# ---- design 1 ----
### M3 wires, design 1

Drawn at 3 px/µm.
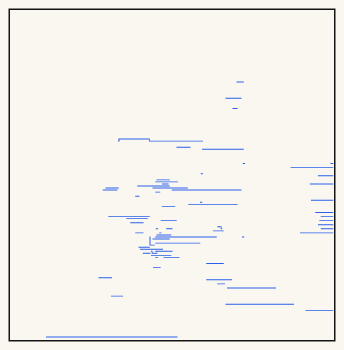

### config.mk
export PLATFORM = sky130hd
export DESIGN_NAME = op_select_input
export DESIGN_NICKNAME = d
export VERILOG_FILES = /design/src/rtl/op_select_input.sv
export SDC_FILE = /design/constraint.sdc
export NUM_CORES = 1
export LEC_CHECK = 0
export CAP_MARGIN = 20
export CORE_AREA = 4 4 104 106
export CTS_BUF_LIST = sky130_fd_sc_hd__clkbuf_4 sky130_fd_sc_hd__clkbuf_8 sky130_fd_sc_hd__clkbuf_16
export DETAILED_ROUTE_END_ITERATION = 8
export DIE_AREA = 0 0 108 110
export PLACE_DENSITY = 0.71
export SYNTH_ARGS = -nofsm -noshare
export SYNTH_HDL_FRONTEND = slang
export SYNTH_SLANG_ARGS = --single-unit
### constraint.sdc
create_clock -name clk -period 3.8 [get_ports clk]
set_input_delay 0.76 -clock clk [delete_from_list [all_inputs] [get_ports clk]]
set_output_delay 0.76 -clock clk [all_outputs]
set_load 0.02 [all_outputs]
### src/rtl/op_select_input.sv
// Op-select input stage: synchronizes and debounces the op switches and confirm button,
// then validates a one-hot op choice while the calculator FSM sits in its op-select state.
module op_select_input #(
  parameter int unsigned DEBOUNCE_CYCLES = 2_000_000,
  parameter int unsigned SEC_CYCLES      = 100_000_000,
  parameter int unsigned TIMEOUT_S       = 9
) (
  input  logic       clk,
  input  logic       rst_n,
  input  logic [3:0] state,
  input  logic [3:0] sw,
  input  logic       btn_confirm,
  output logic [3:0] op_type,
  output logic       op_valid,
  output logic       op_error,
  output logic       timeout,
  output logic [3:0] sec_left
);

  localparam int unsigned DB_W  = $clog2(DEBOUNCE_CYCLES + 1);
  localparam int unsigned SEC_W = $clog2(SEC_CYCLES + 1);
  localparam logic [3:0]  OP_STATE = 4'd8;

  typedef enum logic [1:0] {
    S_IDLE  = 2'd0,
    S_ARMED = 2'd1,
    S_DONE  = 2'd2
  } fsm_t;

  // Two-flop synchronizers for the raw switch and button inputs
  logic [3:0] sw_meta, sw_sync;
  logic       btn_meta, btn_sync;

  always_ff @(posedge clk or negedge rst_n) begin
    if (!rst_n) begin
      sw_meta  <= '0;
      sw_sync  <= '0;
      btn_meta <= 1'b0;
      btn_sync <= 1'b0;
    end else begin
      sw_meta  <= sw;
      sw_sync  <= sw_meta;
      btn_meta <= btn_confirm;
      btn_sync <= btn_meta;
    end
  end

  // Debounce: the filtered value follows only after DEBOUNCE_CYCLES consecutive differing cycles
  logic [3:0]      sw_db;
  logic [DB_W-1:0] sw_cnt;
  logic            btn_db, btn_db_q;
  logic [DB_W-1:0] btn_cnt;

  always_ff @(posedge clk or negedge rst_n) begin
    if (!rst_n) begin
      sw_db    <= '0;
      sw_cnt   <= '0;
      btn_db   <= 1'b0;
      btn_db_q <= 1'b0;
      btn_cnt  <= '0;
    end else begin
      btn_db_q <= btn_db;
      if (sw_sync != sw_db) begin
        if (sw_cnt == DB_W'(DEBOUNCE_CYCLES - 1)) begin
          sw_db  <= sw_sync;
          sw_cnt <= '0;
        end else begin
          sw_cnt <= sw_cnt + DB_W'(1);
        end
      end else begin
        sw_cnt <= '0;
      end
      if (btn_sync != btn_db) begin
        if (btn_cnt == DB_W'(DEBOUNCE_CYCLES - 1)) begin
          btn_db  <= btn_sync;
          btn_cnt <= '0;
        end else begin
          btn_cnt <= btn_cnt + DB_W'(1);
        end
      end else begin
        btn_cnt <= '0;
      end
    end
  end

  logic press;
  logic sw_onehot;
  assign press     = btn_db & ~btn_db_q;
  assign sw_onehot = $onehot(sw_db);

  fsm_t             fsm_q, fsm_d;
  logic [SEC_W-1:0] sec_cnt, sec_cnt_d;
  logic [3:0]       op_type_d, sec_left_d;
  logic             op_valid_d, op_error_d, timeout_d;
  logic             tick;

  assign tick = (sec_cnt == SEC_W'(SEC_CYCLES - 1));

  // Control state and all registered outputs
  always_ff @(posedge clk or negedge rst_n) begin
    if (!rst_n) begin
      fsm_q    <= S_IDLE;
      sec_cnt  <= '0;
      op_type  <= '0;
      sec_left <= '0;
      op_valid <= 1'b0;
      op_error <= 1'b0;
      timeout  <= 1'b0;
    end else begin
      fsm_q    <= fsm_d;
      sec_cnt  <= sec_cnt_d;
      op_type  <= op_type_d;
      sec_left <= sec_left_d;
      op_valid <= op_valid_d;
      op_error <= op_error_d;
      timeout  <= timeout_d;
    end
  end

  // Next state; leaving op-select overrides any press or tick in the same cycle
  always_comb begin
    fsm_d      = fsm_q;
    sec_cnt_d  = sec_cnt;
    op_type_d  = op_type;
    sec_left_d = sec_left;
    op_valid_d = 1'b0;
    op_error_d = 1'b0;
    timeout_d  = 1'b0;
    case (fsm_q)
      S_IDLE: begin
        if (state == OP_STATE) begin
          fsm_d      = S_ARMED;
          sec_left_d = 4'(TIMEOUT_S);
          sec_cnt_d  = '0;
        end
      end
      S_ARMED: begin
        if (state != OP_STATE) begin
          fsm_d      = S_IDLE;
          sec_left_d = '0;
        end else begin
          sec_cnt_d = tick ? '0 : sec_cnt + SEC_W'(1);
          if (press && sw_onehot) begin
            op_type_d  = sw_db;
            op_valid_d = 1'b1;
            fsm_d      = S_DONE;
          end else begin
            op_error_d = press;
            if (tick) begin
              sec_left_d = sec_left - 4'd1;
              if (sec_left == 4'd1) begin
                timeout_d = 1'b1;
                fsm_d     = S_DONE;
              end
            end
          end
        end
      end
      S_DONE: begin
        if (state != OP_STATE) begin
          fsm_d      = S_IDLE;
          sec_left_d = '0;
        end
      end
      default: begin
        fsm_d      = S_IDLE;
        sec_left_d = '0;
      end
    endcase
  end

endmodule

# ---- design 2 ----
--- src/rtl/led_pattern_gen_if.sv ---
// Bus between a controller and the LED pattern generator: run controls
// flow toward the generator, the registered pattern and step strobe flow back.
interface led_pattern_gen_if #(
  parameter int N_LED = 4,
  parameter int DIV_W = 24
) ();
  logic             start;
  logic [1:0]       mode;
  logic [DIV_W-1:0] period;
  logic [N_LED-1:0] led;
  logic             step_pulse;

  modport master (
    output start,
    output mode,
    output period,
    input  led,
    input  step_pulse
  );

  modport slave (
    input  start,
    input  mode,
    input  period,
    output led,
    output step_pulse
  );
endinterface

--- src/rtl/led_pattern_gen.sv ---
// LED pattern generator: a prescaler produces step ticks every period+1
// cycles while running, and each tick advances a bounce, rotate-up,
// rotate-down or blink-all pattern. The first tick after reset only primes
// the outputs so the sequence starts from LED 0 (or all-on when blinking).
module led_pattern_gen #(
  parameter int N_LED = 4,
  parameter int DIV_W = 24
) (
  input  logic              clk,
  input  logic              reset,
  led_pattern_gen_if.slave  bus
);

  localparam int POS_W = (N_LED > 2) ? $clog2(N_LED) : 1;
  localparam logic [POS_W-1:0] LAST_POS = POS_W'(N_LED - 1);
  localparam logic [POS_W-1:0] POS_ONE  = POS_W'(1);

  typedef enum logic {
    UNPRIMED = 1'b0,
    PRIMED   = 1'b1
  } prime_state_e;

  prime_state_e     prime_q, prime_d;
  logic [DIV_W-1:0] cnt_q, cnt_d;
  logic [POS_W-1:0] pos_q, pos_d;
  logic             dir_q, dir_d;
  logic             phase_q, phase_d;
  logic [N_LED-1:0] led_q, led_d;
  logic             pulse_q, pulse_d;
  logic             tick;

  // Greater-or-equal lets a shortened period take effect on the very next
  // running edge instead of waiting for the counter to wrap.
  assign tick = bus.start && (cnt_q >= bus.period);

  // Next-state logic: prescaler, pattern position/direction, blink phase and
  // the LED image of the state that results from this tick.
  always_comb begin
    prime_d = prime_q;
    cnt_d   = cnt_q;
    pos_d   = pos_q;
    dir_d   = dir_q;
    phase_d = phase_q;
    led_d   = led_q;
    pulse_d = 1'b0;

    if (bus.start) begin
      if (tick) begin
        cnt_d = '0;
      end else begin
        cnt_d = cnt_q + DIV_W'(1);
      end
    end

    if (tick) begin
      pulse_d = 1'b1;
      if (prime_q == UNPRIMED) begin
        prime_d = PRIMED;
        phase_d = (bus.mode == 2'd3);
      end else begin
        phase_d = 1'b0;
        unique case (bus.mode)
          2'd0: begin
            if (!dir_q) begin
              if (pos_q == LAST_POS) begin
                pos_d = LAST_POS - POS_ONE;
                dir_d = 1'b1;
              end else begin
                pos_d = pos_q + POS_ONE;
              end
            end else begin
              if (pos_q == '0) begin
                pos_d = POS_ONE;
                dir_d = 1'b0;
              end else begin
                pos_d = pos_q - POS_ONE;
              end
            end
          end
          2'd1: begin
            pos_d = (pos_q == LAST_POS) ? '0 : pos_q + POS_ONE;
            dir_d = 1'b0;
          end
          2'd2: begin
            pos_d = (pos_q == '0) ? LAST_POS : pos_q - POS_ONE;
            dir_d = 1'b1;
          end
          default: begin
            phase_d = ~phase_q;
          end
        endcase
      end

      if (bus.mode == 2'd3) begin
        led_d = {N_LED{phase_d}};
      end else begin
        led_d = N_LED'(1) << pos_d;
      end
    end
  end

  // State register; reset clears everything and forces a fresh priming tick.
  always_ff @(posedge clk) begin
    if (reset) begin
      prime_q <= UNPRIMED;
      cnt_q   <= '0;
      pos_q   <= '0;
      dir_q   <= 1'b0;
      phase_q <= 1'b0;
      led_q   <= '0;
      pulse_q <= 1'b0;
    end else begin
      prime_q <= prime_d;
      cnt_q   <= cnt_d;
      pos_q   <= pos_d;
      dir_q   <= dir_d;
      phase_q <= phase_d;
      led_q   <= led_d;
      pulse_q <= pulse_d;
    end
  end

  assign bus.led        = led_q;
  assign bus.step_pulse = pulse_q;

endmodule

--- src/flat_wrapper.sv ---
// flat-port wrapper written by rule: the top's interface ports become plain ports
module led_pattern_gen_flat 
#(
  parameter int N_LED = 4,
  parameter int DIV_W = 24
)
  (clk, reset, bus_start, bus_mode, bus_period, bus_led, bus_step_pulse);
  led_pattern_gen_if #(.N_LED(N_LED), .DIV_W(DIV_W)) bus_i ();
  input  logic clk;
  input  logic reset;
  input wire logic [$bits(bus_i.start)-1:0] bus_start;
  input wire logic [$bits(bus_i.mode)-1:0] bus_mode;
  input wire logic [$bits(bus_i.period)-1:0] bus_period;
  output wire logic [$bits(bus_i.led)-1:0] bus_led;
  output wire logic [$bits(bus_i.step_pulse)-1:0] bus_step_pulse;
  assign bus_i.start = bus_start;
  assign bus_i.mode = bus_mode;
  assign bus_i.period = bus_period;
  assign bus_led = bus_i.led;
  assign bus_step_pulse = bus_i.step_pulse;
  led_pattern_gen #(.N_LED(N_LED), .DIV_W(DIV_W)) u_core (.clk(clk), .reset(reset), .bus(bus_i));
endmodule
--- config.mk ---
export PLATFORM = sky130hd
export DESIGN_NAME = led_pattern_gen_flat
export DESIGN_NICKNAME = d
export VERILOG_FILES = /design/src/rtl/led_pattern_gen_if.sv /design/src/rtl/led_pattern_gen.sv /design/src/flat_wrapper.sv
export SDC_FILE = /design/constraint.sdc
export NUM_CORES = 1
export LEC_CHECK = 0
export CAP_MARGIN = 20
export CORE_UTILIZATION = 50
export CTS_CLUSTER_SIZE = 8
export DETAILED_ROUTE_END_ITERATION = 8
export GPL_TIMING_DRIVEN = 0
export PLACE_DENSITY = 0.77
export SETUP_SLACK_MARGIN = 0.4
export SKIP_CTS_REPAIR_TIMING = 1
export SLEW_MARGIN = 20
export SYNTH_ARGS = -nofsm -noshare
export SYNTH_HDL_FRONTEND = slang
export SYNTH_SLANG_ARGS = --single-unit
--- constraint.sdc ---
create_clock -name clk -period 2.7 [get_ports clk]
set_clock_uncertainty 0.15 [all_clocks]
set_input_delay 0.54 -clock clk [delete_from_list [all_inputs] [get_ports clk]]
set_output_delay 0.54 -clock clk [all_outputs]
set_load 0.05 [all_outputs]
# ---- design 3 ----
--- config.mk ---
export PLATFORM = sky130hd
export DESIGN_NAME = serial_mux_arbiter_flat
export DESIGN_NICKNAME = d
export VERILOG_FILES = /design/src/rtl/serial_mux_pkg.sv /design/src/rtl/serial_mux_arbiter_if.sv /design/src/rtl/serial_mux_arbiter_rr_pick.sv /design/src/rtl/serial_mux_arbiter.sv /design/src/flat_wrapper.sv
export SDC_FILE = /design/constraint.sdc
export NUM_CORES = 1
export LEC_CHECK = 0
export ABC_CLOCK_PERIOD_IN_PS = 2400
export CAP_MARGIN = 20
export CORE_MARGIN = 4
export CORE_UTILIZATION = 31
export DETAILED_ROUTE_END_ITERATION = 10
export GPL_TIMING_DRIVEN = 0
export PLACE_DENSITY_LB_ADDON = 0.3
export SETUP_SLACK_MARGIN = 0.3
export SYNTH_ARGS = -nofsm -noshare
export SYNTH_HDL_FRONTEND = slang
export SYNTH_HIERARCHICAL = 1
export SYNTH_SLANG_ARGS = --single-unit
--- constraint.sdc ---
create_clock -name clk -period 2.4 [get_ports clk]
set_input_delay 0.48 -clock clk [delete_from_list [all_inputs] [get_ports clk]]
set_output_delay 0.48 -clock clk [all_outputs]
set_load 0.02 [all_outputs]
--- src/rtl/serial_mux_pkg.sv ---
// Shared types and sizing helpers for the serial mux arbiter.
// The localparams here describe the default 4 x 40-bit -> 16-bit build.
package serial_mux_pkg;

  typedef enum logic [1:0] {
    IDLE = 2'd0,
    HDR  = 2'd1,
    BODY = 2'd2
  } state_t;

  // Number of output beats needed to carry one input word.
  function automatic int ser_depth(input int nin, input int nout);
    return (nin + nout - 1) / nout;
  endfunction

  function automatic int cnt_width(input int d);
    return (d > 1) ? $clog2(d) : 1;
  endfunction

  localparam int NCH_DEF  = 4;
  localparam int NIN_DEF  = 40;
  localparam int NOUT_DEF = 16;
  localparam int ID_W     = $clog2(NCH_DEF);
  localparam int BEAT_W   = cnt_width(ser_depth(NIN_DEF, NOUT_DEF));

endpackage

--- src/rtl/serial_mux_arbiter_if.sv ---
// Requester channels and the serialized link of the serial mux arbiter.
// Every channel is valid/ready: a beat moves on a cycle where v && a; the
// sender holds v and d stable until that cycle, and a may depend on v.
interface serial_mux_arbiter_if #(
  parameter int NCH  = 4,
  parameter int NIN  = 40,
  parameter int NOUT = 16
);

  logic [NCH-1:0]  in_v;
  logic [NCH-1:0]  in_a;
  logic [NIN-1:0]  in_d [NCH];
  logic            out_v;
  logic            out_a;
  logic [NOUT-1:0] out_d;

  modport master (
    output in_v, in_d, out_a,
    input  in_a, out_v, out_d
  );

  modport slave (
    input  in_v, in_d, out_a,
    output in_a, out_v, out_d
  );

endinterface

--- src/rtl/serial_mux_arbiter_rr_pick.sv ---
// Combinational round-robin picker: first set request at or after ptr,
// searching cyclically.
module rr_pick #(
  parameter  int NCH = 4,
  localparam int IDW = $clog2(NCH)
) (
  input  logic [NCH-1:0] req,
  input  logic [IDW-1:0] ptr,
  output logic           any,
  output logic [IDW-1:0] idx
);

  logic [IDW-1:0] cand;

  // Walk from the farthest candidate back to ptr so the nearest one wins.
  always_comb begin
    any  = |req;
    idx  = '0;
    cand = '0;
    for (int i = NCH - 1; i >= 0; i--) begin
      cand = IDW'((int'(ptr) + i) % NCH);
      if (req[cand]) idx = cand;
    end
  end

endmodule

--- src/rtl/serial_mux_arbiter.sv ---
// Round-robin arbiter that sends a source-ID header and then the granted
// word LSB-first over one narrow link, holding the grant for the whole word.
module serial_mux_arbiter
  import serial_mux_pkg::*;
#(
  parameter int NCH  = 4,
  parameter int NIN  = 40,
  parameter int NOUT = 16
) (
  input  logic                 clk,
  input  logic                 reset_n,
  serial_mux_arbiter_if.slave  bus,
  output state_t               state_dbg
);

  localparam int D   = ser_depth(NIN, NOUT);
  localparam int IDW = $clog2(NCH);
  localparam int BW  = cnt_width(D);
  localparam int PW  = D * NOUT;

  state_t          state_q, state_d;
  logic [IDW-1:0]  g_q, g_d;
  logic [IDW-1:0]  ptr_q, ptr_d;
  logic [BW-1:0]   beat_q, beat_d;
  logic            pick_any;
  logic [IDW-1:0]  pick_idx;
  logic [PW-1:0]   word_pad;
  logic [NOUT-1:0] beats [D];
  logic            last_beat;
  logic            body_xfer;

  rr_pick #(.NCH(NCH)) u_pick (
    .req (bus.in_v),
    .ptr (ptr_q),
    .any (pick_any),
    .idx (pick_idx)
  );

  // Zero-extending to D full beats gives the short last beat for free.
  assign word_pad = PW'(bus.in_d[g_q]);

  for (genvar b = 0; b < D; b++) begin : g_beat
    assign beats[b] = word_pad[b*NOUT +: NOUT];
  end

  assign last_beat = (beat_q == BW'(D - 1));
  assign body_xfer = bus.in_v[g_q] && bus.out_a;
  assign state_dbg = state_q;

  always_ff @(posedge clk or negedge reset_n) begin
    if (!reset_n) begin
      state_q <= IDLE;
      g_q     <= '0;
      beat_q  <= '0;
      ptr_q   <= '0;
    end else begin
      state_q <= state_d;
      g_q     <= g_d;
      beat_q  <= beat_d;
      ptr_q   <= ptr_d;
    end
  end

  always_comb begin
    state_d   = state_q;
    g_d       = g_q;
    beat_d    = beat_q;
    ptr_d     = ptr_q;
    bus.out_v = 1'b0;
    bus.out_d = '0;
    bus.in_a  = '0;
    unique case (state_q)
      IDLE: begin
        if (pick_any) begin
          g_d     = pick_idx;
          beat_d  = '0;
          state_d = HDR;
        end
      end
      HDR: begin
        bus.out_v = 1'b1;
        bus.out_d = NOUT'(g_q);
        if (bus.out_a) state_d = BODY;
      end
      BODY: begin
        bus.out_v = bus.in_v[g_q];
        bus.out_d = beats[beat_q];
        if (body_xfer) begin
          if (last_beat) begin
            // Ack rides the final transfer; priority moves only on completion.
            bus.in_a[g_q] = 1'b1;
            ptr_d         = (g_q == IDW'(NCH - 1)) ? '0 : g_q + 1'b1;
            state_d       = IDLE;
          end else begin
            beat_d = beat_q + 1'b1;
          end
        end
      end
      default: state_d = IDLE;
    endcase
  end

endmodule

--- src/flat_wrapper.sv ---
// flat-port wrapper written by rule: the top's interface ports become plain ports
module serial_mux_arbiter_flat import serial_mux_pkg::*;
#(
  parameter int NCH  = 4,
  parameter int NIN  = 40,
  parameter int NOUT = 16
)
  (clk, reset_n, state_dbg, bus_in_v, bus_in_d, bus_out_a, bus_in_a, bus_out_v, bus_out_d);
  serial_mux_arbiter_if #(.NCH(NCH), .NIN(NIN), .NOUT(NOUT)) bus_i ();
  input  logic clk;
  input  logic reset_n;
  output state_t state_dbg;
  input wire logic [$bits(bus_i.in_v)-1:0] bus_in_v;
  input wire logic [$bits(bus_i.in_d)-1:0] bus_in_d;
  input wire logic [$bits(bus_i.out_a)-1:0] bus_out_a;
  output wire logic [$bits(bus_i.in_a)-1:0] bus_in_a;
  output wire logic [$bits(bus_i.out_v)-1:0] bus_out_v;
  output wire logic [$bits(bus_i.out_d)-1:0] bus_out_d;
  assign bus_i.in_v = bus_in_v;
  assign bus_i.in_d = {>>{bus_in_d}};
  assign bus_i.out_a = bus_out_a;
  assign bus_in_a = bus_i.in_a;
  assign bus_out_v = bus_i.out_v;
  assign bus_out_d = bus_i.out_d;
  serial_mux_arbiter #(.NCH(NCH), .NIN(NIN), .NOUT(NOUT)) u_core (.clk(clk), .reset_n(reset_n), .bus(bus_i), .state_dbg(state_dbg));
endmodule

==> screenshots <==
Signal wires by layer.
shot_01.png
Drawn at 4 px/µm. Two of the layers only.
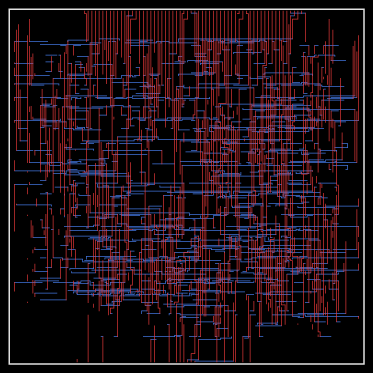
shot_02.png
Drawn at 3 px/µm. Two of the layers only.
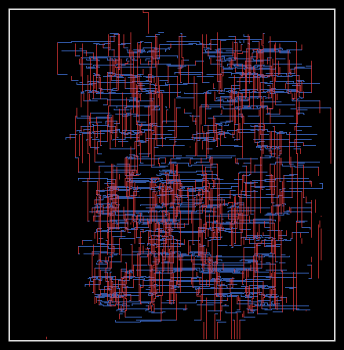
shot_03.png
Drawn at 4 px/µm. Two of the layers only.
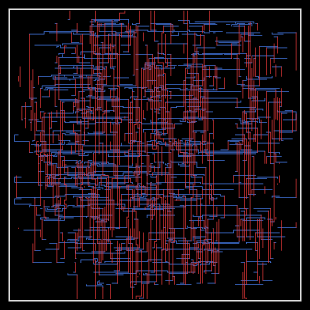
Of these, least wire: shot_03.png
Of these, largest die: shot_02.png
- design 3 = shot_01.png
- design 1 = shot_02.png
- design 2 = shot_03.png

Key to shot_02.png:
- met2: red (wire length 4530 µm)
- met1: blue (wire length 4470 µm)

### Cell classes on the final placement, design 1

Drawn at 2 px/µm.
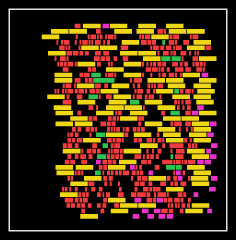
- other buffers and delay cells: magenta (cells 28; share of their area 5.0%)
- flip-flops: yellow (cells 98; share of their area 47%)
- all other logic: red (cells 376; share of their area 44%)
- clock drivers and dummy loads: green (cells 16; share of their area 3.8%)

### Cell outlines without signal wires, design 1

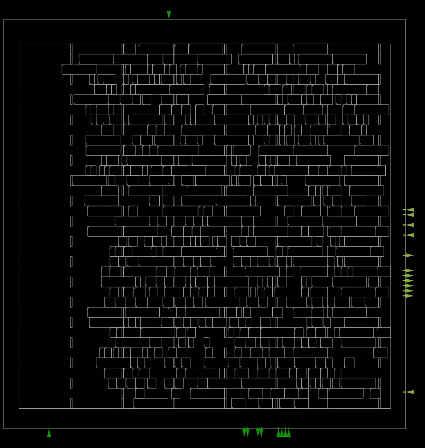
Seq cells: 98
row cnt: 36
post-layout util: 54.9%

## Picture notes: 'M3 wires' of design 1
- share of all routed wire: 4.7%
- nets with wire on the layer: 49

==> Slide: Implementation Results, design 1 <==
Run Summary

Synthesis
  • Cells after Synth: between 400 and 500
  • Yosys top cell by instances: dfrtp_1
  • Adder-cell share of the synthesized area: between 2 and 2.5%

Floorplan
  • Die H: 110 µm
  • Die width: between 100 and 150 µm

Final timing
  • WHS: 0.363 ns
  • Final hold viol count: 0

Drt
  • DR vias: roughly 3700
  • Drc violations: 0

Final layout
  • Layout non-clock buf frac: between 4 and 5%
  • Layout cells sized above 1: roughly 6.4%
  • Clock buffers: 10

Clock network
  • CTS root buf: clkbuf_8
  • Clock tree buffer depth: 2

Outcome
  • Outcome: finished, final reports clean

Placement
  • DP Area: ~5200 µm²

Worst setup path
  • Setup Crit Path Kind: flop to flop
  • Cell chain of the critical path: inv_1, fa_1, inv_1, ha_1, ha_1, nor4b_2, nand3_1, mux2_2

Pwr
  • Maximum VDD drop: about 160 µV
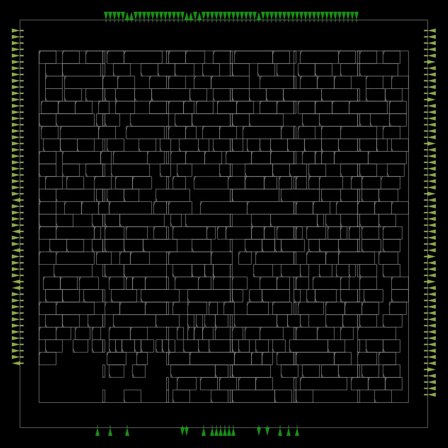
*Cell outlines without signal wires, design 3*
post-layout util: 79.0%
non-filler cells, final: 497

==> Slide: Implementation Results, design 3 <==
Run Summary

Outcome
  • Outcome: finished with violations
  • Failing checks: negative setup slack

Pwr
  • Flop pwr share: between 6 and 7%
  • Switching part of the total: 42.2%
  • P_seq: between 0.2 and 0.3 mW
  • Leak pwr: approximately 1.9 nW

Final layout
  • Dominant logic cell type in the layout: clkdlybuf4s50_1
  • Combinational gate area: 1990 µm²
  • Layout non-clock buf frac: between 50% and 60%
  • Inserted Diodes: 0
  • Final instance area: between 4000 and 5000 µm²
  • Layout filler cell count: between 300 and 400
  • Seq area share: around 4.3%
  • Biggest Area Class: buffers
  • Top cells excl fill/tap: clkdlybuf4s50_1, mux4_2, buf_6, buf_4
  • Nets: between 500 and 600

Synthesis
  • Flip-flops with a built-in enable: 0
  • Yosys xor share: 0%
  • Yosys Instances: between 200 and 250
  • Yosys stat area: 2000 µm²
  • Ys Warns: 6
  • Synthesized Nets: between 300 and 400
  • Flop and latch count out of synthesis: 8
  • And+or+nand+nor area frac: 16.8%
  • Yosys top cell by instances: mux4_2
  • Largest area contributor in the netlist: mux4_2
  • Top cells by count: mux4_2, nand2_1, mux2_2
  • Logic family by area: multiplexers

Placement
  • DP Area: 4110 µm²
  • GP Congestion: approximately 0.83
  • HPWL Detailed: approximately 7800 µm
  • Port-buffer cells: 189

Clock network
  • Total CTS buffers: 3
  • Htree depth: 1
  • Clock tree buffer depth: 2
  • # Post-CTS Setup Buffers: 17

Final timing
  • Setup TNS Final: -0.000312 ns
  • Setup Viol. Count Final: 1
  • Slack of the critical path: -0.000312 ns
  • Final hold viol count: 0
  • RSZ-0062 raised after global routing: true

Drt
  • Final ANT Viol Nets: 0
  • Met3 wire len: approximately 1100 µm
  • First-pass DRT Iterations: 4
  • Wl on met1: approximately 3300 µm
  • DR top layer: met4
  • Vias per std cell: between 5 and 6
  • Met2 wire len: 5470 µm
  • Routed wire length: 10000 µm
  • DR WL/cell: between 20 and 25 µm

Worst setup path
  • CP endpoint: bus_out_d[1]
  • Cells on worst reg2reg path: 6
  • WP data required: ~1.9 ns
  • CP Depth: 6
  • CP bufs+invs: 3
  • Critical path data arrival time: between 1.5 and 2 ns

Global route
  • M3 GR Usage: under 10%
  • Vias in the first global route: approximately 2800
  • Largest net degree at the start of global routing: 11
  • Busiest layer in global routing: met2

Floorplan
  • Core area: about 6100 µm²
### M3 wires, design 2

Drawn at 4 px/µm.
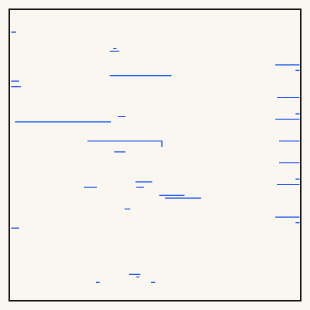
- wire length on this layer: 140 µm
- share of all routed wire: 2.3%
- longest straight run: 23.7 µm

==> Slide: Implementation Results, design 2 <==
Run Summary

Outcome
  • Outcome: finished, final reports clean

Final layout
  • Layout non-clock buf frac: 14.9%
  • Number of flip-flops in the largest register: 24
  • Layout cells sized above 1: 37.9%
  • Seq area share: between 10% and 20%

Synthesis
  • Register share after synthesis: between 20% and 30%
  • Commonest flop: dfxtp_1
  • Post-Syn Area: about 2500 µm²
  • Biggest area cells: dfxtp_1, ha_1, inv_1, nor3_1, nor2_1
  • Yosys stat area: between 2000 and 2500 µm²
  • Cells after Synth: 296
  • AO/OA Area Share: 16.4%
  • Yosys xor share: slightly below 5%
  • Yosys Instances: between 200 and 300
  • And+or+nand+nor area frac: between 20% and 30%

Worst hold path
  • Min-Delay Path Depth: 2

Clock network
  • TritonCTS clock tree: built

Worst setup path
  • Critical Path Source: bus_period[7]
  • Critical Path Slowest Stage Cell: clkdlybuf4s50_1
  • Critical Path Fanout Max: 5

Drt
  • Drt initial violations: ~86
  • DR top layer: met4
  • Routed wire length: a little over 6000 µm

Floorplan
  • Row cnt: 25
  • TAP cells: 67
  • Io pins: 34

Pwr
  • Pwr top: sequential cells
  • Tot Pwr: roughly 1.1 mW
  • Cell Pwr Density: 311 nW/µm²
  • Maximum VDD drop: roughly 240 µV

Final timing
  • WHS: approximately 0.33 ns
  • Slack of the critical path: about 0.09 ns
  • Setup Viol. Count Final: 0
  • RSZ-0062 raised after global routing: true
  • Final hold viol count: 0

Global route
  • Initial antenna violation count: 0

# ---- design 4 ----
### Signal wires by layer, design 4

Drawn at 6 px/µm. Two of the layers only.
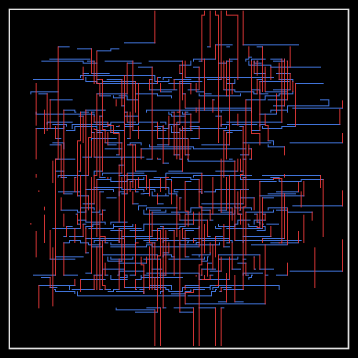

**src/rtl/multibyte_add_seq_pkg.sv**
```systemverilog
// Shared types and constants for the byte-serial multi-byte adder.
package multibyte_add_seq_pkg;
   localparam int BYTE_W     = 8;
   localparam int NBYTES_MIN = 2;
   localparam int NBYTES_MAX = 16;

   typedef enum logic {
      IDLE = 1'b0,
      RUN  = 1'b1
   } state_t;
endpackage

```
**src/rtl/multibyte_add_seq_prefix_add8_cin.sv**
```systemverilog
// 8-bit Kogge-Stone adder with carry-in, carry-out and signed overflow.
module prefix_add8_cin
   import multibyte_add_seq_pkg::*;
(
   input  logic [BYTE_W-1:0] i_a,
   input  logic [BYTE_W-1:0] i_b,
   input  logic              i_cin,
   output logic [BYTE_W-1:0] o_sum,
   output logic              o_cout,
   output logic              o_ovf
);
   logic [BYTE_W-1:0] w_g0, w_p0;
   logic [BYTE_W-1:0] w_g1, w_p1;
   logic [BYTE_W-1:0] w_g2, w_p2;
   logic [BYTE_W-1:0] w_g3, w_p3;
   logic [BYTE_W:0]   w_c;

   assign w_g0 = i_a & i_b;
   assign w_p0 = i_a ^ i_b;

   for (genvar i = 0; i < BYTE_W; i++) begin : g_l1
      if (i >= 1) begin : g_op
         assign w_g1[i] = w_g0[i] | (w_p0[i] & w_g0[i-1]);
         assign w_p1[i] = w_p0[i] & w_p0[i-1];
      end else begin : g_pass
         assign w_g1[i] = w_g0[i];
         assign w_p1[i] = w_p0[i];
      end
   end

   for (genvar i = 0; i < BYTE_W; i++) begin : g_l2
      if (i >= 2) begin : g_op
         assign w_g2[i] = w_g1[i] | (w_p1[i] & w_g1[i-2]);
         assign w_p2[i] = w_p1[i] & w_p1[i-2];
      end else begin : g_pass
         assign w_g2[i] = w_g1[i];
         assign w_p2[i] = w_p1[i];
      end
   end

   for (genvar i = 0; i < BYTE_W; i++) begin : g_l3
      if (i >= 4) begin : g_op
         assign w_g3[i] = w_g2[i] | (w_p2[i] & w_g2[i-4]);
         assign w_p3[i] = w_p2[i] & w_p2[i-4];
      end else begin : g_pass
         assign w_g3[i] = w_g2[i];
         assign w_p3[i] = w_p2[i];
      end
   end

   // Carry-in enters as a generate below bit 0, propagated by group P.
   assign w_c[0]        = i_cin;
   assign w_c[BYTE_W:1] = w_g3 | (w_p3 & {BYTE_W{i_cin}});

   assign o_sum  = w_p0 ^ w_c[BYTE_W-1:0];
   assign o_cout = w_c[BYTE_W];
   assign o_ovf  = (i_a[BYTE_W-1] == i_b[BYTE_W-1])
                 & (o_sum[BYTE_W-1] != i_a[BYTE_W-1]);
endmodule

```
**src/rtl/multibyte_add_seq.sv**
```systemverilog
// Byte-serial NBYTES-wide adder, LSB first, valid/ready on both sides.
module multibyte_add_seq
   import multibyte_add_seq_pkg::*;
#(
   parameter int NBYTES = 4
) (
   input  logic              clock,
   input  logic              reset_n,
   input  logic              enable,
   input  logic              clear,
   input  logic              in_valid,
   output logic              in_ready,
   input  logic [BYTE_W-1:0] a_byte,
   input  logic [BYTE_W-1:0] b_byte,
   output logic              out_valid,
   input  logic              out_ready,
   output logic [BYTE_W-1:0] sum_byte,
   output logic              out_last,
   output logic              carry_out,
   output logic              ovf
);
   localparam int CNT_W = (NBYTES > 2) ? $clog2(NBYTES) : 1;
   localparam logic [CNT_W-1:0] LAST_IDX = CNT_W'(NBYTES - 1);

   if (NBYTES < NBYTES_MIN || NBYTES > NBYTES_MAX) begin : g_bad_nbytes
      $error("multibyte_add_seq: NBYTES must be 2..16");
   end

   state_t            r_state;
   state_t            w_state_nxt;
   logic [CNT_W-1:0]  r_cnt;
   logic              r_carry;
   logic              r_valid;
   logic [BYTE_W-1:0] r_sum;
   logic              r_last;
   logic              r_cout;
   logic              r_ovf;

   logic              w_xfer;
   logic              w_last;
   logic              w_cin;
   logic [BYTE_W-1:0] w_sum;
   logic              w_cout;
   logic              w_ovf;

   prefix_add8_cin u_add (
      .i_a    (a_byte),
      .i_b    (b_byte),
      .i_cin  (w_cin),
      .o_sum  (w_sum),
      .o_cout (w_cout),
      .o_ovf  (w_ovf)
   );

   always_ff @(posedge clock) begin
      if (!reset_n)
         r_state <= IDLE;
      else if (enable)
         r_state <= w_state_nxt;
   end

   always_comb begin
      w_state_nxt = r_state;
      unique case (r_state)
         IDLE:    if (!clear && w_xfer) w_state_nxt = RUN;
         RUN:     if (clear || (w_xfer && w_last)) w_state_nxt = IDLE;
         default: w_state_nxt = IDLE;
      endcase
   end

   // A new operation always starts without carry, whatever r_carry holds.
   always_comb begin
      in_ready = enable & ~clear & (~r_valid | out_ready);
      w_xfer   = in_valid & in_ready;
      w_last   = (r_cnt == LAST_IDX);
      w_cin    = (r_state == RUN) & r_carry;
   end

   always_ff @(posedge clock) begin
      if (!reset_n) begin
         r_cnt   <= '0;
         r_carry <= 1'b0;
         r_valid <= 1'b0;
         r_sum   <= '0;
         r_last  <= 1'b0;
         r_cout  <= 1'b0;
         r_ovf   <= 1'b0;
      end else if (enable) begin
         if (clear) begin
            r_cnt   <= '0;
            r_carry <= 1'b0;
            r_valid <= 1'b0;
         end else if (w_xfer) begin
            r_valid <= 1'b1;
            r_sum   <= w_sum;
            r_last  <= w_last;
            r_cout  <= w_last & w_cout;
            r_ovf   <= w_last & w_ovf;
            r_carry <= ~w_last & w_cout;
            r_cnt   <= w_last ? '0 : r_cnt + CNT_W'(1);
         end else if (out_ready) begin
            r_valid <= 1'b0;
         end
      end
   end

   assign out_valid = r_valid;
   assign sum_byte  = r_sum;
   assign out_last  = r_last;
   assign carry_out = r_cout;
   assign ovf       = r_ovf;
endmodule
```
**config.mk**
```make
export PLATFORM = sky130hd
export DESIGN_NAME = multibyte_add_seq
export DESIGN_NICKNAME = d
export VERILOG_FILES = /design/src/rtl/multibyte_add_seq_pkg.sv /design/src/rtl/multibyte_add_seq_prefix_add8_cin.sv /design/src/rtl/multibyte_add_seq.sv
export SDC_FILE = /design/constraint.sdc
export NUM_CORES = 1
export LEC_CHECK = 0
export ABC_AREA = 1
export ABC_CLOCK_PERIOD_IN_PS = 1800
export CORE_MARGIN = 3
export CORE_UTILIZATION = 47
export CTS_CLUSTER_SIZE = 10
export DETAILED_ROUTE_END_ITERATION = 12
export PLACE_DENSITY = 0.77
export RECOVER_POWER = 25
export REMOVE_ABC_BUFFERS = 1
export SLEW_MARGIN = 0
export SYNTH_ARGS = -nofsm -noshare
export SYNTH_HDL_FRONTEND = slang
export SYNTH_SLANG_ARGS = --single-unit
```
**constraint.sdc**
```tcl
create_clock -name clock -period 1.8 [get_ports clock]
set_clock_uncertainty 0.2 [all_clocks]
set_input_delay 0.18 -clock clock [delete_from_list [all_inputs] [get_ports clock]]
set_output_delay 0.18 -clock clock [all_outputs]
set_load 0.1 [all_outputs]
```
# ---- design 5 ----
### src/rtl/mem_arb_pkg.sv
// Shared types for the fetch/data memory arbiter: FSM states, port select and grant pick.
// Default bus widths live here so the top and any wrappers agree.
package mem_arb_pkg;

   localparam int ADDR_W_DEF = 32;
   localparam int DATA_W_DEF = 32;

   typedef enum logic [1:0] {
      IDLE   = 2'd0,
      BUS_IP = 2'd1,
      BUS_DP = 2'd2,
      DONE   = 2'd3
   } arb_state_e;

   typedef enum logic {
      PORT_IP = 1'b0,
      PORT_DP = 1'b1
   } port_sel_e;

   // With both ports requesting, round-robin hands the grant to whoever did not win last.
   function automatic port_sel_e pick_grant(input logic      ip_req,
                                            input logic      dp_req,
                                            input logic      rr_en,
                                            input port_sel_e last);
      port_sel_e sel;
      if (ip_req && dp_req)
         sel = (rr_en && (last == PORT_DP)) ? PORT_IP : PORT_DP;
      else if (ip_req)
         sel = PORT_IP;
      else
         sel = PORT_DP;
      return sel;
   endfunction

endpackage

### src/rtl/mem_bus_arbiter.sv
// Merges CPU fetch and data ports onto one Avalon-style master; one transfer at a time, strobe 1 cycle after grant, done pulse after completion.
// Optional ARB_ROUND_ROBIN_EN: alternate grants on simultaneous requests instead of fixed data-over-fetch priority.
module mem_bus_arbiter
   import mem_arb_pkg::*;
#(
   parameter int ADDR_W = ADDR_W_DEF,
   parameter int DATA_W = DATA_W_DEF
) (
   input  logic                clk,
   input  logic                rst,
   input  logic                ip_read,
   input  logic [ADDR_W-1:0]   ip_address,
   output logic [DATA_W-1:0]   ip_rdata,
   output logic                ip_done,
   input  logic                dp_read,
   input  logic                dp_write,
   input  logic [ADDR_W-1:0]   dp_address,
   input  logic [DATA_W-1:0]   dp_writedata,
   input  logic [DATA_W/8-1:0] dp_byteenable,
   output logic [DATA_W-1:0]   dp_rdata,
   output logic                dp_done,
   output logic [ADDR_W-1:0]   address,
   output logic                read,
   output logic                write,
   output logic [DATA_W-1:0]   writedata,
   output logic [DATA_W/8-1:0] byteenable,
   input  logic                waitrequest,
   input  logic [DATA_W-1:0]   readdata
);

   localparam int BE_W = DATA_W / 8;

   arb_state_e          r_state;
   arb_state_e          w_next_state;
   port_sel_e           r_owner;
   logic                r_is_write;
   logic [ADDR_W-1:0]   r_addr;
   logic [DATA_W-1:0]   r_wdata;
   logic [BE_W-1:0]     r_be;
   logic [DATA_W-1:0]   r_ip_rdata;
   logic [DATA_W-1:0]   r_dp_rdata;

   logic                w_ip_req;
   logic                w_dp_req;
   logic                w_any_req;
   logic                w_grant_now;
   logic                w_xfer_done;
   port_sel_e           w_grant;
   port_sel_e           w_last;
   logic                w_read;
   logic                w_write;
   logic                w_ip_done;
   logic                w_dp_done;
   logic                w_unused;

   assign w_ip_req    = ip_read;
   assign w_dp_req    = dp_read | dp_write;
   assign w_any_req   = w_ip_req | w_dp_req;
   assign w_grant_now = (r_state == IDLE) && w_any_req;
   assign w_xfer_done = ((r_state == BUS_IP) || (r_state == BUS_DP)) && !waitrequest;
   assign w_unused    = ^{ip_address[1:0], dp_address[1:0]};

`ifdef ARB_ROUND_ROBIN_EN
   port_sel_e r_last_grant;

   always_ff @(posedge clk) begin
      if (rst)
         r_last_grant <= PORT_DP;
      else if (w_grant_now)
         r_last_grant <= w_grant;
   end

   assign w_last  = r_last_grant;
   assign w_grant = pick_grant(w_ip_req, w_dp_req, 1'b1, w_last);
`else
   assign w_last  = PORT_DP;
   assign w_grant = pick_grant(w_ip_req, w_dp_req, 1'b0, w_last);
`endif

   always_ff @(posedge clk) begin
      if (rst)
         r_state <= IDLE;
      else
         r_state <= w_next_state;
   end

   // DONE always falls back to IDLE so a request still held during its done pulse is not re-granted.
   always_comb begin
      w_next_state = r_state;
      case (r_state)
         IDLE: begin
            if (w_any_req)
               w_next_state = (w_grant == PORT_DP) ? BUS_DP : BUS_IP;
         end
         BUS_IP, BUS_DP: begin
            if (!waitrequest)
               w_next_state = DONE;
         end
         DONE:    w_next_state = IDLE;
         default: w_next_state = IDLE;
      endcase
   end

   always_comb begin
      w_read    = 1'b0;
      w_write   = 1'b0;
      w_ip_done = 1'b0;
      w_dp_done = 1'b0;
      case (r_state)
         BUS_IP: w_read = 1'b1;
         BUS_DP: begin
            w_read  = !r_is_write;
            w_write = r_is_write;
         end
         DONE: begin
            w_ip_done = (r_owner == PORT_IP);
            w_dp_done = (r_owner == PORT_DP);
         end
         default: ;
      endcase
   end

   always_ff @(posedge clk) begin
      if (rst) begin
         r_owner    <= PORT_DP;
         r_is_write <= 1'b0;
         r_addr     <= '0;
         r_wdata    <= '0;
         r_be       <= '0;
         r_ip_rdata <= '0;
         r_dp_rdata <= '0;
      end else begin
         if (w_grant_now) begin
            r_owner <= w_grant;
            if (w_grant == PORT_DP) begin
               r_addr     <= {dp_address[ADDR_W-1:2], 2'b00};
               r_wdata    <= dp_writedata;
               r_be       <= dp_byteenable;
               r_is_write <= dp_write;
            end else begin
               r_addr     <= {ip_address[ADDR_W-1:2], 2'b00};
               r_wdata    <= '0;
               r_be       <= '1;
               r_is_write <= 1'b0;
            end
         end
         if (w_xfer_done && !r_is_write) begin
            if (r_state == BUS_IP)
               r_ip_rdata <= readdata;
            else
               r_dp_rdata <= readdata;
         end
      end
   end

   assign address    = r_addr;
   assign writedata  = r_wdata;
   assign byteenable = r_be;
   assign read       = w_read;
   assign write      = w_write;
   assign ip_done    = w_ip_done;
   assign dp_done    = w_dp_done;
   assign ip_rdata   = r_ip_rdata;
   assign dp_rdata   = r_dp_rdata;

   // A simultaneous load and store is a core bug; the store wins.
   a_dp_rw_excl: assert property (@(posedge clk) disable iff (rst) !(dp_read && dp_write))
      else $error("dp_read and dp_write asserted together");

endmodule

### config.mk
export PLATFORM = sky130hd
export DESIGN_NAME = mem_bus_arbiter
export DESIGN_NICKNAME = d
export VERILOG_FILES = /design/src/rtl/mem_arb_pkg.sv /design/src/rtl/mem_bus_arbiter.sv
export SDC_FILE = /design/constraint.sdc
export NUM_CORES = 1
export LEC_CHECK = 0
export CAP_MARGIN = 40
export CELL_PAD_IN_SITES_DETAIL_PLACEMENT = 2
export CELL_PAD_IN_SITES_GLOBAL_PLACEMENT = 2
export CORE_ASPECT_RATIO = 2
export CORE_MARGIN = 8
export CORE_UTILIZATION = 21
export CTS_BUF_LIST = sky130_fd_sc_hd__clkbuf_8
export DETAILED_ROUTE_END_ITERATION = 10
export PLACE_DENSITY = 0.86
export SLEW_MARGIN = 20
export SYNTH_ARGS = -nofsm -noshare
export SYNTH_HDL_FRONTEND = slang
export SYNTH_SLANG_ARGS = --single-unit
### constraint.sdc
create_clock -name clk -period 2.7 [get_ports clk]
set_clock_uncertainty 0.15 [all_clocks]
set_input_delay 0.675 -clock clk [delete_from_list [all_inputs] [get_ports clk]]
set_output_delay 0.675 -clock clk [all_outputs]
set_load 0.01 [all_outputs]
### M3 wires, design 4

Drawn at 6 px/µm.
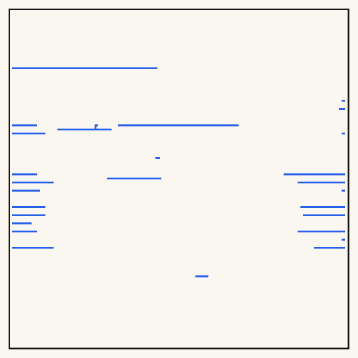
- nets with wire on the layer: 26
- share of all routed wire: 5.6%
- wire length on this layer: 158 µm
- longest straight run: 23.9 µm

## Picture notes: 'Signal wires by layer' of design 4
- met2: red (wire length 1330 µm)
- met1: blue (wire length 1330 µm)

==> Slide: Implementation Results, design 4 <==
Run Summary

Synthesis
  • Biggest area cells: dfxtp_1, nand2_1, ha_1, inv_1, nand3_1
  • Post-Syn Area: approximately 1200 µm²
  • Flip-flops with a built-in enable: 0

Pwr
  • Part of the power in combinational logic: between 40% and 50%
  • Cell Pwr Density: around 580 nW/µm²
  • Int Pwr: 0.612 mW

Worst setup path
  • Critical Path Fanout Max: 4
  • Cells on worst reg2reg path: 6
  • Reg-to-Reg End: sum_byte[6]
  • CP endpoint: sum_byte[4]

Drt
  • DR vias: about 1200
  • Met2 wire len: between 1000 and 1500 µm
  • Final ANT Viol Nets: 0

Final timing
  • Final Cycle Share: a little over nine tenths

Final layout
  • Multi-input gates: between 100 and 150
  • Biggest Area Class: combinational gates
  • Post-layout util: 73.5%

Global route
  • M1 GR Usage: 22.4%

Outcome
  • Outcome: finished, final reports clean

Clock network
  • Htree depth: 1
  • TritonCTS clock tree: built
### Signal wires by layer, design 5

Drawn at 2 px/µm. Two of the layers only.
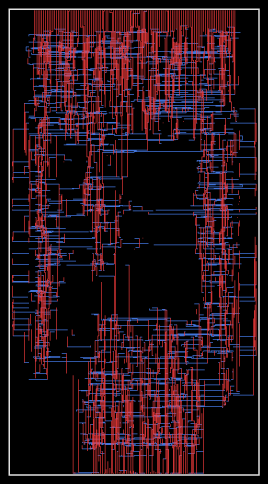
- met1: blue (wire length 7540 µm)
- met2: red (wire length 13200 µm)

==> Slide: Implementation Results, design 5 <==
Run Summary

Synthesis
  • Yosys cell types: 32
  • Register share after synthesis: a little over half
  • MUX area fraction: 0%
  • Logic family by area: simple AND/OR/NAND/NOR gates
  • Post-Syn Area: around 4900 µm²
  • Cells after Synth: between 500 and 600
  • Synth Area per Inst: about 8.6 µm²
  • Synth top area share: a little over half

Clock network
  • Htree depth: 4
  • Total CTS buffers: 17
  • # Post-CTS Setup Buffers: 0
  • TritonCTS clock tree: built
  • Post-CTS Hold Buffers: 0

Final layout
  • Bufs w/o clock: 284
  • Nets: slightly below 1000
  • Post-layout util: ~36%
  • Dominant logic cell type in the layout: clkdlybuf4s50_1
  • Logic share of the area: a little under a quarter

Worst hold path
  • Min-Delay Path Depth: 2

Pwr
  • Combinational group power: 2.85 mW
  • Switching pwr: between 2 and 3 mW
  • Maximum VDD drop: 474 µV
  • Switching part of the total: roughly 36%
  • P_seq: about 2.7 mW

Global route
  • Initial antenna violation count: 7
  • Largest net degree at the start of global routing: approximately 55
  • Tot GR Track Use: about 16%

Final timing
  • Slack of the critical path: 0.180 ns
  • RSZ-0062 raised after global routing: false
  • Final Max Tran Viols: 0
  • Final Cycle Share: slightly above 90%
  • WHS: 0.309 ns

Outcome
  • Outcome: finished, final reports clean

Drt
  • Met2 wire len: approximately 13000 µm

Floorplan
  • TAP cells: roughly 280

Worst setup path
  • Cells on worst reg2reg path: 7
  • CP delay by family, top: buffers and inverters
  • Crit start category: flop

==> gallery <==
Cell outlines without signal wires.
(a)
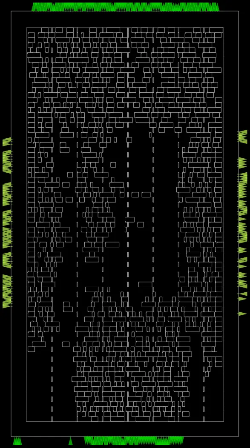
(b)
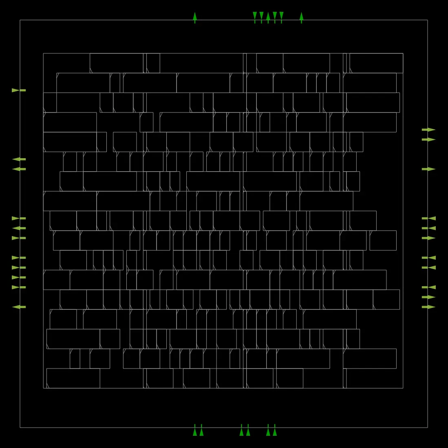
| picture | from |
|---|---|
| (b) | design 4 |
| (a) | design 5 |
- highest utilization: (b)
- most sequential cells: (a)


# ---- design 6 ----
### Signal wires by layer, design 6

Drawn at 3 px/µm. Two of the layers only.
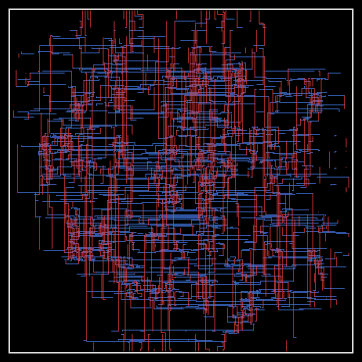

### config.mk
export PLATFORM = sky130hd
export DESIGN_NAME = chain_sched_flat
export DESIGN_NICKNAME = d
export VERILOG_FILES = /design/src/rtl/chain_sched_if.sv /design/src/rtl/chain_sched.sv /design/src/flat_wrapper.sv
export SDC_FILE = /design/constraint.sdc
export NUM_CORES = 1
export LEC_CHECK = 0
export CAP_MARGIN = 20
export CORE_MARGIN = 1.5
export CORE_UTILIZATION = 35
export CTS_CLUSTER_SIZE = 28
export DETAILED_ROUTE_END_ITERATION = 10
export HOLD_SLACK_MARGIN = 0.1
export MAX_ROUTING_LAYER = met4
export PLACE_DENSITY = 0.54
export SLEW_MARGIN = 20
export SYNTH_ARGS = -nofsm -noshare
export SYNTH_HDL_FRONTEND = slang
export SYNTH_SLANG_ARGS = --single-unit
### constraint.sdc
create_clock -name clk -period 12.05 [get_ports clk]
set_clock_uncertainty 0.1 [all_clocks]
set_input_delay 1.205 -clock clk [delete_from_list [all_inputs] [get_ports clk]]
set_output_delay 1.205 -clock clk [all_outputs]
set_load 0.03 [all_outputs]
### src/rtl/chain_sched_if.sv
`default_nettype none
// +-----------------------------------------------------------------------------+
// | chain_sched_if : control, read-triple and write-back bundle of chain_sched |
// | Rev 1.0                                                                     |
// +-----------------------------------------------------------------------------+
interface chain_sched_if;
   logic       start;
   logic [7:0] matlen;
   logic       busy;
   logic       done;
   logic       err;
   logic       rd_valid;
   logic       rd_ready;
   logic [7:0] ir;
   logic [7:0] kr;
   logic [7:0] jr;
   logic       last_k;
   logic       rw;
   logic       winit;
   logic [7:0] iw;
   logic [7:0] jw;

   modport master (
      input  start, matlen, rd_ready,
      output busy, done, err, rd_valid, ir, kr, jr, last_k, rw, winit, iw, jw
   );

   modport slave (
      output start, matlen, rd_ready,
      input  busy, done, err, rd_valid, ir, kr, jr, last_k, rw, winit, iw, jw
   );
endinterface
`default_nettype wire

### src/rtl/chain_sched.sv
`default_nettype none
// +-----------------------------------------------------------------------------+
// | chain_sched : diagonal-order sequencer for the matrix-chain DP table       |
// | Rev 1.0                                                                     |
// +-----------------------------------------------------------------------------+
module chain_sched #(
   parameter int N_MAX = 32,
   parameter int LAT   = 2
) (
   input  wire logic     clk,
   input  wire logic     reset,
   chain_sched_if.master bus
);
   localparam logic [2:0] S_IDLE  = 3'd0;
   localparam logic [2:0] S_INIT  = 3'd1;
   localparam logic [2:0] S_ISSUE = 3'd2;
   localparam logic [2:0] S_DRAIN = 3'd3;
   localparam logic [2:0] S_WRITE = 3'd4;
   localparam logic [2:0] S_DONE  = 3'd5;

   localparam logic [7:0] C_N_MAX     = 8'(N_MAX);
   localparam logic [3:0] C_LAT_LAST  = (LAT > 0) ? 4'(LAT - 1) : 4'd0;
   localparam bit         C_HAS_DRAIN = (LAT > 0);

   logic [2:0] r_state, w_state_nx;
   logic [7:0] r_n, w_n_nx;
   logic [7:0] r_i, w_i_nx;
   logic [7:0] r_k, w_k_nx;
   logic [7:0] r_d, w_d_nx;
   logic [3:0] r_cnt, w_cnt_nx;
   logic       r_err, w_err_nx;

   logic       r_busy, r_done, r_rd_valid, r_last_k, r_rw, r_winit;
   logic [7:0] r_ir, r_kr, r_jr, r_iw, r_jw;
   logic       w_busy_nx, w_done_nx, w_rd_valid_nx, w_last_k_nx, w_rw_nx, w_winit_nx;
   logic [7:0] w_j_nx;

   logic [7:0] w_j;
   logic       w_hs;

   assign w_j  = r_i + r_d;
   assign w_hs = r_rd_valid & bus.rd_ready;

   always_ff @(posedge clk or negedge reset) begin
      if (!reset) begin
         r_state    <= S_IDLE;
         r_n        <= 8'd0;
         r_i        <= 8'd0;
         r_k        <= 8'd0;
         r_d        <= 8'd0;
         r_cnt      <= 4'd0;
         r_err      <= 1'b0;
         r_busy     <= 1'b0;
         r_done     <= 1'b0;
         r_rd_valid <= 1'b0;
         r_last_k   <= 1'b0;
         r_rw       <= 1'b0;
         r_winit    <= 1'b0;
         r_ir       <= 8'd0;
         r_kr       <= 8'd0;
         r_jr       <= 8'd0;
         r_iw       <= 8'd0;
         r_jw       <= 8'd0;
      end else begin
         r_state    <= w_state_nx;
         r_n        <= w_n_nx;
         r_i        <= w_i_nx;
         r_k        <= w_k_nx;
         r_d        <= w_d_nx;
         r_cnt      <= w_cnt_nx;
         r_err      <= w_err_nx;
         r_busy     <= w_busy_nx;
         r_done     <= w_done_nx;
         r_rd_valid <= w_rd_valid_nx;
         r_last_k   <= w_last_k_nx;
         r_rw       <= w_rw_nx;
         r_winit    <= w_winit_nx;
         r_ir       <= w_i_nx;
         r_kr       <= w_k_nx;
         r_jr       <= w_j_nx;
         r_iw       <= w_i_nx;
         r_jw       <= w_j_nx;
      end
   end

   always_comb begin
      w_state_nx = r_state;
      w_n_nx     = r_n;
      w_i_nx     = r_i;
      w_k_nx     = r_k;
      w_d_nx     = r_d;
      w_cnt_nx   = r_cnt;
      w_err_nx   = r_err;
      case (r_state)
         S_IDLE: begin
            if (bus.start) begin
               w_n_nx   = bus.matlen;
               w_err_nx = (bus.matlen > C_N_MAX);
               w_i_nx   = 8'd0;
               w_k_nx   = 8'd0;
               w_d_nx   = 8'd0;
               if ((bus.matlen == 8'd0) || (bus.matlen > C_N_MAX)) begin
                  w_state_nx = S_DONE;
               end else begin
                  w_state_nx = S_INIT;
               end
            end
         end
         S_INIT: begin
            if (r_i == r_n - 8'd1) begin
               w_i_nx     = 8'd0;
               w_k_nx     = 8'd0;
               w_d_nx     = 8'd1;
               w_state_nx = (r_n == 8'd1) ? S_DONE : S_ISSUE;
            end else begin
               w_i_nx = r_i + 8'd1;
            end
         end
         S_ISSUE: begin
            if (w_hs) begin
               w_k_nx = r_k + 8'd1;
               if (r_last_k) begin
                  w_cnt_nx   = 4'd0;
                  w_state_nx = C_HAS_DRAIN ? S_DRAIN : S_WRITE;
               end
            end
         end
         S_DRAIN: begin
            if (r_cnt == C_LAT_LAST) begin
               w_state_nx = S_WRITE;
            end else begin
               w_cnt_nx = r_cnt + 4'd1;
            end
         end
         S_WRITE: begin
            if (w_j < r_n - 8'd1) begin
               w_i_nx     = r_i + 8'd1;
               w_k_nx     = r_i + 8'd1;
               w_state_nx = S_ISSUE;
            end else if (r_d < r_n - 8'd1) begin
               w_d_nx     = r_d + 8'd1;
               w_i_nx     = 8'd0;
               w_k_nx     = 8'd0;
               w_state_nx = S_ISSUE;
            end else begin
               w_state_nx = S_DONE;
            end
         end
         S_DONE:  w_state_nx = S_IDLE;
         default: w_state_nx = S_IDLE;
      endcase
   end

   // Outputs are registered from next-state values; d stays 0 during INIT so j = i+d
   // yields the diagonal address there without a separate mux.
   always_comb begin
      w_j_nx        = w_i_nx + w_d_nx;
      w_busy_nx     = (w_state_nx != S_IDLE);
      w_done_nx     = (w_state_nx == S_DONE);
      w_rd_valid_nx = (w_state_nx == S_ISSUE);
      w_last_k_nx   = w_rd_valid_nx && (w_k_nx == w_j_nx - 8'd1);
      w_rw_nx       = (w_state_nx == S_INIT) || (w_state_nx == S_WRITE);
      w_winit_nx    = (w_state_nx == S_INIT);
   end

   assign bus.busy     = r_busy;
   assign bus.done     = r_done;
   assign bus.err      = r_err;
   assign bus.rd_valid = r_rd_valid;
   assign bus.last_k   = r_last_k;
   assign bus.ir       = r_ir;
   assign bus.kr       = r_kr;
   assign bus.jr       = r_jr;
   assign bus.rw       = r_rw;
   assign bus.winit    = r_winit;
   assign bus.iw       = r_iw;
   assign bus.jw       = r_jw;
endmodule
`default_nettype wire

### src/flat_wrapper.sv
// flat-port wrapper written by rule: the top's interface ports become plain ports
module chain_sched_flat 
#(
   parameter int N_MAX = 32,
   parameter int LAT   = 2
)
  (clk, reset, bus_start, bus_matlen, bus_rd_ready, bus_busy, bus_done, bus_err, bus_rd_valid, bus_ir, bus_kr, bus_jr, bus_last_k, bus_rw, bus_winit, bus_iw, bus_jw);
  chain_sched_if bus_i ();
  input  wire logic clk;
  input  wire logic reset;
  input wire logic [$bits(bus_i.start)-1:0] bus_start;
  input wire logic [$bits(bus_i.matlen)-1:0] bus_matlen;
  input wire logic [$bits(bus_i.rd_ready)-1:0] bus_rd_ready;
  output wire logic [$bits(bus_i.busy)-1:0] bus_busy;
  output wire logic [$bits(bus_i.done)-1:0] bus_done;
  output wire logic [$bits(bus_i.err)-1:0] bus_err;
  output wire logic [$bits(bus_i.rd_valid)-1:0] bus_rd_valid;
  output wire logic [$bits(bus_i.ir)-1:0] bus_ir;
  output wire logic [$bits(bus_i.kr)-1:0] bus_kr;
  output wire logic [$bits(bus_i.jr)-1:0] bus_jr;
  output wire logic [$bits(bus_i.last_k)-1:0] bus_last_k;
  output wire logic [$bits(bus_i.rw)-1:0] bus_rw;
  output wire logic [$bits(bus_i.winit)-1:0] bus_winit;
  output wire logic [$bits(bus_i.iw)-1:0] bus_iw;
  output wire logic [$bits(bus_i.jw)-1:0] bus_jw;
  assign bus_i.start = bus_start;
  assign bus_i.matlen = bus_matlen;
  assign bus_i.rd_ready = bus_rd_ready;
  assign bus_busy = bus_i.busy;
  assign bus_done = bus_i.done;
  assign bus_err = bus_i.err;
  assign bus_rd_valid = bus_i.rd_valid;
  assign bus_ir = bus_i.ir;
  assign bus_kr = bus_i.kr;
  assign bus_jr = bus_i.jr;
  assign bus_last_k = bus_i.last_k;
  assign bus_rw = bus_i.rw;
  assign bus_winit = bus_i.winit;
  assign bus_iw = bus_i.iw;
  assign bus_jw = bus_i.jw;
  chain_sched #(.N_MAX(N_MAX), .LAT(LAT)) u_core (.clk(clk), .reset(reset), .bus(bus_i));
endmodule
# ---- design 7 ----
$ cat config.mk
export PLATFORM = sky130hd
export DESIGN_NAME = count_monitor
export DESIGN_NICKNAME = d
export VERILOG_FILES = /design/src/rtl/count_mon_pkg.sv /design/src/rtl/wrap_event_reg.sv /design/src/rtl/count_monitor.sv
export SDC_FILE = /design/constraint.sdc
export NUM_CORES = 1
export LEC_CHECK = 0
export CAP_MARGIN = 20
export CORE_UTILIZATION = 45
export CTS_CLUSTER_SIZE = 20
export DETAILED_ROUTE_END_ITERATION = 10
export PLACE_DENSITY = 0.83
export SYNTH_ARGS = -nofsm -noshare
export SYNTH_HDL_FRONTEND = slang
export SYNTH_SLANG_ARGS = --single-unit
$ cat constraint.sdc
create_clock -name clk -period 3.65 [get_ports clk]
set_input_delay 1.095 -clock clk [delete_from_list [all_inputs] [get_ports clk]]
set_output_delay 1.095 -clock clk [all_outputs]
set_load 0.01 [all_outputs]
$ cat src/rtl/count_mon_pkg.sv
// Shared types and constants for the count monitor: FSM state encoding,
// the width and terminal value of the upstream 3-bit counter, and the
// modulo-8 successor used by the step check.
package count_mon_pkg;

    localparam int CNT_W = 3;
    localparam logic [CNT_W-1:0] CNT_MAX = 3'd7;

    typedef enum logic [1:0] {
        IDLE  = 2'd0,
        TRACK = 2'd1,
        ERR   = 2'd2
    } state_t;

    // Legal successor of a count value; wraps 7 -> 0 through truncation.
    function automatic logic [CNT_W-1:0] next_count(input logic [CNT_W-1:0] q);
        return q + CNT_W'(1);
    endfunction

endpackage

$ cat src/rtl/wrap_event_reg.sv
// Saturating rollover counter plus a single-entry event register with a
// valid/ready handshake. A rollover arriving while an event is still
// pending overwrites the payload and raises a sticky overflow flag, unless
// the pending event is accepted on that same edge.
module wrap_event_reg #(
    parameter int WRAP_W = 8
) (
    input  logic              clk,
    input  logic              clr,
    input  logic              i_wrap,
    input  logic              i_ev_ready,
    output logic [WRAP_W-1:0] o_wrap_cnt,
    output logic              o_ev_valid,
    output logic [WRAP_W-1:0] o_ev_data,
    output logic              o_ev_ovf
);

    logic [WRAP_W-1:0] r_wrap_cnt;
    logic [WRAP_W-1:0] r_ev_data;
    logic              r_ev_valid;
    logic              r_ev_ovf;

    logic [WRAP_W-1:0] w_cnt_next;
    logic              w_accept;

    // Hold at all-ones once saturated; later events carry the saturated value.
    assign w_cnt_next = (&r_wrap_cnt) ? r_wrap_cnt : r_wrap_cnt + WRAP_W'(1);
    assign w_accept   = r_ev_valid & i_ev_ready;

    // Counter, event payload, handshake and overflow tracking.
    always_ff @(posedge clk) begin
        if (clr) begin
            r_wrap_cnt <= '0;
            r_ev_data  <= '0;
            r_ev_valid <= 1'b0;
            r_ev_ovf   <= 1'b0;
        end else if (i_wrap) begin
            r_wrap_cnt <= w_cnt_next;
            r_ev_data  <= w_cnt_next;
            r_ev_valid <= 1'b1;
            if (r_ev_valid && !i_ev_ready) begin
                r_ev_ovf <= 1'b1;
            end
        end else if (w_accept) begin
            r_ev_valid <= 1'b0;
        end
    end

    assign o_wrap_cnt = r_wrap_cnt;
    assign o_ev_valid = r_ev_valid;
    assign o_ev_data  = r_ev_data;
    assign o_ev_ovf   = r_ev_ovf;

endmodule

$ cat src/rtl/count_monitor.sv
// Monitors a free-running 3-bit counter: tracks its value, flags 7->0
// rollovers as one-cycle pulses and handshaked events.
//
// Build option COUNT_MON_STEP_CHECK_EN: when defined, an illegal step
// (neither hold nor +1) latches step_err and parks the FSM in ERR until
// clr. When undefined, an illegal step just resynchronises q_reg.
//
// state | meaning
// IDLE  | no reference value yet; first sample loads q_reg
// TRACK | following the counter, checking each sampled step
// ERR   | illegal step seen; samples ignored until clr
module count_monitor
    import count_mon_pkg::*;
#(
    parameter int WRAP_W = 8
) (
    input  logic              clk,
    input  logic              clr,
    input  logic              sample,
    input  logic [CNT_W-1:0]  q_in,
    input  logic              ev_ready,
    output logic [CNT_W-1:0]  q_reg,
    output logic              rollover,
    output logic [WRAP_W-1:0] wrap_cnt,
    output logic              ev_valid,
    output logic [WRAP_W-1:0] ev_data,
    output logic              ev_ovf,
    output logic              step_err,
    output logic [1:0]        state
);

    state_t           r_state;
    logic [CNT_W-1:0] r_q_reg;
    logic             r_rollover;

    logic w_track_smp;
    logic w_step_hold;
    logic w_step_inc;
    logic w_wrap;

    assign w_track_smp = (r_state == TRACK) && sample;
    assign w_step_hold = (q_in == r_q_reg);
    assign w_step_inc  = (q_in == next_count(r_q_reg));
    assign w_wrap      = w_track_smp && w_step_inc && (r_q_reg == CNT_MAX);

`ifdef COUNT_MON_STEP_CHECK_EN
    logic r_step_err;
`endif

    // FSM with step check; rollover is registered so it appears as a pulse
    // in the cycle after the sampling edge, aligned with the wrap count update.
    always_ff @(posedge clk) begin
        if (clr) begin
            r_state    <= IDLE;
            r_q_reg    <= '0;
            r_rollover <= 1'b0;
`ifdef COUNT_MON_STEP_CHECK_EN
            r_step_err <= 1'b0;
`endif
        end else begin
            r_rollover <= w_wrap;
            case (r_state)
                IDLE: begin
                    if (sample) begin
                        r_q_reg <= q_in;
                        r_state <= TRACK;
                    end
                end
                TRACK: begin
                    if (sample && !w_step_hold) begin
                        if (w_step_inc) begin
                            r_q_reg <= q_in;
                        end else begin
`ifdef COUNT_MON_STEP_CHECK_EN
                            r_step_err <= 1'b1;
                            r_state    <= ERR;
`else
                            r_q_reg <= q_in;
`endif
                        end
                    end
                end
                ERR: begin
                    r_state <= ERR;
                end
                default: begin
                    r_state <= IDLE;
                end
            endcase
        end
    end

    wrap_event_reg #(
        .WRAP_W(WRAP_W)
    ) u_wrap_event_reg (
        .clk        (clk),
        .clr        (clr),
        .i_wrap     (w_wrap),
        .i_ev_ready (ev_ready),
        .o_wrap_cnt (wrap_cnt),
        .o_ev_valid (ev_valid),
        .o_ev_data  (ev_data),
        .o_ev_ovf   (ev_ovf)
    );

    assign q_reg    = r_q_reg;
    assign rollover = r_rollover;
    assign state    = r_state;
`ifdef COUNT_MON_STEP_CHECK_EN
    assign step_err = r_step_err;
`else
    assign step_err = 1'b0;
`endif

endmodule

# ---- design 8 ----
File: src/rtl/mod_residue_encoder.sv
// Bit-serial restoring binary-to-residue converter: out_res = in_data mod in_mod, MSB first.
// Define MOD_RESIDUE_FAST_EN to retire two dividend bits per cycle (DATA_W must then be even).
module mod_residue_encoder #(
  parameter int unsigned DATA_W = 16,
  parameter int unsigned MOD_W  = 4
) (
  input  logic              clk_i,
  input  logic              rst_i,
  input  logic              in_valid_i,
  output logic              in_ready_o,
  input  logic [DATA_W-1:0] in_data_i,
  input  logic [MOD_W-1:0]  in_mod_i,
  output logic              out_valid_o,
  input  logic              out_ready_i,
  output logic [MOD_W-1:0]  out_res_o,
  output logic              out_err_o
);

`ifdef MOD_RESIDUE_FAST_EN
  localparam int unsigned Shift = 2;
`else
  localparam int unsigned Shift = 1;
`endif
  localparam int unsigned Steps = DATA_W / Shift;
  localparam int unsigned CntW  = $clog2(Steps + 1);

  typedef enum logic [1:0] {StIdle, StRun, StDone} state_e;

  state_e              state_q;
  logic [DATA_W-1:0]   d_q;
  logic [MOD_W-1:0]    m_q;
  // R < M always holds, so the stored remainder never needs its extra bit; T is widened instead.
  logic [MOD_W-1:0]    r_q;
  logic [CntW-1:0]     cnt_q;
  logic                err_q;
  logic                in_ready_q;
  logic                out_valid_q;
  logic [MOD_W-1:0]    out_res_q;
  logic                out_err_q;
  logic [MOD_W-1:0]    r_d;

  function automatic logic [MOD_W-1:0] restore_step(input logic [MOD_W-1:0] r,
                                                    input logic             b,
                                                    input logic [MOD_W-1:0] m);
    logic [MOD_W:0] t;
    t = {r, b};
    if (t >= {1'b0, m}) begin
      return MOD_W'(t - {1'b0, m});
    end
    return t[MOD_W-1:0];
  endfunction

  always_comb begin
`ifdef MOD_RESIDUE_FAST_EN
    r_d = restore_step(restore_step(r_q, d_q[DATA_W-1], m_q), d_q[DATA_W-2], m_q);
`else
    r_d = restore_step(r_q, d_q[DATA_W-1], m_q);
`endif
  end

  always_ff @(posedge clk_i or posedge rst_i) begin
    if (rst_i) begin
      state_q     <= StIdle;
      d_q         <= '0;
      m_q         <= '0;
      r_q         <= '0;
      cnt_q       <= '0;
      err_q       <= 1'b0;
      in_ready_q  <= 1'b1;
      out_valid_q <= 1'b0;
      out_res_q   <= '0;
      out_err_q   <= 1'b0;
    end else begin
      unique case (state_q)
        StIdle: begin
          if (in_valid_i) begin
            d_q        <= in_data_i;
            m_q        <= in_mod_i;
            r_q        <= '0;
            cnt_q      <= '0;
            err_q      <= (in_mod_i == '0);
            in_ready_q <= 1'b0;
            state_q    <= StRun;
          end
        end
        StRun: begin
          // A zero modulus spends exactly one cycle here, giving a one-cycle error latency.
          if (err_q) begin
            out_res_q   <= '0;
            out_err_q   <= 1'b1;
            out_valid_q <= 1'b1;
            state_q     <= StDone;
          end else begin
            r_q   <= r_d;
            d_q   <= d_q << Shift;
            cnt_q <= cnt_q + 1'b1;
            if (cnt_q == CntW'(Steps - 1)) begin
              out_res_q   <= r_d;
              out_err_q   <= 1'b0;
              out_valid_q <= 1'b1;
              state_q     <= StDone;
            end
          end
        end
        StDone: begin
          if (out_ready_i) begin
            out_valid_q <= 1'b0;
            in_ready_q  <= 1'b1;
            state_q     <= StIdle;
          end
        end
        default: begin
          state_q     <= StIdle;
          in_ready_q  <= 1'b1;
          out_valid_q <= 1'b0;
        end
      endcase
    end
  end

  assign in_ready_o  = in_ready_q;
  assign out_valid_o = out_valid_q;
  assign out_res_o   = out_res_q;
  assign out_err_o   = out_err_q;

endmodule

File: config.mk
export PLATFORM = sky130hd
export DESIGN_NAME = mod_residue_encoder
export DESIGN_NICKNAME = d
export VERILOG_FILES = /design/src/rtl/mod_residue_encoder.sv
export SDC_FILE = /design/constraint.sdc
export NUM_CORES = 1
export LEC_CHECK = 0
export ABC_AREA = 1
export CAP_MARGIN = 25
export CORE_MARGIN = 1
export CORE_UTILIZATION = 55
export CTS_BUF_LIST = sky130_fd_sc_hd__clkbuf_8 sky130_fd_sc_hd__clkbuf_16
export DETAILED_ROUTE_END_ITERATION = 10
export HOLD_SLACK_MARGIN = 0.05
export PLACE_DENSITY_LB_ADDON = 0.3
export REMOVE_ABC_BUFFERS = 1
export SYNTH_ARGS = -nofsm -noshare
export SYNTH_HDL_FRONTEND = slang
export SYNTH_SLANG_ARGS = --single-unit
export TNS_END_PERCENT = 50
File: constraint.sdc
create_clock -name clk_i -period 4.45 [get_ports clk_i]
set_input_delay 0.445 -clock clk_i [delete_from_list [all_inputs] [get_ports clk_i]]
set_output_delay 0.445 -clock clk_i [all_outputs]
set_load 0.01 [all_outputs]
### Cell outlines without signal wires, design 6

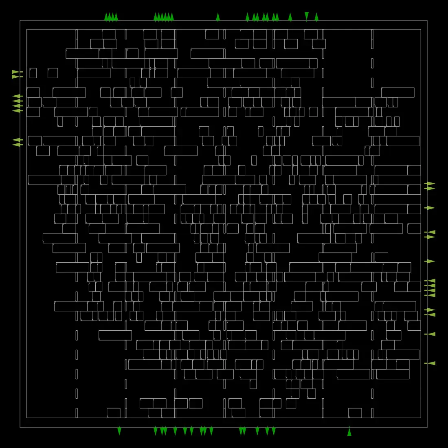
Seq cells: 54
core area: 12000 µm²

## Picture notes: 'Signal wires by layer' of design 6
- met2: red (wire length 5600 µm)
- met1: blue (wire length 5740 µm)

==> Slide: Implementation Results, design 6 <==
Run Summary

Worst setup path
  • Setup Crit Path Kind: flop to flop
  • Critical Path Source: u_core.r_i[1]
  • Setup slack, reg-to-reg: 4.66 ns
  • Reg-to-Reg End: u_core.bus.last_k
  • Element type at the critical path end: flop
  • Cells on worst reg2reg path: 28
  • WP data required: 12.13 ns
  • Most frequent cell on the critical path: a21oi_1

Drt
  • Met3 wire len: approximately 380 µm
  • DR WL/cell: 17.8 µm
  • Routed wire length: about 12000 µm
  • Final ANT Viol Nets: 0
  • Vias per std cell: about 5.6

Synthesis
  • Yosys cell types: around 63
  • Cells after Synth: slightly below 500
  • Logic family by area: simple AND/OR/NAND/NOR gates
  • AO/OA Area Share: a little under a fifth
  • Biggest area cells: dfrtp_1, ha_1, xnor2_1, a21oi_1, o21ai_0
  • MUX area fraction: roughly 2.2%
  • Synthesized Nets: around 530
  • Ys Warns: 0
  • Ys async rst share: 100%
  • Synth Area per Inst: about 9 µm²
  • Yosys stat area: roughly 4300 µm²

Final timing
  • Slew @ Worst Pin: 1.07 ns
  • Min Tclk post-route: approximately 7.4 ns
  • Slew margin rel.: 28.9%
  • Final Max Tran Viols: 0
  • Fmax: between 0.1 and 0.15 GHz
  • Slack of the critical path: 4.66 ns
  • WHS: roughly 0.45 ns
  • Setup TNS Final: 0 ns

Outcome
  • Outcome: finished, final reports clean

Placement
  • Port-buffer cells: roughly 58
  • DP Area: 4910 µm²
  • Dpl ws: 4.76 ns

Final layout
  • Inverters: 23
  • Clk cell area share: about 2.7%
  • Dominant logic cell type in the layout: clkdlybuf4s50_1
  • Combinational gate area: around 2700 µm²
  • Nets: approximately 570
  • Seq area share: 26.7%
  • Layout cells sized above 1: about 5%
  • Logic share of the area: ~53%
  • Top cells excl fill/tap: clkdlybuf4s50_1, dfrtp_1, nand2_1, a21oi_1, ha_1
  • Non-filler cells, final: 665
  • Final instance area: 5050 µm²
  • Inserted Diodes: 0

Global route
  • Initial antenna violation count: 0
  • M1 GR Usage: between 20% and 30%
  • Largest net degree at the start of global routing: approximately 55
  • Global-route wire length before repair: 19600 µm

Floorplan
  • Row cnt: around 40
  • Die footprint: approximately 13000 µm²
  • TAP cells: 147
  • Die width: around 110 µm

Pwr
  • Part of the power in combinational logic: between 60% and 70%
  • Combinational group power: 0.709 mW
  • Pwr top: combinational logic
  • P_seq: between 0.3 and 0.4 mW
  • Clk. pwr: ~0.14 mW
  • Int Pwr: 0.616 mW
  • Cell Pwr Density: ~230 nW/µm²

Clock network
  • # Post-CTS Setup Buffers: 0
  • Total CTS buffers: 5
  • Htree depth: 2

Worst hold path
  • Min-Delay Path Depth: 2

Job
  • Max Cap Viol: 0
  • Log Warnings: 28
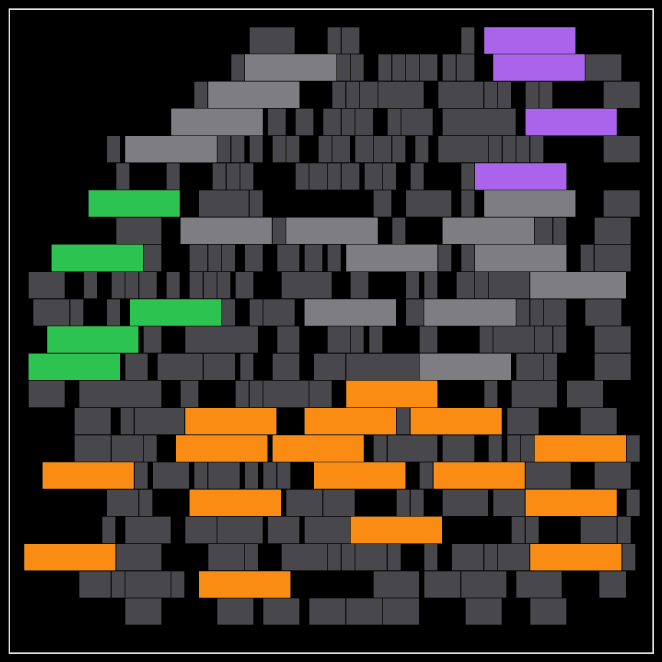
*Where the registers sit, design 8*
Drawn at 10 px/µm.
- `cnt_q`: green (sequential cells 5; where left middle)
- `d_q`: orange (sequential cells 16)
- `out_res_o`: purple (sequential cells 4; where top right)

==> Slide: Implementation Results, design 8 <==
Run Summary

Outcome
  • Outcome: finished, final reports clean

Global route
  • Tot GR Track Use: a little over a fifth
  • Largest net degree at the start of global routing: 40
  • Initial antenna violation count: 0
  • Global-route wire length before repair: around 6500 µm
  • M1 GR Usage: 28.7%

Pwr
  • Pwr top: combinational logic
  • Int Pwr: between 1 and 1.5 mW
  • Leak pwr: approximately 1.2 nW
  • P_seq: a little over 0.6 mW

Synthesis
  • Flip-flops with a built-in enable: 0
  • And+or+nand+nor area frac: 19.6%
  • Logic family by area: simple AND/OR/NAND/NOR gates
  • Cells after Synth: between 200 and 250
  • Top cells by count: nand2_1, dfrtp_1, inv_1
  • Adder-cell share of the synthesized area: under 10%
  • Register share after synthesis: about 46%
  • MUX area fraction: under 10%
  • Yosys Instances: approximately 230

Final layout
  • Logic share of the area: a little under two fifths
  • Biggest Area Class: flip-flops and latches
  • Seq cells: 39
  • Reg area: approximately 1000 µm²
  • Clock buffers: 5
  • Combinational gate area: roughly 900 µm²

Worst setup path
  • Reg2reg start: cnt_q[0]
  • Setup slack, reg-to-reg: roughly 2.7 ns
  • Setup Crit Path Kind: flop to output port
  • Cell chain of the critical path: clkdlybuf4s50_1
  • Reg-to-Reg End: out_valid_o
  • Slowest stage delay, CP: 0.53 ns
  • Critical Path Fanout Max: 2

Clock network
  • Htree depth: 2

Drt
  • Routed wire length: 3780 µm
  • Drt initial violations: roughly 82
  • First-pass DRT Iterations: 4
  • DR vias: ~1600
  • Final ANT Viol Nets: 0

Floorplan
  • Core area: ~3700 µm²
  • Row cnt: 22
  • FP Util: between 50% and 60%
  • Die width: 64.2 µm

Placement
  • DP Area: 2430 µm²
  • Port-buffer cells: 30
  • GP Congestion: 0.870
  • Dpl ws: about 2.6 ns

Final timing
  • Clock Skew: ~0.0042 ns
  • Slew @ Worst Pin: roughly 0.55 ns
  • Setup TNS Final: 0 ns
  • Slew margin rel.: 63.1%
  • Final Max Tran Viols: 0

Job
  • Log Warnings: 25
  • Max Cap Viol: 0

Worst hold path
  • Min-Delay Path Depth: 2
### M3 wires, design 7

Drawn at 8 px/µm.
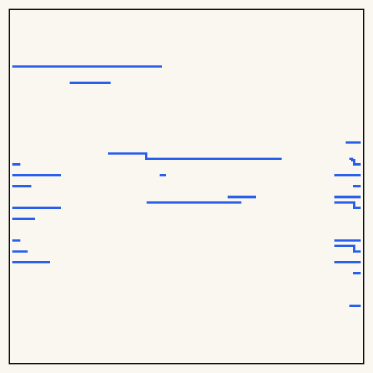
- share of all routed wire: 6.9%
- wire length on this layer: 109 µm
- nets with wire on the layer: 23

### Signal wires by layer, design 7

Drawn at 8 px/µm. Two of the layers only.
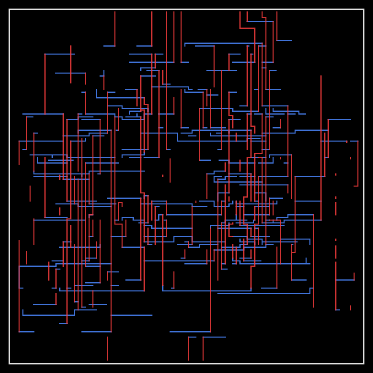
- met2: red (wire length 809 µm)
- met1: blue (wire length 638 µm)

==> Slide: Implementation Results, design 7 <==
Run Summary

Final layout
  • Reg area: 320 µm²
  • Post-layout util: 68.3%
  • Seq cells: 16
  • Clock buffers: 4
  • Clk cell area share: 3.37%
  • Dominant logic cell type in the layout: clkdlybuf4s50_1
  • Final instance area: between 1000 and 1500 µm²
  • Combinational gate area: 392 µm²
  • Seq area share: between 20 and 30%
  • Layout non-clock buf frac: between 20% and 30%

Synthesis
  • Synthesized Nets: 99
  • Ys async rst share: 0%
  • Flip-flops with a built-in enable: 0
  • Flop and latch count out of synthesis: 16
  • Yosys top cell by instances: dfxtp_1

Drt
  • DR top layer: met4
  • Vias per std cell: between 5 and 6
  • Drc violations: 3

Worst setup path
  • CP Depth: 5
  • Setup slack, reg-to-reg: 1.47 ns
  • WP data required: roughly 3.9 ns
  • Critical Path Source: sample

Job
  • Max Cap Viol: 0
  • Log Warnings: 26

Outcome
  • Failing checks: design-rule violations
  • Outcome: finished with violations

Final timing
  • RSZ-0062 raised after global routing: false
  • Fmax: 0.379 GHz
  • Setup TNS Final: 0 ns
  • Slew @ Worst Pin: 0.554 ns
  • Final Max Tran Viols: 0

Floorplan
  • Die H: between 40 and 50 µm
  • Core area: around 1600 µm²
  • Die width: ~44 µm

Global route
  • GR Util met2: 33.8%
  • Tot GR Track Use: ~18%

Clock network
  • Post-CTS Hold Buffers: 0
  • Clock latency (worst-skew pair): between 0.2 and 0.3 ns

Pwr
  • Clock power share: 36.5%

==> layout pictures side by side <==
Cell classes on the final placement.
image #1
Drawn at 4 px/µm.
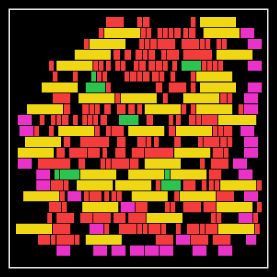
image #2
Drawn at 2 px/µm.
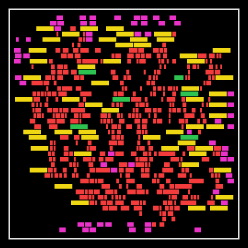
image #3
Drawn at 6 px/µm.
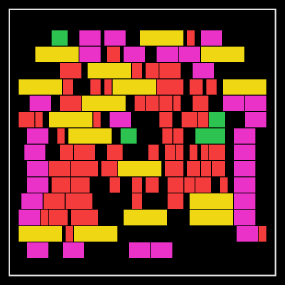
| from | picture |
|---|---|
| design 6 | image #2 |
| design 8 | image #1 |
| design 7 | image #3 |
- largest die: image #2


# ---- design 9 ----
[config.mk]
export PLATFORM = sky130hd
export DESIGN_NAME = dma_bus_master_flat
export DESIGN_NICKNAME = d
export VERILOG_FILES = /design/src/rtl/dma_bus_master_pkg.sv /design/src/rtl/dma_bus_master_if.sv /design/src/rtl/dma_bus_master.sv /design/src/flat_wrapper.sv
export SDC_FILE = /design/constraint.sdc
export NUM_CORES = 1
export LEC_CHECK = 0
export CORE_MARGIN = 4
export CORE_UTILIZATION = 43
export CTS_BUF_LIST = sky130_fd_sc_hd__clkbuf_4
export DETAILED_ROUTE_END_ITERATION = 8
export PLACE_DENSITY = 0.88
export SETUP_SLACK_MARGIN = 0.3
export SLEW_MARGIN = 5
export SYNTH_ARGS = -nofsm -noshare
export SYNTH_HDL_FRONTEND = slang
export SYNTH_SLANG_ARGS = --single-unit
[constraint.sdc]
create_clock -name clock -period 2.5 [get_ports clock]
set_clock_uncertainty 0.2 [all_clocks]
set_input_delay 0.625 -clock clock [delete_from_list [all_inputs] [get_ports clock]]
set_output_delay 0.625 -clock clock [all_outputs]
set_load 0.005 [all_outputs]
[src/rtl/dma_bus_master_pkg.sv]
// Shared types and constants for the single-channel DMA bus master.
// Holds the FSM state encoding, bus qualifier constants and buffer word indices.
package dma_bus_master_pkg;

   typedef enum logic [2:0] {
      StIdle,
      StFetchA,
      StFetchD,
      StReq,
      StBegin,
      StWdata,
      StWend,
      StRwait
   } state_e;

   localparam logic [3:0]  BE_ALL       = 4'hF;
   localparam logic [7:0]  BURST_SINGLE = 8'd0;

   // Word positions of a write job inside the ping-pong buffer half.
   localparam logic [31:0] POP_IDX_ADDR = 32'd0;
   localparam logic [31:0] POP_IDX_DATA = 32'd1;

endpackage

[src/rtl/dma_bus_master_if.sv]
// Shared multiplexed address/data system bus plus arbiter request/grant.
// The master modport is the DMA side; the slave modport is the arbiter/slave side.
interface dma_bus_master_if;

   logic        request;
   logic        granted;
   logic [31:0] address_dataIN;
   logic        end_transactionIN;
   logic        data_validIN;
   logic        busyIN;
   logic        errorIN;
   logic [31:0] address_dataOUT;
   logic [3:0]  byte_enableOUT;
   logic [7:0]  busrt_sizeOUT;
   logic        read_n_writeOUT;
   logic        begin_transactionOUT;
   logic        end_transactionOUT;
   logic        data_validOUT;
   logic        busyOUT;

   modport master (
      output request,
      output address_dataOUT,
      output byte_enableOUT,
      output busrt_sizeOUT,
      output read_n_writeOUT,
      output begin_transactionOUT,
      output end_transactionOUT,
      output data_validOUT,
      output busyOUT,
      input  granted,
      input  address_dataIN,
      input  end_transactionIN,
      input  data_validIN,
      input  busyIN,
      input  errorIN
   );

   modport slave (
      input  request,
      input  address_dataOUT,
      input  byte_enableOUT,
      input  busrt_sizeOUT,
      input  read_n_writeOUT,
      input  begin_transactionOUT,
      input  end_transactionOUT,
      input  data_validOUT,
      input  busyOUT,
      output granted,
      output address_dataIN,
      output end_transactionIN,
      output data_validIN,
      output busyIN,
      output errorIN
   );

endinterface

[src/rtl/dma_bus_master.sv]
// Single-channel DMA: single-word bus writes sourced from the ping-pong buffer and
// single-word bus reads pushed back into it. Outputs are decoded from state and bus inputs.
module dma_bus_master
   import dma_bus_master_pkg::*;
(
   input  logic             clock,
   input  logic             reset,
   input  logic             dataReady,
   input  logic             readReady,
   input  logic [31:0]      address_to_read,
   output logic [31:0]      popAddress,
   input  logic [31:0]      popData,
   output logic [31:0]      pushAddress,
   output logic [31:0]      pushData,
   output logic             push,
   output logic             switch,
   dma_bus_master_if.master bus
);

   state_e      r_state;
   state_e      w_state_d;
   logic        r_wr_pend;
   logic        r_rd_pend;
   logic        r_is_read;
   logic [31:0] r_rd_addr;
   logic [31:0] r_dest;
   logic [31:0] r_data;
   logic [31:0] r_push_ptr;
   logic        w_wr_done;
   logic        w_rd_done;

   always_comb begin
      w_state_d                = r_state;
      w_wr_done                = 1'b0;
      w_rd_done                = 1'b0;
      popAddress               = POP_IDX_ADDR;
      pushAddress              = '0;
      pushData                 = '0;
      push                     = 1'b0;
      switch                   = 1'b0;
      bus.request              = 1'b0;
      bus.address_dataOUT      = '0;
      bus.byte_enableOUT       = '0;
      bus.busrt_sizeOUT        = '0;
      bus.read_n_writeOUT      = 1'b0;
      bus.begin_transactionOUT = 1'b0;
      bus.end_transactionOUT   = 1'b0;
      bus.data_validOUT        = 1'b0;
      bus.busyOUT              = 1'b0;

      unique case (r_state)
         StIdle: begin
            // Write job wins when both are pending; the read stays pending.
            if (r_wr_pend) begin
               w_state_d = StFetchA;
            end else if (r_rd_pend) begin
               w_state_d = StReq;
            end
         end
         StFetchA: begin
            popAddress = POP_IDX_DATA;
            w_state_d  = StFetchD;
         end
         StFetchD: begin
            w_state_d = StReq;
         end
         StReq: begin
            bus.request = 1'b1;
            if (bus.granted) begin
               w_state_d = StBegin;
            end
         end
         StBegin: begin
            bus.begin_transactionOUT = 1'b1;
            bus.address_dataOUT      = r_is_read ? r_rd_addr : r_dest;
            bus.read_n_writeOUT      = r_is_read;
            bus.byte_enableOUT       = BE_ALL;
            bus.busrt_sizeOUT        = BURST_SINGLE;
            if (bus.errorIN) begin
               w_wr_done = ~r_is_read;
               w_rd_done = r_is_read;
               w_state_d = StIdle;
            end else begin
               w_state_d = r_is_read ? StRwait : StWdata;
            end
         end
         StWdata: begin
            bus.data_validOUT   = 1'b1;
            bus.address_dataOUT = r_data;
            if (bus.errorIN) begin
               w_wr_done = 1'b1;
               w_state_d = StIdle;
            end else if (!bus.busyIN) begin
               w_state_d = StWend;
            end
         end
         StWend: begin
            bus.end_transactionOUT = 1'b1;
            w_wr_done              = 1'b1;
            w_state_d              = StIdle;
         end
         StRwait: begin
            if (bus.errorIN) begin
               w_rd_done = 1'b1;
               w_state_d = StIdle;
            end else begin
               if (bus.data_validIN) begin
                  push        = 1'b1;
                  pushData    = bus.address_dataIN;
                  pushAddress = r_push_ptr;
               end
               if (bus.end_transactionIN) begin
                  switch    = 1'b1;
                  w_rd_done = 1'b1;
                  w_state_d = StIdle;
               end
            end
         end
         default: begin
            w_state_d = StIdle;
         end
      endcase
   end

   always_ff @(posedge clock or negedge reset) begin
      if (!reset) begin
         r_state    <= StIdle;
         r_wr_pend  <= 1'b0;
         r_rd_pend  <= 1'b0;
         r_is_read  <= 1'b0;
         r_rd_addr  <= '0;
         r_dest     <= '0;
         r_data     <= '0;
         r_push_ptr <= '0;
      end else begin
         r_state <= w_state_d;

         // One-deep job flags: a pulse while already pending is dropped.
         if (w_wr_done) begin
            r_wr_pend <= 1'b0;
         end else if (dataReady) begin
            r_wr_pend <= 1'b1;
         end

         if (w_rd_done) begin
            r_rd_pend <= 1'b0;
         end else if (readReady && !r_rd_pend) begin
            r_rd_pend <= 1'b1;
            r_rd_addr <= address_to_read;
         end

         if (r_state == StIdle && (r_wr_pend || r_rd_pend)) begin
            r_is_read <= ~r_wr_pend;
         end

         // popData trails popAddress by one cycle: word 0 arrives in FETCH_A, word 1 in FETCH_D.
         if (r_state == StFetchA) begin
            r_dest <= popData;
         end
         if (r_state == StFetchD) begin
            r_data <= popData;
         end

         if (switch) begin
            r_push_ptr <= '0;
         end else if (push) begin
            r_push_ptr <= r_push_ptr + 32'd1;
         end
      end
   end

endmodule

[src/flat_wrapper.sv]
// flat-port wrapper written by rule: the top's interface ports become plain ports
module dma_bus_master_flat import dma_bus_master_pkg::*;
  (clock, reset, dataReady, readReady, address_to_read, popAddress, popData, pushAddress, pushData, push, switch, bus_request, bus_address_dataOUT, bus_byte_enableOUT, bus_busrt_sizeOUT, bus_read_n_writeOUT, bus_begin_transactionOUT, bus_end_transactionOUT, bus_data_validOUT, bus_busyOUT, bus_granted, bus_address_dataIN, bus_end_transactionIN, bus_data_validIN, bus_busyIN, bus_errorIN);
  dma_bus_master_if bus_i ();
  input  logic clock;
  input  logic reset;
  input  logic dataReady;
  input  logic readReady;
  input  logic [31:0] address_to_read;
  output logic [31:0] popAddress;
  input  logic [31:0] popData;
  output logic [31:0] pushAddress;
  output logic [31:0] pushData;
  output logic push;
  output logic switch;
  output wire logic [$bits(bus_i.request)-1:0] bus_request;
  output wire logic [$bits(bus_i.address_dataOUT)-1:0] bus_address_dataOUT;
  output wire logic [$bits(bus_i.byte_enableOUT)-1:0] bus_byte_enableOUT;
  output wire logic [$bits(bus_i.busrt_sizeOUT)-1:0] bus_busrt_sizeOUT;
  output wire logic [$bits(bus_i.read_n_writeOUT)-1:0] bus_read_n_writeOUT;
  output wire logic [$bits(bus_i.begin_transactionOUT)-1:0] bus_begin_transactionOUT;
  output wire logic [$bits(bus_i.end_transactionOUT)-1:0] bus_end_transactionOUT;
  output wire logic [$bits(bus_i.data_validOUT)-1:0] bus_data_validOUT;
  output wire logic [$bits(bus_i.busyOUT)-1:0] bus_busyOUT;
  input wire logic [$bits(bus_i.granted)-1:0] bus_granted;
  input wire logic [$bits(bus_i.address_dataIN)-1:0] bus_address_dataIN;
  input wire logic [$bits(bus_i.end_transactionIN)-1:0] bus_end_transactionIN;
  input wire logic [$bits(bus_i.data_validIN)-1:0] bus_data_validIN;
  input wire logic [$bits(bus_i.busyIN)-1:0] bus_busyIN;
  input wire logic [$bits(bus_i.errorIN)-1:0] bus_errorIN;
  assign bus_request = bus_i.request;
  assign bus_address_dataOUT = bus_i.address_dataOUT;
  assign bus_byte_enableOUT = bus_i.byte_enableOUT;
  assign bus_busrt_sizeOUT = bus_i.busrt_sizeOUT;
  assign bus_read_n_writeOUT = bus_i.read_n_writeOUT;
  assign bus_begin_transactionOUT = bus_i.begin_transactionOUT;
  assign bus_end_transactionOUT = bus_i.end_transactionOUT;
  assign bus_data_validOUT = bus_i.data_validOUT;
  assign bus_busyOUT = bus_i.busyOUT;
  assign bus_i.granted = bus_granted;
  assign bus_i.address_dataIN = bus_address_dataIN;
  assign bus_i.end_transactionIN = bus_end_transactionIN;
  assign bus_i.data_validIN = bus_data_validIN;
  assign bus_i.busyIN = bus_busyIN;
  assign bus_i.errorIN = bus_errorIN;
  dma_bus_master u_core (.clock(clock), .reset(reset), .dataReady(dataReady), .readReady(readReady), .address_to_read(address_to_read), .popAddress(popAddress), .popData(popData), .pushAddress(pushAddress), .pushData(pushData), .push(push), .switch(switch), .bus(bus_i));
endmodule
# ---- design 10 ----
File: src/rtl/fifo_pkg.sv
// Shared helpers for the FIFO family: address/pointer width derivation and
// parameter range checks, kept here so sync and future async variants agree.
package fifo_pkg;

    // Ceiling log2 for elaboration-time width calculations (clog2(1) == 0).
    function automatic int clog2(input int value);
        int result;
        result = 0;
        for (int v = value - 1; v > 0; v = v >> 1) begin
            result++;
        end
        return result;
    endfunction

    // Pointers carry one extra wrap bit above the array index.
    function automatic int ptr_w(input int depth);
        return clog2(depth) + 1;
    endfunction

    // True when depth is a power of two and at least two entries.
    function automatic bit depth_ok(input int depth);
        return (depth >= 2) && ((1 << clog2(depth)) == depth);
    endfunction

    // Full legality check for a FIFO parameter set.
    function automatic bit params_ok(input int data_w, input int depth,
                                     input int af_level, input int ae_level);
        return (data_w >= 1) && depth_ok(depth) &&
               (af_level >= 1) && (af_level <= depth) &&
               (ae_level >= 0) && (ae_level <= depth - 1);
    endfunction

endpackage

File: src/rtl/fifo_mem.sv
// FIFO storage: DEPTH x DATA_W array, one synchronous write port and one
// asynchronous read port. Contents are deliberately not reset.
module fifo_mem
    import fifo_pkg::*;
#(
    parameter int DATA_W = 8,
    parameter int DEPTH  = 8
) (
    input  logic                      clk,
    input  logic                      we,
    input  logic [clog2(DEPTH)-1:0]   waddr,
    input  logic [DATA_W-1:0]         wdata,
    input  logic [clog2(DEPTH)-1:0]   raddr,
    output logic [DATA_W-1:0]         rdata
);

    logic [DATA_W-1:0] mem_reg [DEPTH];

    // Write port: store one word per accepted push.
    always_ff @(posedge clk) begin
        if (we) begin
            mem_reg[waddr] <= wdata;
        end
    end

    // Read port is combinational so the head word falls through to the output.
    assign rdata = mem_reg[raddr];

endmodule

File: src/rtl/sync_fifo_p.sv
// Parametrised first-word-fall-through synchronous FIFO with occupancy count,
// almost-full/almost-empty thresholds, synchronous flush and sticky error flags.
// All outputs decode from registered state only; inputs never reach outputs
// combinationally.
module sync_fifo_p
    import fifo_pkg::*;
#(
    parameter int DATA_W   = 8,
    parameter int DEPTH    = 8,
    parameter int AF_LEVEL = DEPTH - 1,
    parameter int AE_LEVEL = 1
) (
    input  logic                     clk,
    input  logic                     reset,
    input  logic [DATA_W-1:0]        io_din,
    input  logic                     io_push,
    input  logic                     io_pop,
    input  logic                     io_flush,
    output logic [DATA_W-1:0]        io_dout,
    output logic                     io_empty,
    output logic                     io_full,
    output logic [clog2(DEPTH):0]    io_count,
    output logic                     io_almost_full,
    output logic                     io_almost_empty,
    output logic                     io_overflow,
    output logic                     io_underflow
);

    localparam int AW = clog2(DEPTH);
    localparam int PW = ptr_w(DEPTH);
    localparam logic [PW-1:0] AF_THR = PW'(AF_LEVEL);
    localparam logic [PW-1:0] AE_THR = PW'(AE_LEVEL);

    // Refuse to elaborate an illegal parameter set.
    generate
        if (!params_ok(DATA_W, DEPTH, AF_LEVEL, AE_LEVEL)) begin : g_bad_params
            $error("sync_fifo_p: illegal DATA_W/DEPTH/AF_LEVEL/AE_LEVEL combination");
        end
    endgenerate

    logic [PW-1:0] wr_ptr_reg, wr_ptr_next;
    logic [PW-1:0] rd_ptr_reg, rd_ptr_next;
    logic          overflow_reg, overflow_next;
    logic          underflow_reg, underflow_next;

    logic          empty;
    logic          full;
    logic          pop_acc;
    logic          push_acc;
    logic          mem_we;
    logic [PW-1:0] count;

    // Status decode from the registered pointers: equal pointers mean empty,
    // same index with opposite wrap bits means full.
    assign empty = (wr_ptr_reg == rd_ptr_reg);
    assign full  = (wr_ptr_reg[AW-1:0] == rd_ptr_reg[AW-1:0]) &&
                   (wr_ptr_reg[AW] != rd_ptr_reg[AW]);
    assign count = wr_ptr_reg - rd_ptr_reg;

    // A pop frees a slot this cycle, so a push into a full FIFO is accepted
    // alongside it. A push does not rescue a pop on an empty FIFO (no bypass).
    assign pop_acc  = io_pop && !empty;
    assign push_acc = io_push && (!full || pop_acc);

    // Flush suppresses the write so ignored pushes leave memory untouched.
    assign mem_we = push_acc && !io_flush;

    // Next-state logic for pointers and sticky error flags; flush wins.
    always_comb begin
        wr_ptr_next    = wr_ptr_reg;
        rd_ptr_next    = rd_ptr_reg;
        overflow_next  = overflow_reg;
        underflow_next = underflow_reg;
        if (io_flush) begin
            wr_ptr_next    = '0;
            rd_ptr_next    = '0;
            overflow_next  = 1'b0;
            underflow_next = 1'b0;
        end else begin
            if (pop_acc) begin
                rd_ptr_next = rd_ptr_reg + PW'(1);
            end
            if (push_acc) begin
                wr_ptr_next = wr_ptr_reg + PW'(1);
            end
            if (io_push && !push_acc) begin
                overflow_next = 1'b1;
            end
            if (io_pop && !pop_acc) begin
                underflow_next = 1'b1;
            end
        end
    end

    // State registers; reset clears immediately, independent of the clock.
    always_ff @(posedge clk or negedge reset) begin
        if (!reset) begin
            wr_ptr_reg    <= '0;
            rd_ptr_reg    <= '0;
            overflow_reg  <= 1'b0;
            underflow_reg <= 1'b0;
        end else begin
            wr_ptr_reg    <= wr_ptr_next;
            rd_ptr_reg    <= rd_ptr_next;
            overflow_reg  <= overflow_next;
            underflow_reg <= underflow_next;
        end
    end

    fifo_mem #(
        .DATA_W (DATA_W),
        .DEPTH  (DEPTH)
    ) u_mem (
        .clk   (clk),
        .we    (mem_we),
        .waddr (wr_ptr_reg[AW-1:0]),
        .wdata (io_din),
        .raddr (rd_ptr_reg[AW-1:0]),
        .rdata (io_dout)
    );

    assign io_empty        = empty;
    assign io_full         = full;
    assign io_count        = count;
    assign io_almost_full  = (count >= AF_THR);
    assign io_almost_empty = (count <= AE_THR);
    assign io_overflow     = overflow_reg;
    assign io_underflow    = underflow_reg;

endmodule

File: config.mk
export PLATFORM = sky130hd
export DESIGN_NAME = sync_fifo_p
export DESIGN_NICKNAME = d
export VERILOG_FILES = /design/src/rtl/fifo_pkg.sv /design/src/rtl/fifo_mem.sv /design/src/rtl/sync_fifo_p.sv
export SDC_FILE = /design/constraint.sdc
export NUM_CORES = 1
export LEC_CHECK = 0
export CORE_MARGIN = 5
export CORE_UTILIZATION = 45
export CTS_CLUSTER_DIAMETER = 50
export DETAILED_ROUTE_END_ITERATION = 8
export PLACE_DENSITY = 0.68
export SLEW_MARGIN = 20
export SYNTH_ARGS = -nofsm -noshare
export SYNTH_HDL_FRONTEND = slang
export SYNTH_SLANG_ARGS = --single-unit
export TNS_END_PERCENT = 30
File: constraint.sdc
create_clock -name clk -period 2.4 [get_ports clk]
set_input_delay 0.48 -clock clk [delete_from_list [all_inputs] [get_ports clk]]
set_output_delay 0.48 -clock clk [all_outputs]
set_load 0.01 [all_outputs]
# ---- design 11 ----
===== config.mk =====
export PLATFORM = sky130hd
export DESIGN_NAME = fixfloat_sched
export DESIGN_NICKNAME = d
export VERILOG_FILES = /design/src/rtl/fixfloat_pkg.sv /design/src/rtl/rr_arb2.sv /design/src/rtl/fixfloat_sched.sv
export SDC_FILE = /design/constraint.sdc
export NUM_CORES = 1
export LEC_CHECK = 0
export CORE_UTILIZATION = 45
export CTS_CLUSTER_SIZE = 25
export DETAILED_ROUTE_END_ITERATION = 16
export GPL_TIMING_DRIVEN = 1
export MAX_ROUTING_LAYER = met4
export PLACE_DENSITY = 0.69
export REMOVE_ABC_BUFFERS = 1
export SYNTH_ARGS = -nofsm -noshare
export SYNTH_HDL_FRONTEND = slang
export SYNTH_SLANG_ARGS = --single-unit

===== constraint.sdc =====
create_clock -name clk -period 7.5 [get_ports clk]
set_input_delay 1.5 -clock clk [delete_from_list [all_inputs] [get_ports clk]]
set_output_delay 1.5 -clock clk [all_outputs]
set_load 0.005 [all_outputs]

===== src/rtl/fixfloat_pkg.sv =====
// Shared types and constants for the fixed-to-float conversion scheduler.
package fixfloat_pkg;

   localparam int DATA_W     = 32;
   localparam int FRAC_W     = 23;
   localparam int FLOAT_BIAS = 127;
   localparam int POS_W      = 5;

   typedef enum logic [1:0] {
      IDLE = 2'd0,
      NORM = 2'd1,
      PACK = 2'd2,
      RESP = 2'd3
   } state_e;

   // Magnitude of a two's-complement word; the most negative value maps to 2^31.
   function automatic logic [DATA_W-1:0] abs_mag(input logic [DATA_W-1:0] d);
      return d[DATA_W-1] ? (~d + {{(DATA_W-1){1'b0}}, 1'b1}) : d;
   endfunction

endpackage


===== src/rtl/rr_arb2.sv =====
// Two-way round-robin arbiter: the requester granted last drops to low priority.
module rr_arb2 (
   input  logic       clk,
   input  logic       rst,
   input  logic [1:0] req,
   input  logic       advance,
   output logic [1:0] grant
);

   logic prio_q, prio_d;   // index of the requester currently holding priority

   // Grant the priority holder if it asks, otherwise the other one.
   always_comb begin
      grant = 2'b00;
      if (prio_q == 1'b0) begin
         if (req[0])      grant = 2'b01;
         else if (req[1]) grant = 2'b10;
      end else begin
         if (req[1])      grant = 2'b10;
         else if (req[0]) grant = 2'b01;
      end
   end

   // On an accepted grant, hand priority to the other requester.
   always_comb begin
      prio_d = prio_q;
      if (advance && (grant != 2'b00)) prio_d = grant[0];
   end

   // Priority register; reset favours requester 0.
   always_ff @(posedge clk) begin
      if (rst) prio_q <= 1'b0;
      else     prio_q <= prio_d;
   end

endmodule


===== src/rtl/fixfloat_sched.sv =====
// Arbitrates two requesters onto one serial fixed-point to IEEE-754 single converter.
module fixfloat_sched
   import fixfloat_pkg::*;
(
   input  logic              clk,
   input  logic              rst,
   input  logic              req0_valid,
   input  logic [DATA_W-1:0] req0_data,
   input  logic [POS_W-1:0]  req0_fixpos,
   output logic              req0_ready,
   input  logic              req1_valid,
   input  logic [DATA_W-1:0] req1_data,
   input  logic [POS_W-1:0]  req1_fixpos,
   output logic              req1_ready,
   output logic              out_valid,
   input  logic              out_ready,
   output logic [DATA_W-1:0] out_result,
   output logic              out_id
);

   state_e            state_q, state_d;
   logic              sign_q, sign_d;
   logic [DATA_W-1:0] mag_q, mag_d;
   logic [POS_W-1:0]  fixpos_q, fixpos_d;
   logic [POS_W-1:0]  cnt_q, cnt_d;
   logic              id_q, id_d;
   logic              out_valid_q, out_valid_d;
   logic [DATA_W-1:0] out_result_q, out_result_d;
   logic              out_id_q, out_id_d;

   logic [1:0]        grant;
   logic              accept;
   logic [DATA_W-1:0] sel_data;
   logic [POS_W-1:0]  sel_fixpos;
   logic [POS_W-1:0]  leadpos;
   logic [7:0]        exp8;

   rr_arb2 u_arb (
      .clk     (clk),
      .rst     (rst),
      .req     ({req1_valid, req0_valid}),
      .advance (accept),
      .grant   (grant)
   );

   // Ready only while idle, only to the granted side, never during reset.
   assign req0_ready = (state_q == IDLE) && grant[0] && !rst;
   assign req1_ready = (state_q == IDLE) && grant[1] && !rst;
   assign accept     = (req0_valid && req0_ready) || (req1_valid && req1_ready);
   assign sel_data   = grant[1] ? req1_data   : req0_data;
   assign sel_fixpos = grant[1] ? req1_fixpos : req0_fixpos;

   // Leading-one position falls out of the shift count; exponent stays in 96..158.
   assign leadpos = 5'd31 - cnt_q;
   assign exp8    = 8'(FLOAT_BIAS) + {3'b000, leadpos} - {3'b000, fixpos_q};

   assign out_valid  = out_valid_q;
   assign out_result = out_result_q;
   assign out_id     = out_id_q;

   // Next-state logic: accept, normalise one bit per cycle, pack, hold for consumer.
   always_comb begin
      state_d      = state_q;
      sign_d       = sign_q;
      mag_d        = mag_q;
      fixpos_d     = fixpos_q;
      cnt_d        = cnt_q;
      id_d         = id_q;
      out_valid_d  = out_valid_q;
      out_result_d = out_result_q;
      out_id_d     = out_id_q;
      case (state_q)
         IDLE: begin
            if (accept) begin
               sign_d   = sel_data[DATA_W-1];
               mag_d    = abs_mag(sel_data);
               fixpos_d = sel_fixpos;
               id_d     = grant[1];
               cnt_d    = '0;
               state_d  = NORM;
            end
         end
         NORM: begin
            if ((mag_q == '0) || mag_q[DATA_W-1]) begin
               state_d = PACK;
            end else begin
               mag_d = {mag_q[DATA_W-2:0], 1'b0};
               cnt_d = cnt_q + 5'd1;
            end
         end
         PACK: begin
            // Hidden one dropped, low bits truncated; zero ignores the sign.
            out_result_d = (mag_q == '0) ? '0
                         : {sign_q, exp8, mag_q[DATA_W-2 -: FRAC_W]};
            out_id_d     = id_q;
            out_valid_d  = 1'b1;
            state_d      = RESP;
         end
         RESP: begin
            if (out_ready) begin
               out_valid_d = 1'b0;
               state_d     = IDLE;
            end
         end
         default: state_d = IDLE;
      endcase
   end

   // State and output registers; reset drops any in-flight conversion.
   always_ff @(posedge clk) begin
      if (rst) begin
         state_q      <= IDLE;
         sign_q       <= 1'b0;
         mag_q        <= '0;
         fixpos_q     <= '0;
         cnt_q        <= '0;
         id_q         <= 1'b0;
         out_valid_q  <= 1'b0;
         out_result_q <= '0;
         out_id_q     <= 1'b0;
      end else begin
         state_q      <= state_d;
         sign_q       <= sign_d;
         mag_q        <= mag_d;
         fixpos_q     <= fixpos_d;
         cnt_q        <= cnt_d;
         id_q         <= id_d;
         out_valid_q  <= out_valid_d;
         out_result_q <= out_result_d;
         out_id_q     <= out_id_d;
      end
   end

endmodule


# ---- design 12 ----
### config.mk
export PLATFORM = sky130hd
export DESIGN_NAME = router_input_unit
export DESIGN_NICKNAME = d
export VERILOG_FILES = /design/src/rtl/router_input_unit.sv
export SDC_FILE = /design/constraint.sdc
export NUM_CORES = 1
export LEC_CHECK = 0
export CELL_PAD_IN_SITES_DETAIL_PLACEMENT = 2
export CELL_PAD_IN_SITES_GLOBAL_PLACEMENT = 2
export CORE_UTILIZATION = 35
export CTS_CLUSTER_SIZE = 16
export DETAILED_ROUTE_END_ITERATION = 16
export GPL_TIMING_DRIVEN = 0
export PLACE_DENSITY = 0.73
export REMOVE_ABC_BUFFERS = 1
export SYNTH_ARGS = -nofsm -noshare
export SYNTH_HDL_FRONTEND = slang
export SYNTH_SLANG_ARGS = --single-unit
### constraint.sdc
create_clock -name clk -period 2.3 [get_ports clk]
set_input_delay 0.575 -clock clk [delete_from_list [all_inputs] [get_ports clk]]
set_output_delay 0.575 -clock clk [all_outputs]
set_load 0.1 [all_outputs]
### src/rtl/router_input_unit.sv
// Mesh router input port: flit FIFO, XY route on each head flit, request/grant to the switch arbiter.
// Head written at edge t: route registered at t+1, request from the following cycle; backpressure via in_ready (full).
module router_input_unit #(
    parameter int DATA_WIDTH = 8,
    parameter int N_REGISTER = 3,
    parameter int DEPTH      = 4,
    parameter int COORD_W    = 2,
    parameter int MY_X       = 0,
    parameter int MY_Y       = 0
) (
    input  logic                  clk,
    input  logic                  rst,
    input  logic [DATA_WIDTH-1:0] in_flit,
    input  logic                  in_valid,
    output logic                  in_ready,
    output logic [N_REGISTER-1:0] request,
    input  logic                  grant,
    output logic [DATA_WIDTH-1:0] flit_out,
    output logic                  err
);

    localparam int PW = (DEPTH > 1) ? $clog2(DEPTH) : 1;
    localparam int CW = $clog2(DEPTH + 1);

    localparam logic [COORD_W-1:0]    MX   = COORD_W'(MY_X);
    localparam logic [COORD_W-1:0]    MYC  = COORD_W'(MY_Y);
    localparam logic [N_REGISTER-1:0] RQ_L = N_REGISTER'(1);
    localparam logic [N_REGISTER-1:0] RQ_N = N_REGISTER'(2);
    localparam logic [N_REGISTER-1:0] RQ_E = N_REGISTER'(3);
    localparam logic [N_REGISTER-1:0] RQ_S = N_REGISTER'(4);
    localparam logic [N_REGISTER-1:0] RQ_W = N_REGISTER'(5);

    typedef enum logic {S_IDLE, S_ACTIVE} state_t;

    logic [DATA_WIDTH-1:0] r_mem [DEPTH];
    logic [PW-1:0]         r_wr_ptr;
    logic [PW-1:0]         r_rd_ptr;
    logic [CW-1:0]         r_count;
    state_t                r_state;
    logic [N_REGISTER-1:0] r_route;
    logic                  r_err;

    logic [DATA_WIDTH-1:0] w_head;
    logic [1:0]            w_type;
    logic [COORD_W-1:0]    w_dst_x;
    logic [COORD_W-1:0]    w_dst_y;
    logic                  w_not_empty;
    logic                  w_is_head;
    logic                  w_is_tail;
    logic                  w_drop;
    logic                  w_push;
    logic                  w_pop;
    logic [N_REGISTER-1:0] w_route;

    assign w_head      = r_mem[r_rd_ptr];
    assign w_type      = w_head[DATA_WIDTH-1 -: 2];
    assign w_dst_x     = w_head[2*COORD_W-1:COORD_W];
    assign w_dst_y     = w_head[COORD_W-1:0];
    assign w_not_empty = (r_count != '0);
    assign w_is_head   = w_type[0];
    assign w_is_tail   = w_type[1];

    assign in_ready = (r_count != CW'(DEPTH));
    assign request  = (r_state == S_ACTIVE && w_not_empty) ? r_route : '0;
    assign flit_out = w_not_empty ? w_head : '0;
    assign err      = r_err;

    // A non-head flit at the front while idle has no route, so it is discarded.
    assign w_drop = (r_state == S_IDLE) && w_not_empty && !w_is_head;
    assign w_push = in_valid && in_ready;
    assign w_pop  = (grant && (request != '0)) || w_drop;

    always_comb begin
        w_route = RQ_L;
        if (w_dst_x > MX)
            w_route = RQ_E;
        else if (w_dst_x < MX)
            w_route = RQ_W;
        else if (w_dst_y > MYC)
            w_route = RQ_N;
        else if (w_dst_y < MYC)
            w_route = RQ_S;
    end

    always_ff @(posedge clk) begin
        if (w_push)
            r_mem[r_wr_ptr] <= in_flit;
    end

    always_ff @(posedge clk or posedge rst) begin
        if (rst) begin
            r_wr_ptr <= '0;
            r_rd_ptr <= '0;
            r_count  <= '0;
        end else begin
            if (w_push)
                r_wr_ptr <= r_wr_ptr + PW'(1);
            if (w_pop)
                r_rd_ptr <= r_rd_ptr + PW'(1);
            case ({w_push, w_pop})
                2'b10:   r_count <= r_count + CW'(1);
                2'b01:   r_count <= r_count - CW'(1);
                default: r_count <= r_count;
            endcase
        end
    end

    always_ff @(posedge clk or posedge rst) begin
        if (rst) begin
            r_state <= S_IDLE;
            r_route <= '0;
            r_err   <= 1'b0;
        end else begin
            r_err <= w_drop;
            case (r_state)
                S_IDLE: begin
                    if (w_not_empty && w_is_head) begin
                        r_route <= w_route;
                        r_state <= S_ACTIVE;
                    end
                end
                S_ACTIVE: begin
                    if (w_pop && w_is_tail)
                        r_state <= S_IDLE;
                end
                default: r_state <= S_IDLE;
            endcase
        end
    end

endmodule


==> notes/layouts.md <==
Pictures saved along the way, in no particular order.

Cell classes on the final placement.
panel A
Drawn at 2 px/µm.
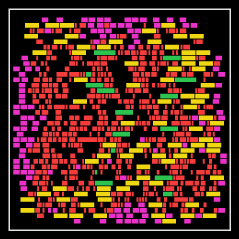
panel B
Drawn at 3 px/µm.
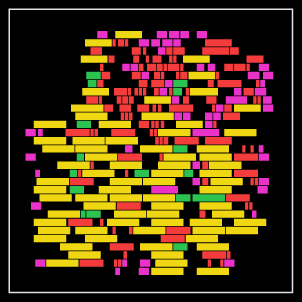
panel C
Drawn at 4 px/µm.
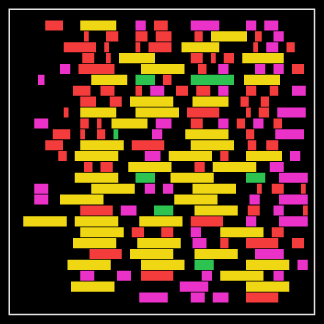
panel D
Drawn at 2 px/µm.
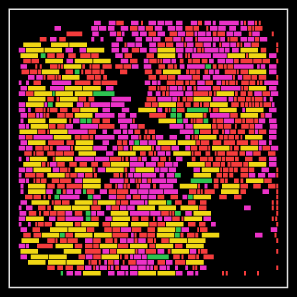
The one with the smallest die is panel C.
For design 12, see panel C.
For design 11, see panel A.
For design 9, see panel D.
For design 10, see panel B.

### Signal wires by layer, design 10

Drawn at 4 px/µm. Two of the layers only.
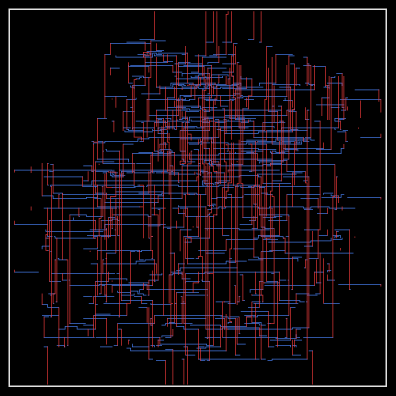
- met1: blue (wire length 2770 µm)
- met2: red (wire length 3250 µm)

### Where the registers sit, design 10

Drawn at 6 px/µm.
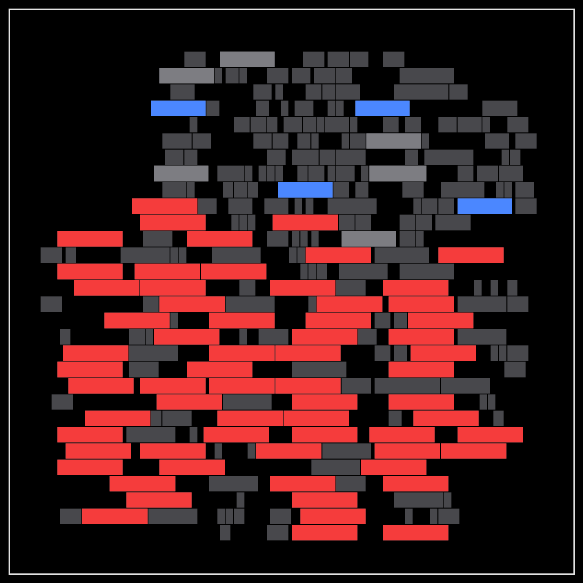
- `u_mem.mem_reg`: red (sequential cells 64)
- `wr_ptr_reg`: blue (sequential cells 4)
- not colored: 6

==> Slide: Implementation Results, design 10 <==
Run Summary

Outcome
  • Outcome: finished with violations
  • Failing checks: negative setup slack

Worst setup path
  • WP data required: 1.92 ns
  • Setup slack, reg-to-reg: between 0.2 and 0.25 ns
  • CP delay by family, top: adder cells
  • Reg2reg start: rd_ptr_reg[0]
  • CP endpoint: io_count[1]
  • Setup Crit Path Kind: flop to output port
  • Critical Path Source: rd_ptr_reg[0]
  • Critical path data arrival time: 1.93 ns
  • Crit start category: flop

Drt
  • DR top layer: met4
  • Drt initial violations: ~200
  • DR vias: approximately 1900
  • Wl on met1: approximately 2800 µm
  • Vias per std cell: just over 5
  • Met2 wire len: about 3200 µm

Synthesis
  • Commonest flop: edfxtp_1
  • Ys async rst share: 13.5%
  • And+or+nand+nor area frac: under 10%
  • MUX area fraction: 13.8%
  • AO/OA Area Share: approximately 3.6%
  • Logic family by area: multiplexers
  • Synthesized Nets: between 200 and 250
  • Yosys top cell by instances: edfxtp_1
  • Flip-flops with a built-in enable: ~64

Final layout
  • Multi-input gates: ~110
  • Synth-to-layout area growth: 27.2%
  • Bufs w/o clock: ~54
  • Layout cells sized above 1: roughly 32%
  • Non-filler cells, final: approximately 360
  • Inverters: 10
  • Layout non-clock buf frac: 12.3%
  • Combinational gate area: about 1000 µm²
  • Clock buffers: 9
  • Number of flip-flops in the largest register: 64
  • Dominant logic cell type in the layout: edfxtp_1
  • Final instance area: roughly 4000 µm²

Final timing
  • Slack of the critical path: -0.0106 ns
  • Fmax: slightly above 0.4 GHz
  • WHS: about 0.48 ns
  • Setup Viol. Count Final: 1
  • Final Cycle Share: 100%
  • Min Tclk post-route: ~2.4 ns
  • Clock Skew: between 0.006 and 0.007 ns

Job
  • Log Warnings: 29
  • Max Cap Viol: 0

Placement
  • Placed Instances: between 300 and 400
  • Port-buffer cells: 30

Global route
  • Vias in the first global route: 1889
  • Tot GR Track Use: approximately 15%
  • GR Util met2: a little under a quarter
  • Busiest layer in global routing: met2
  • M3 GR Usage: between 4 and 5%
  • M1 GR Usage: slightly below 20%

Worst hold path
  • HP Class: input pin to async pin

Clock network
  • Clock latency (worst-skew pair): about 0.34 ns
  • CTS sink cnt: about 74
  • Clock transition at path regs: 0.08 ns
  • TritonCTS clock tree: built

Floorplan
  • Row cnt: 30
### M3 wires, design 11

Drawn at 3 px/µm.
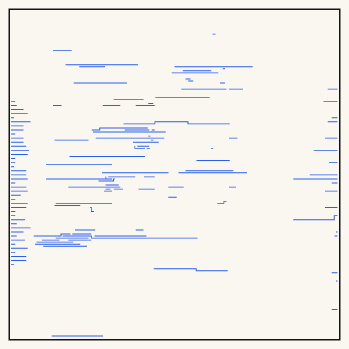
- wire length on this layer: 959 µm
- share of all routed wire: 6.3%
- main direction: horizontal
- nets with wire on the layer: 111
- longest straight run: 35.2 µm

==> Slide: Implementation Results, design 11 <==
Run Summary

Floorplan
  • Row cnt: 38

Worst setup path
  • Most frequent cell on the critical path: clkdlybuf4s50_1
  • Element type at the critical path end: output port
  • Reg-to-Reg End: mag_q[28]

Synthesis
  • MUX area fraction: about an eighth
  • Post-Syn Area: between 5000 and 6000 µm²
  • Yosys Instances: approximately 650
  • Yosys top cell by instances: nor2_1
  • Biggest area cells: dfxtp_1, mux2i_1, nor2_1, nand2_1, a311oi_1

Final layout
  • Bufs w/o clock: approximately 120
  • Reg area: between 1500 and 2000 µm²

Global route
  • Global-route wire length before repair: 24400 µm
  • Vias in the first global route: between 4000 and 5000
  • Initial antenna violation count: 0

Final timing
  • Final Cycle Share: 73.2%

Outcome
  • Outcome: finished, final reports clean

Worst hold path
  • Worst hold endpoint: out_result[28]
### M3 wires, design 9

Drawn at 3 px/µm.
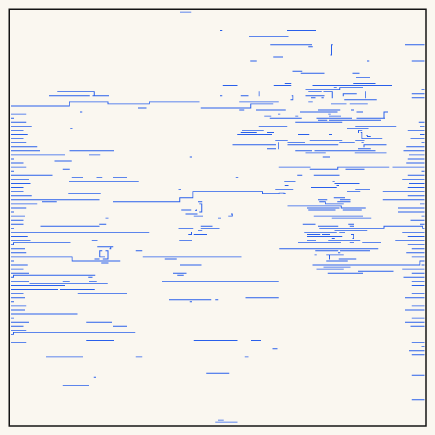
- share of all routed wire: 8.0%
- nets with wire on the layer: 242
- main direction: horizontal
- wire length on this layer: 2320 µm

### Signal wires by layer, design 9

Drawn at 3 px/µm. Two of the layers only.
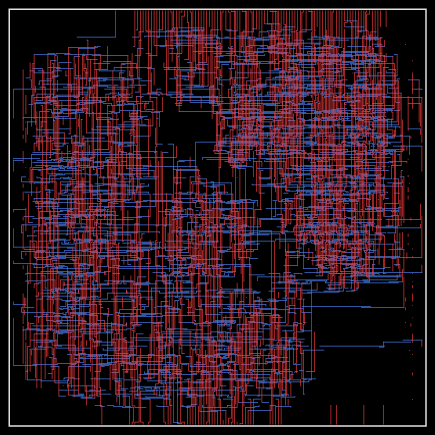
- met1: blue (wire length 10500 µm)
- met2: red (wire length 15100 µm)

==> Slide: Implementation Results, design 9 <==
Run Summary

Worst setup path
  • Critical Path Source: u_core.r_is_read
  • Reg2reg start: u_core.r_state[1]
  • Cells on worst reg2reg path: 10

Final timing
  • Slack of the critical path: -0.431 ns
  • Setup Viol. Count Final: ~150
  • Slew @ Worst Pin: between 0.5 and 0.6 ns

Outcome
  • Failing checks: negative setup slack
  • Outcome: finished with violations

Synthesis
  • Cells after Synth: ~730
  • Synth Area per Inst: approximately 10 µm²
  • Yosys cell types: roughly 42

Final layout
  • Nets: approximately 1200
  • Biggest Area Class: combinational gates
  • Combinational gate area: 4430 µm²

Global route
  • Tot GR Track Use: around 25%

Clock network
  • Clock transition at path regs: between 0.15 and 0.2 ns

Floorplan
  • Io pins: 253
  • Die H: 138 µm

Placement
  • Placed Instances: about 1100
### Cell outlines without signal wires, design 12

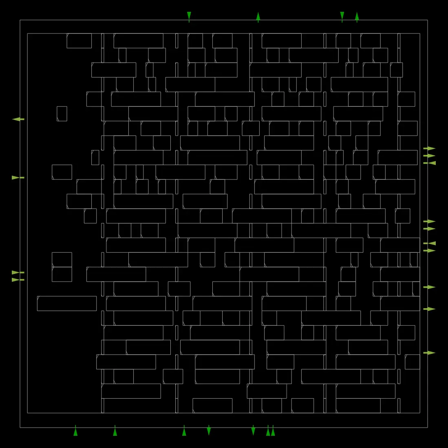
row cnt: 26
TAP cells: 70
layout filler cell count: 475

==> Slide: Implementation Results, design 12 <==
Run Summary

Global route
  • Tot GR Track Use: between 10% and 20%
  • Global-route wire length before repair: 7180 µm

Synthesis
  • Synth top area share: 50.2%
  • Logic family by area: multiplexers
  • Yosys xor share: roughly 1.8%
  • Adder-cell share of the synthesized area: under 10%
  • Synth Area per Inst: ~16 µm²
  • And+or+nand+nor area frac: between 10 and 15%
  • Cells after Synth: roughly 120
  • Ys async rst share: between 20% and 30%

Floorplan
  • Die footprint: around 5800 µm²

Final timing
  • Slack of the critical path: -0.176 ns
  • Slew margin rel.: approximately a third
  • Setup Viol. Count Final: 10
  • Clock Skew: 0.00494 ns
  • Fmax: between 0.4 and 0.5 GHz

Worst hold path
  • Worst hold start: r_count[2]
  • HP Class: flop to flop

Job
  • Log Warnings: 30

Worst setup path
  • Cells on worst reg2reg path: 9
  • Most frequent cell on the critical path: xor2_1
  • Slowest stage delay, CP: about 0.53 ns
  • Element type at the critical path end: flop
  • Reg2reg start: r_rd_ptr[0]

Placement
  • HPWL Detailed: 2850 µm
  • Port-buffer cells: 23

Final layout
  • Seq area share: between 40% and 50%
  • Top reg by flops: r_mem
  • Nets: between 150 and 200
  • Seq cells: about 43
  • Biggest Area Class: flip-flops and latches
  • Layout non-clock buf frac: roughly a fifth

Clock network
  • Clock tree buffer depth: 2

Drt
  • Drc violations: 0
  • Met3 wire len: 129 µm

Outcome
  • Outcome: finished with violations
  • Failing checks: negative setup slack


==> screenshots <==
Cell outlines without signal wires.
picture 1
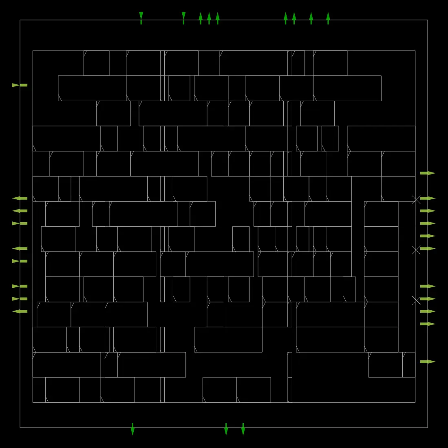
picture 2
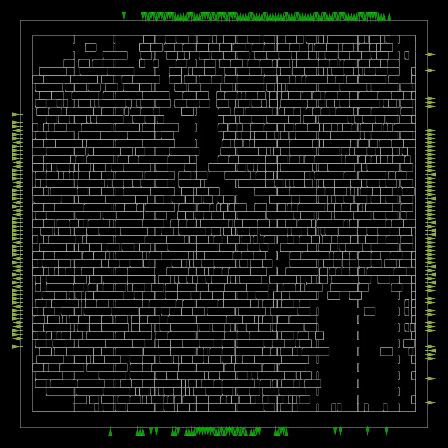
picture 3
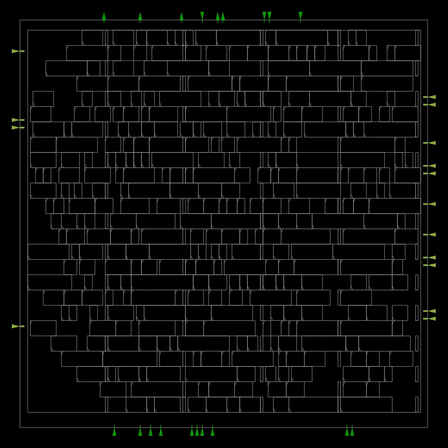
picture 4
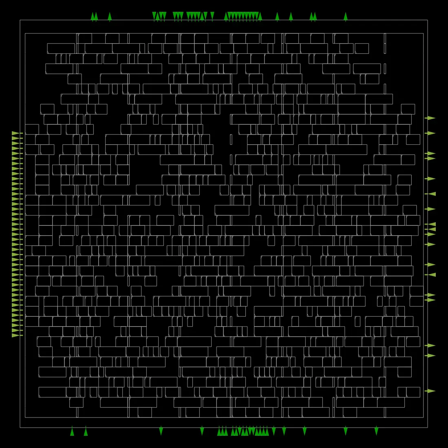
picture 5
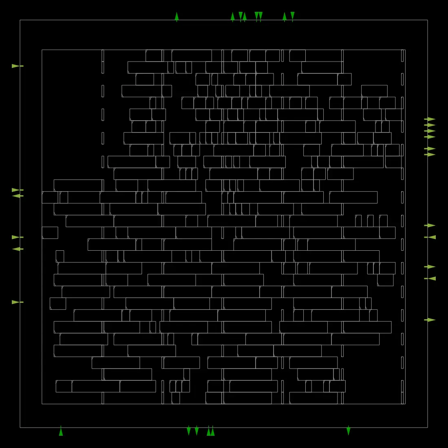
picture 6
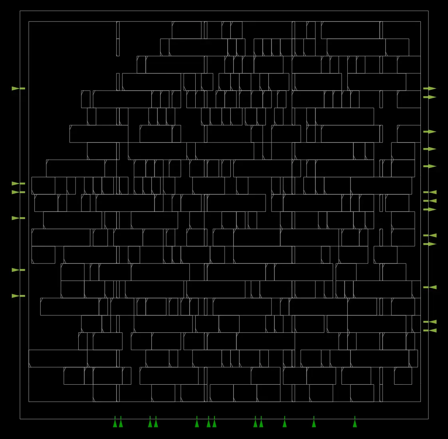
- picture 1 = design 7
- picture 2 = design 9
- picture 6 = design 8
- picture 5 = design 10
- picture 4 = design 11
- picture 3 = design 2


## Gallery

Where the registers sit.
Plate I
Drawn at 12 px/µm.
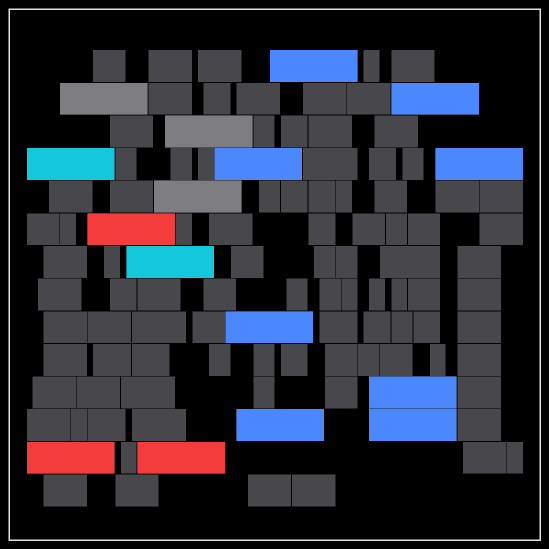
Plate II
Drawn at 8 px/µm.
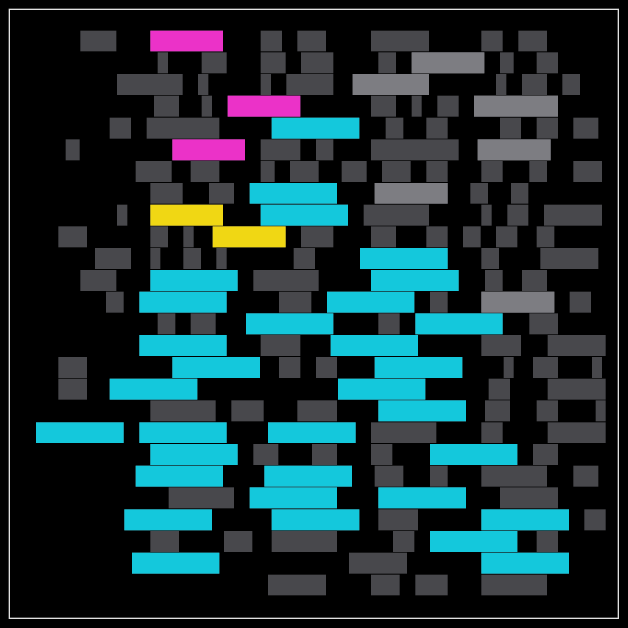
Plate III
Drawn at 10 px/µm.
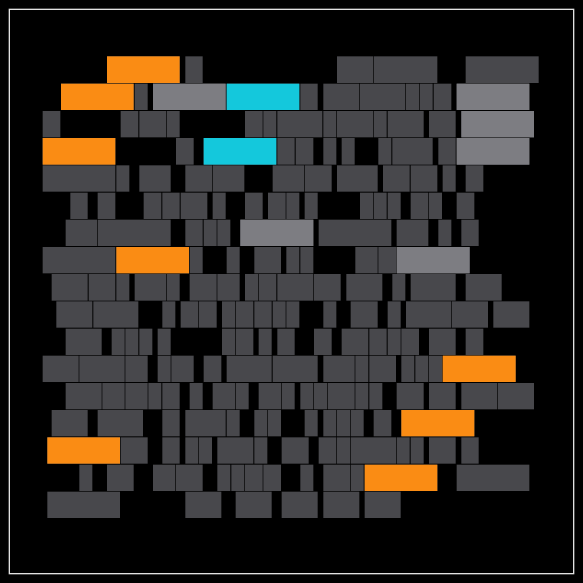
Plate IV
Drawn at 8 px/µm.
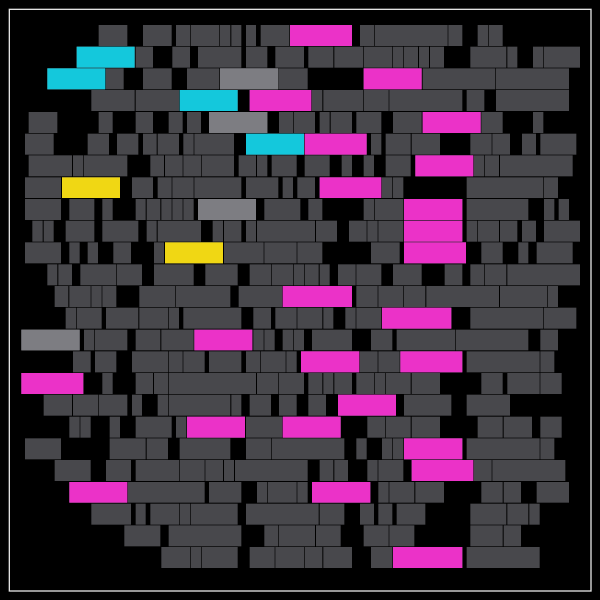
Plate V
Drawn at 4 px/µm.
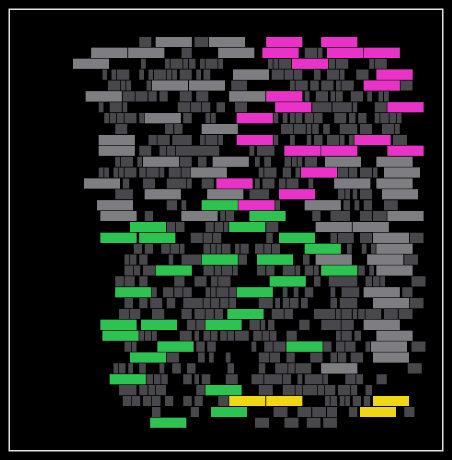
Plate VI
Drawn at 4 px/µm.
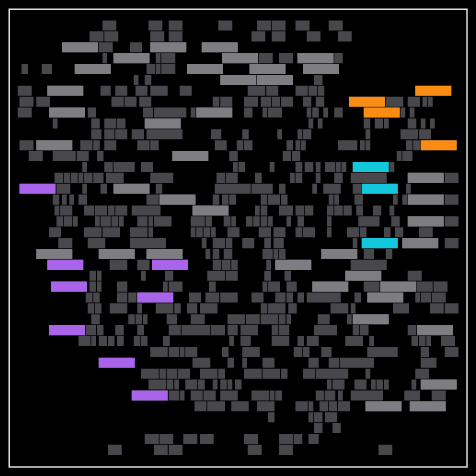
Of these, smallest die: Plate I
Of these, most sequential cells: Plate V
| picture | from |
|---|---|
| Plate VI | design 6 |
| Plate III | design 4 |
| Plate II | design 12 |
| Plate V | design 1 |
| Plate I | design 7 |
| Plate IV | design 2 |

Key to Plate III:
- `r_cnt`: cyan (sequential cells 2)
- `sum_byte`: orange (sequential cells 8; where spread over the die)
- not colored: 6

Power and IR drop assume default switching activity.
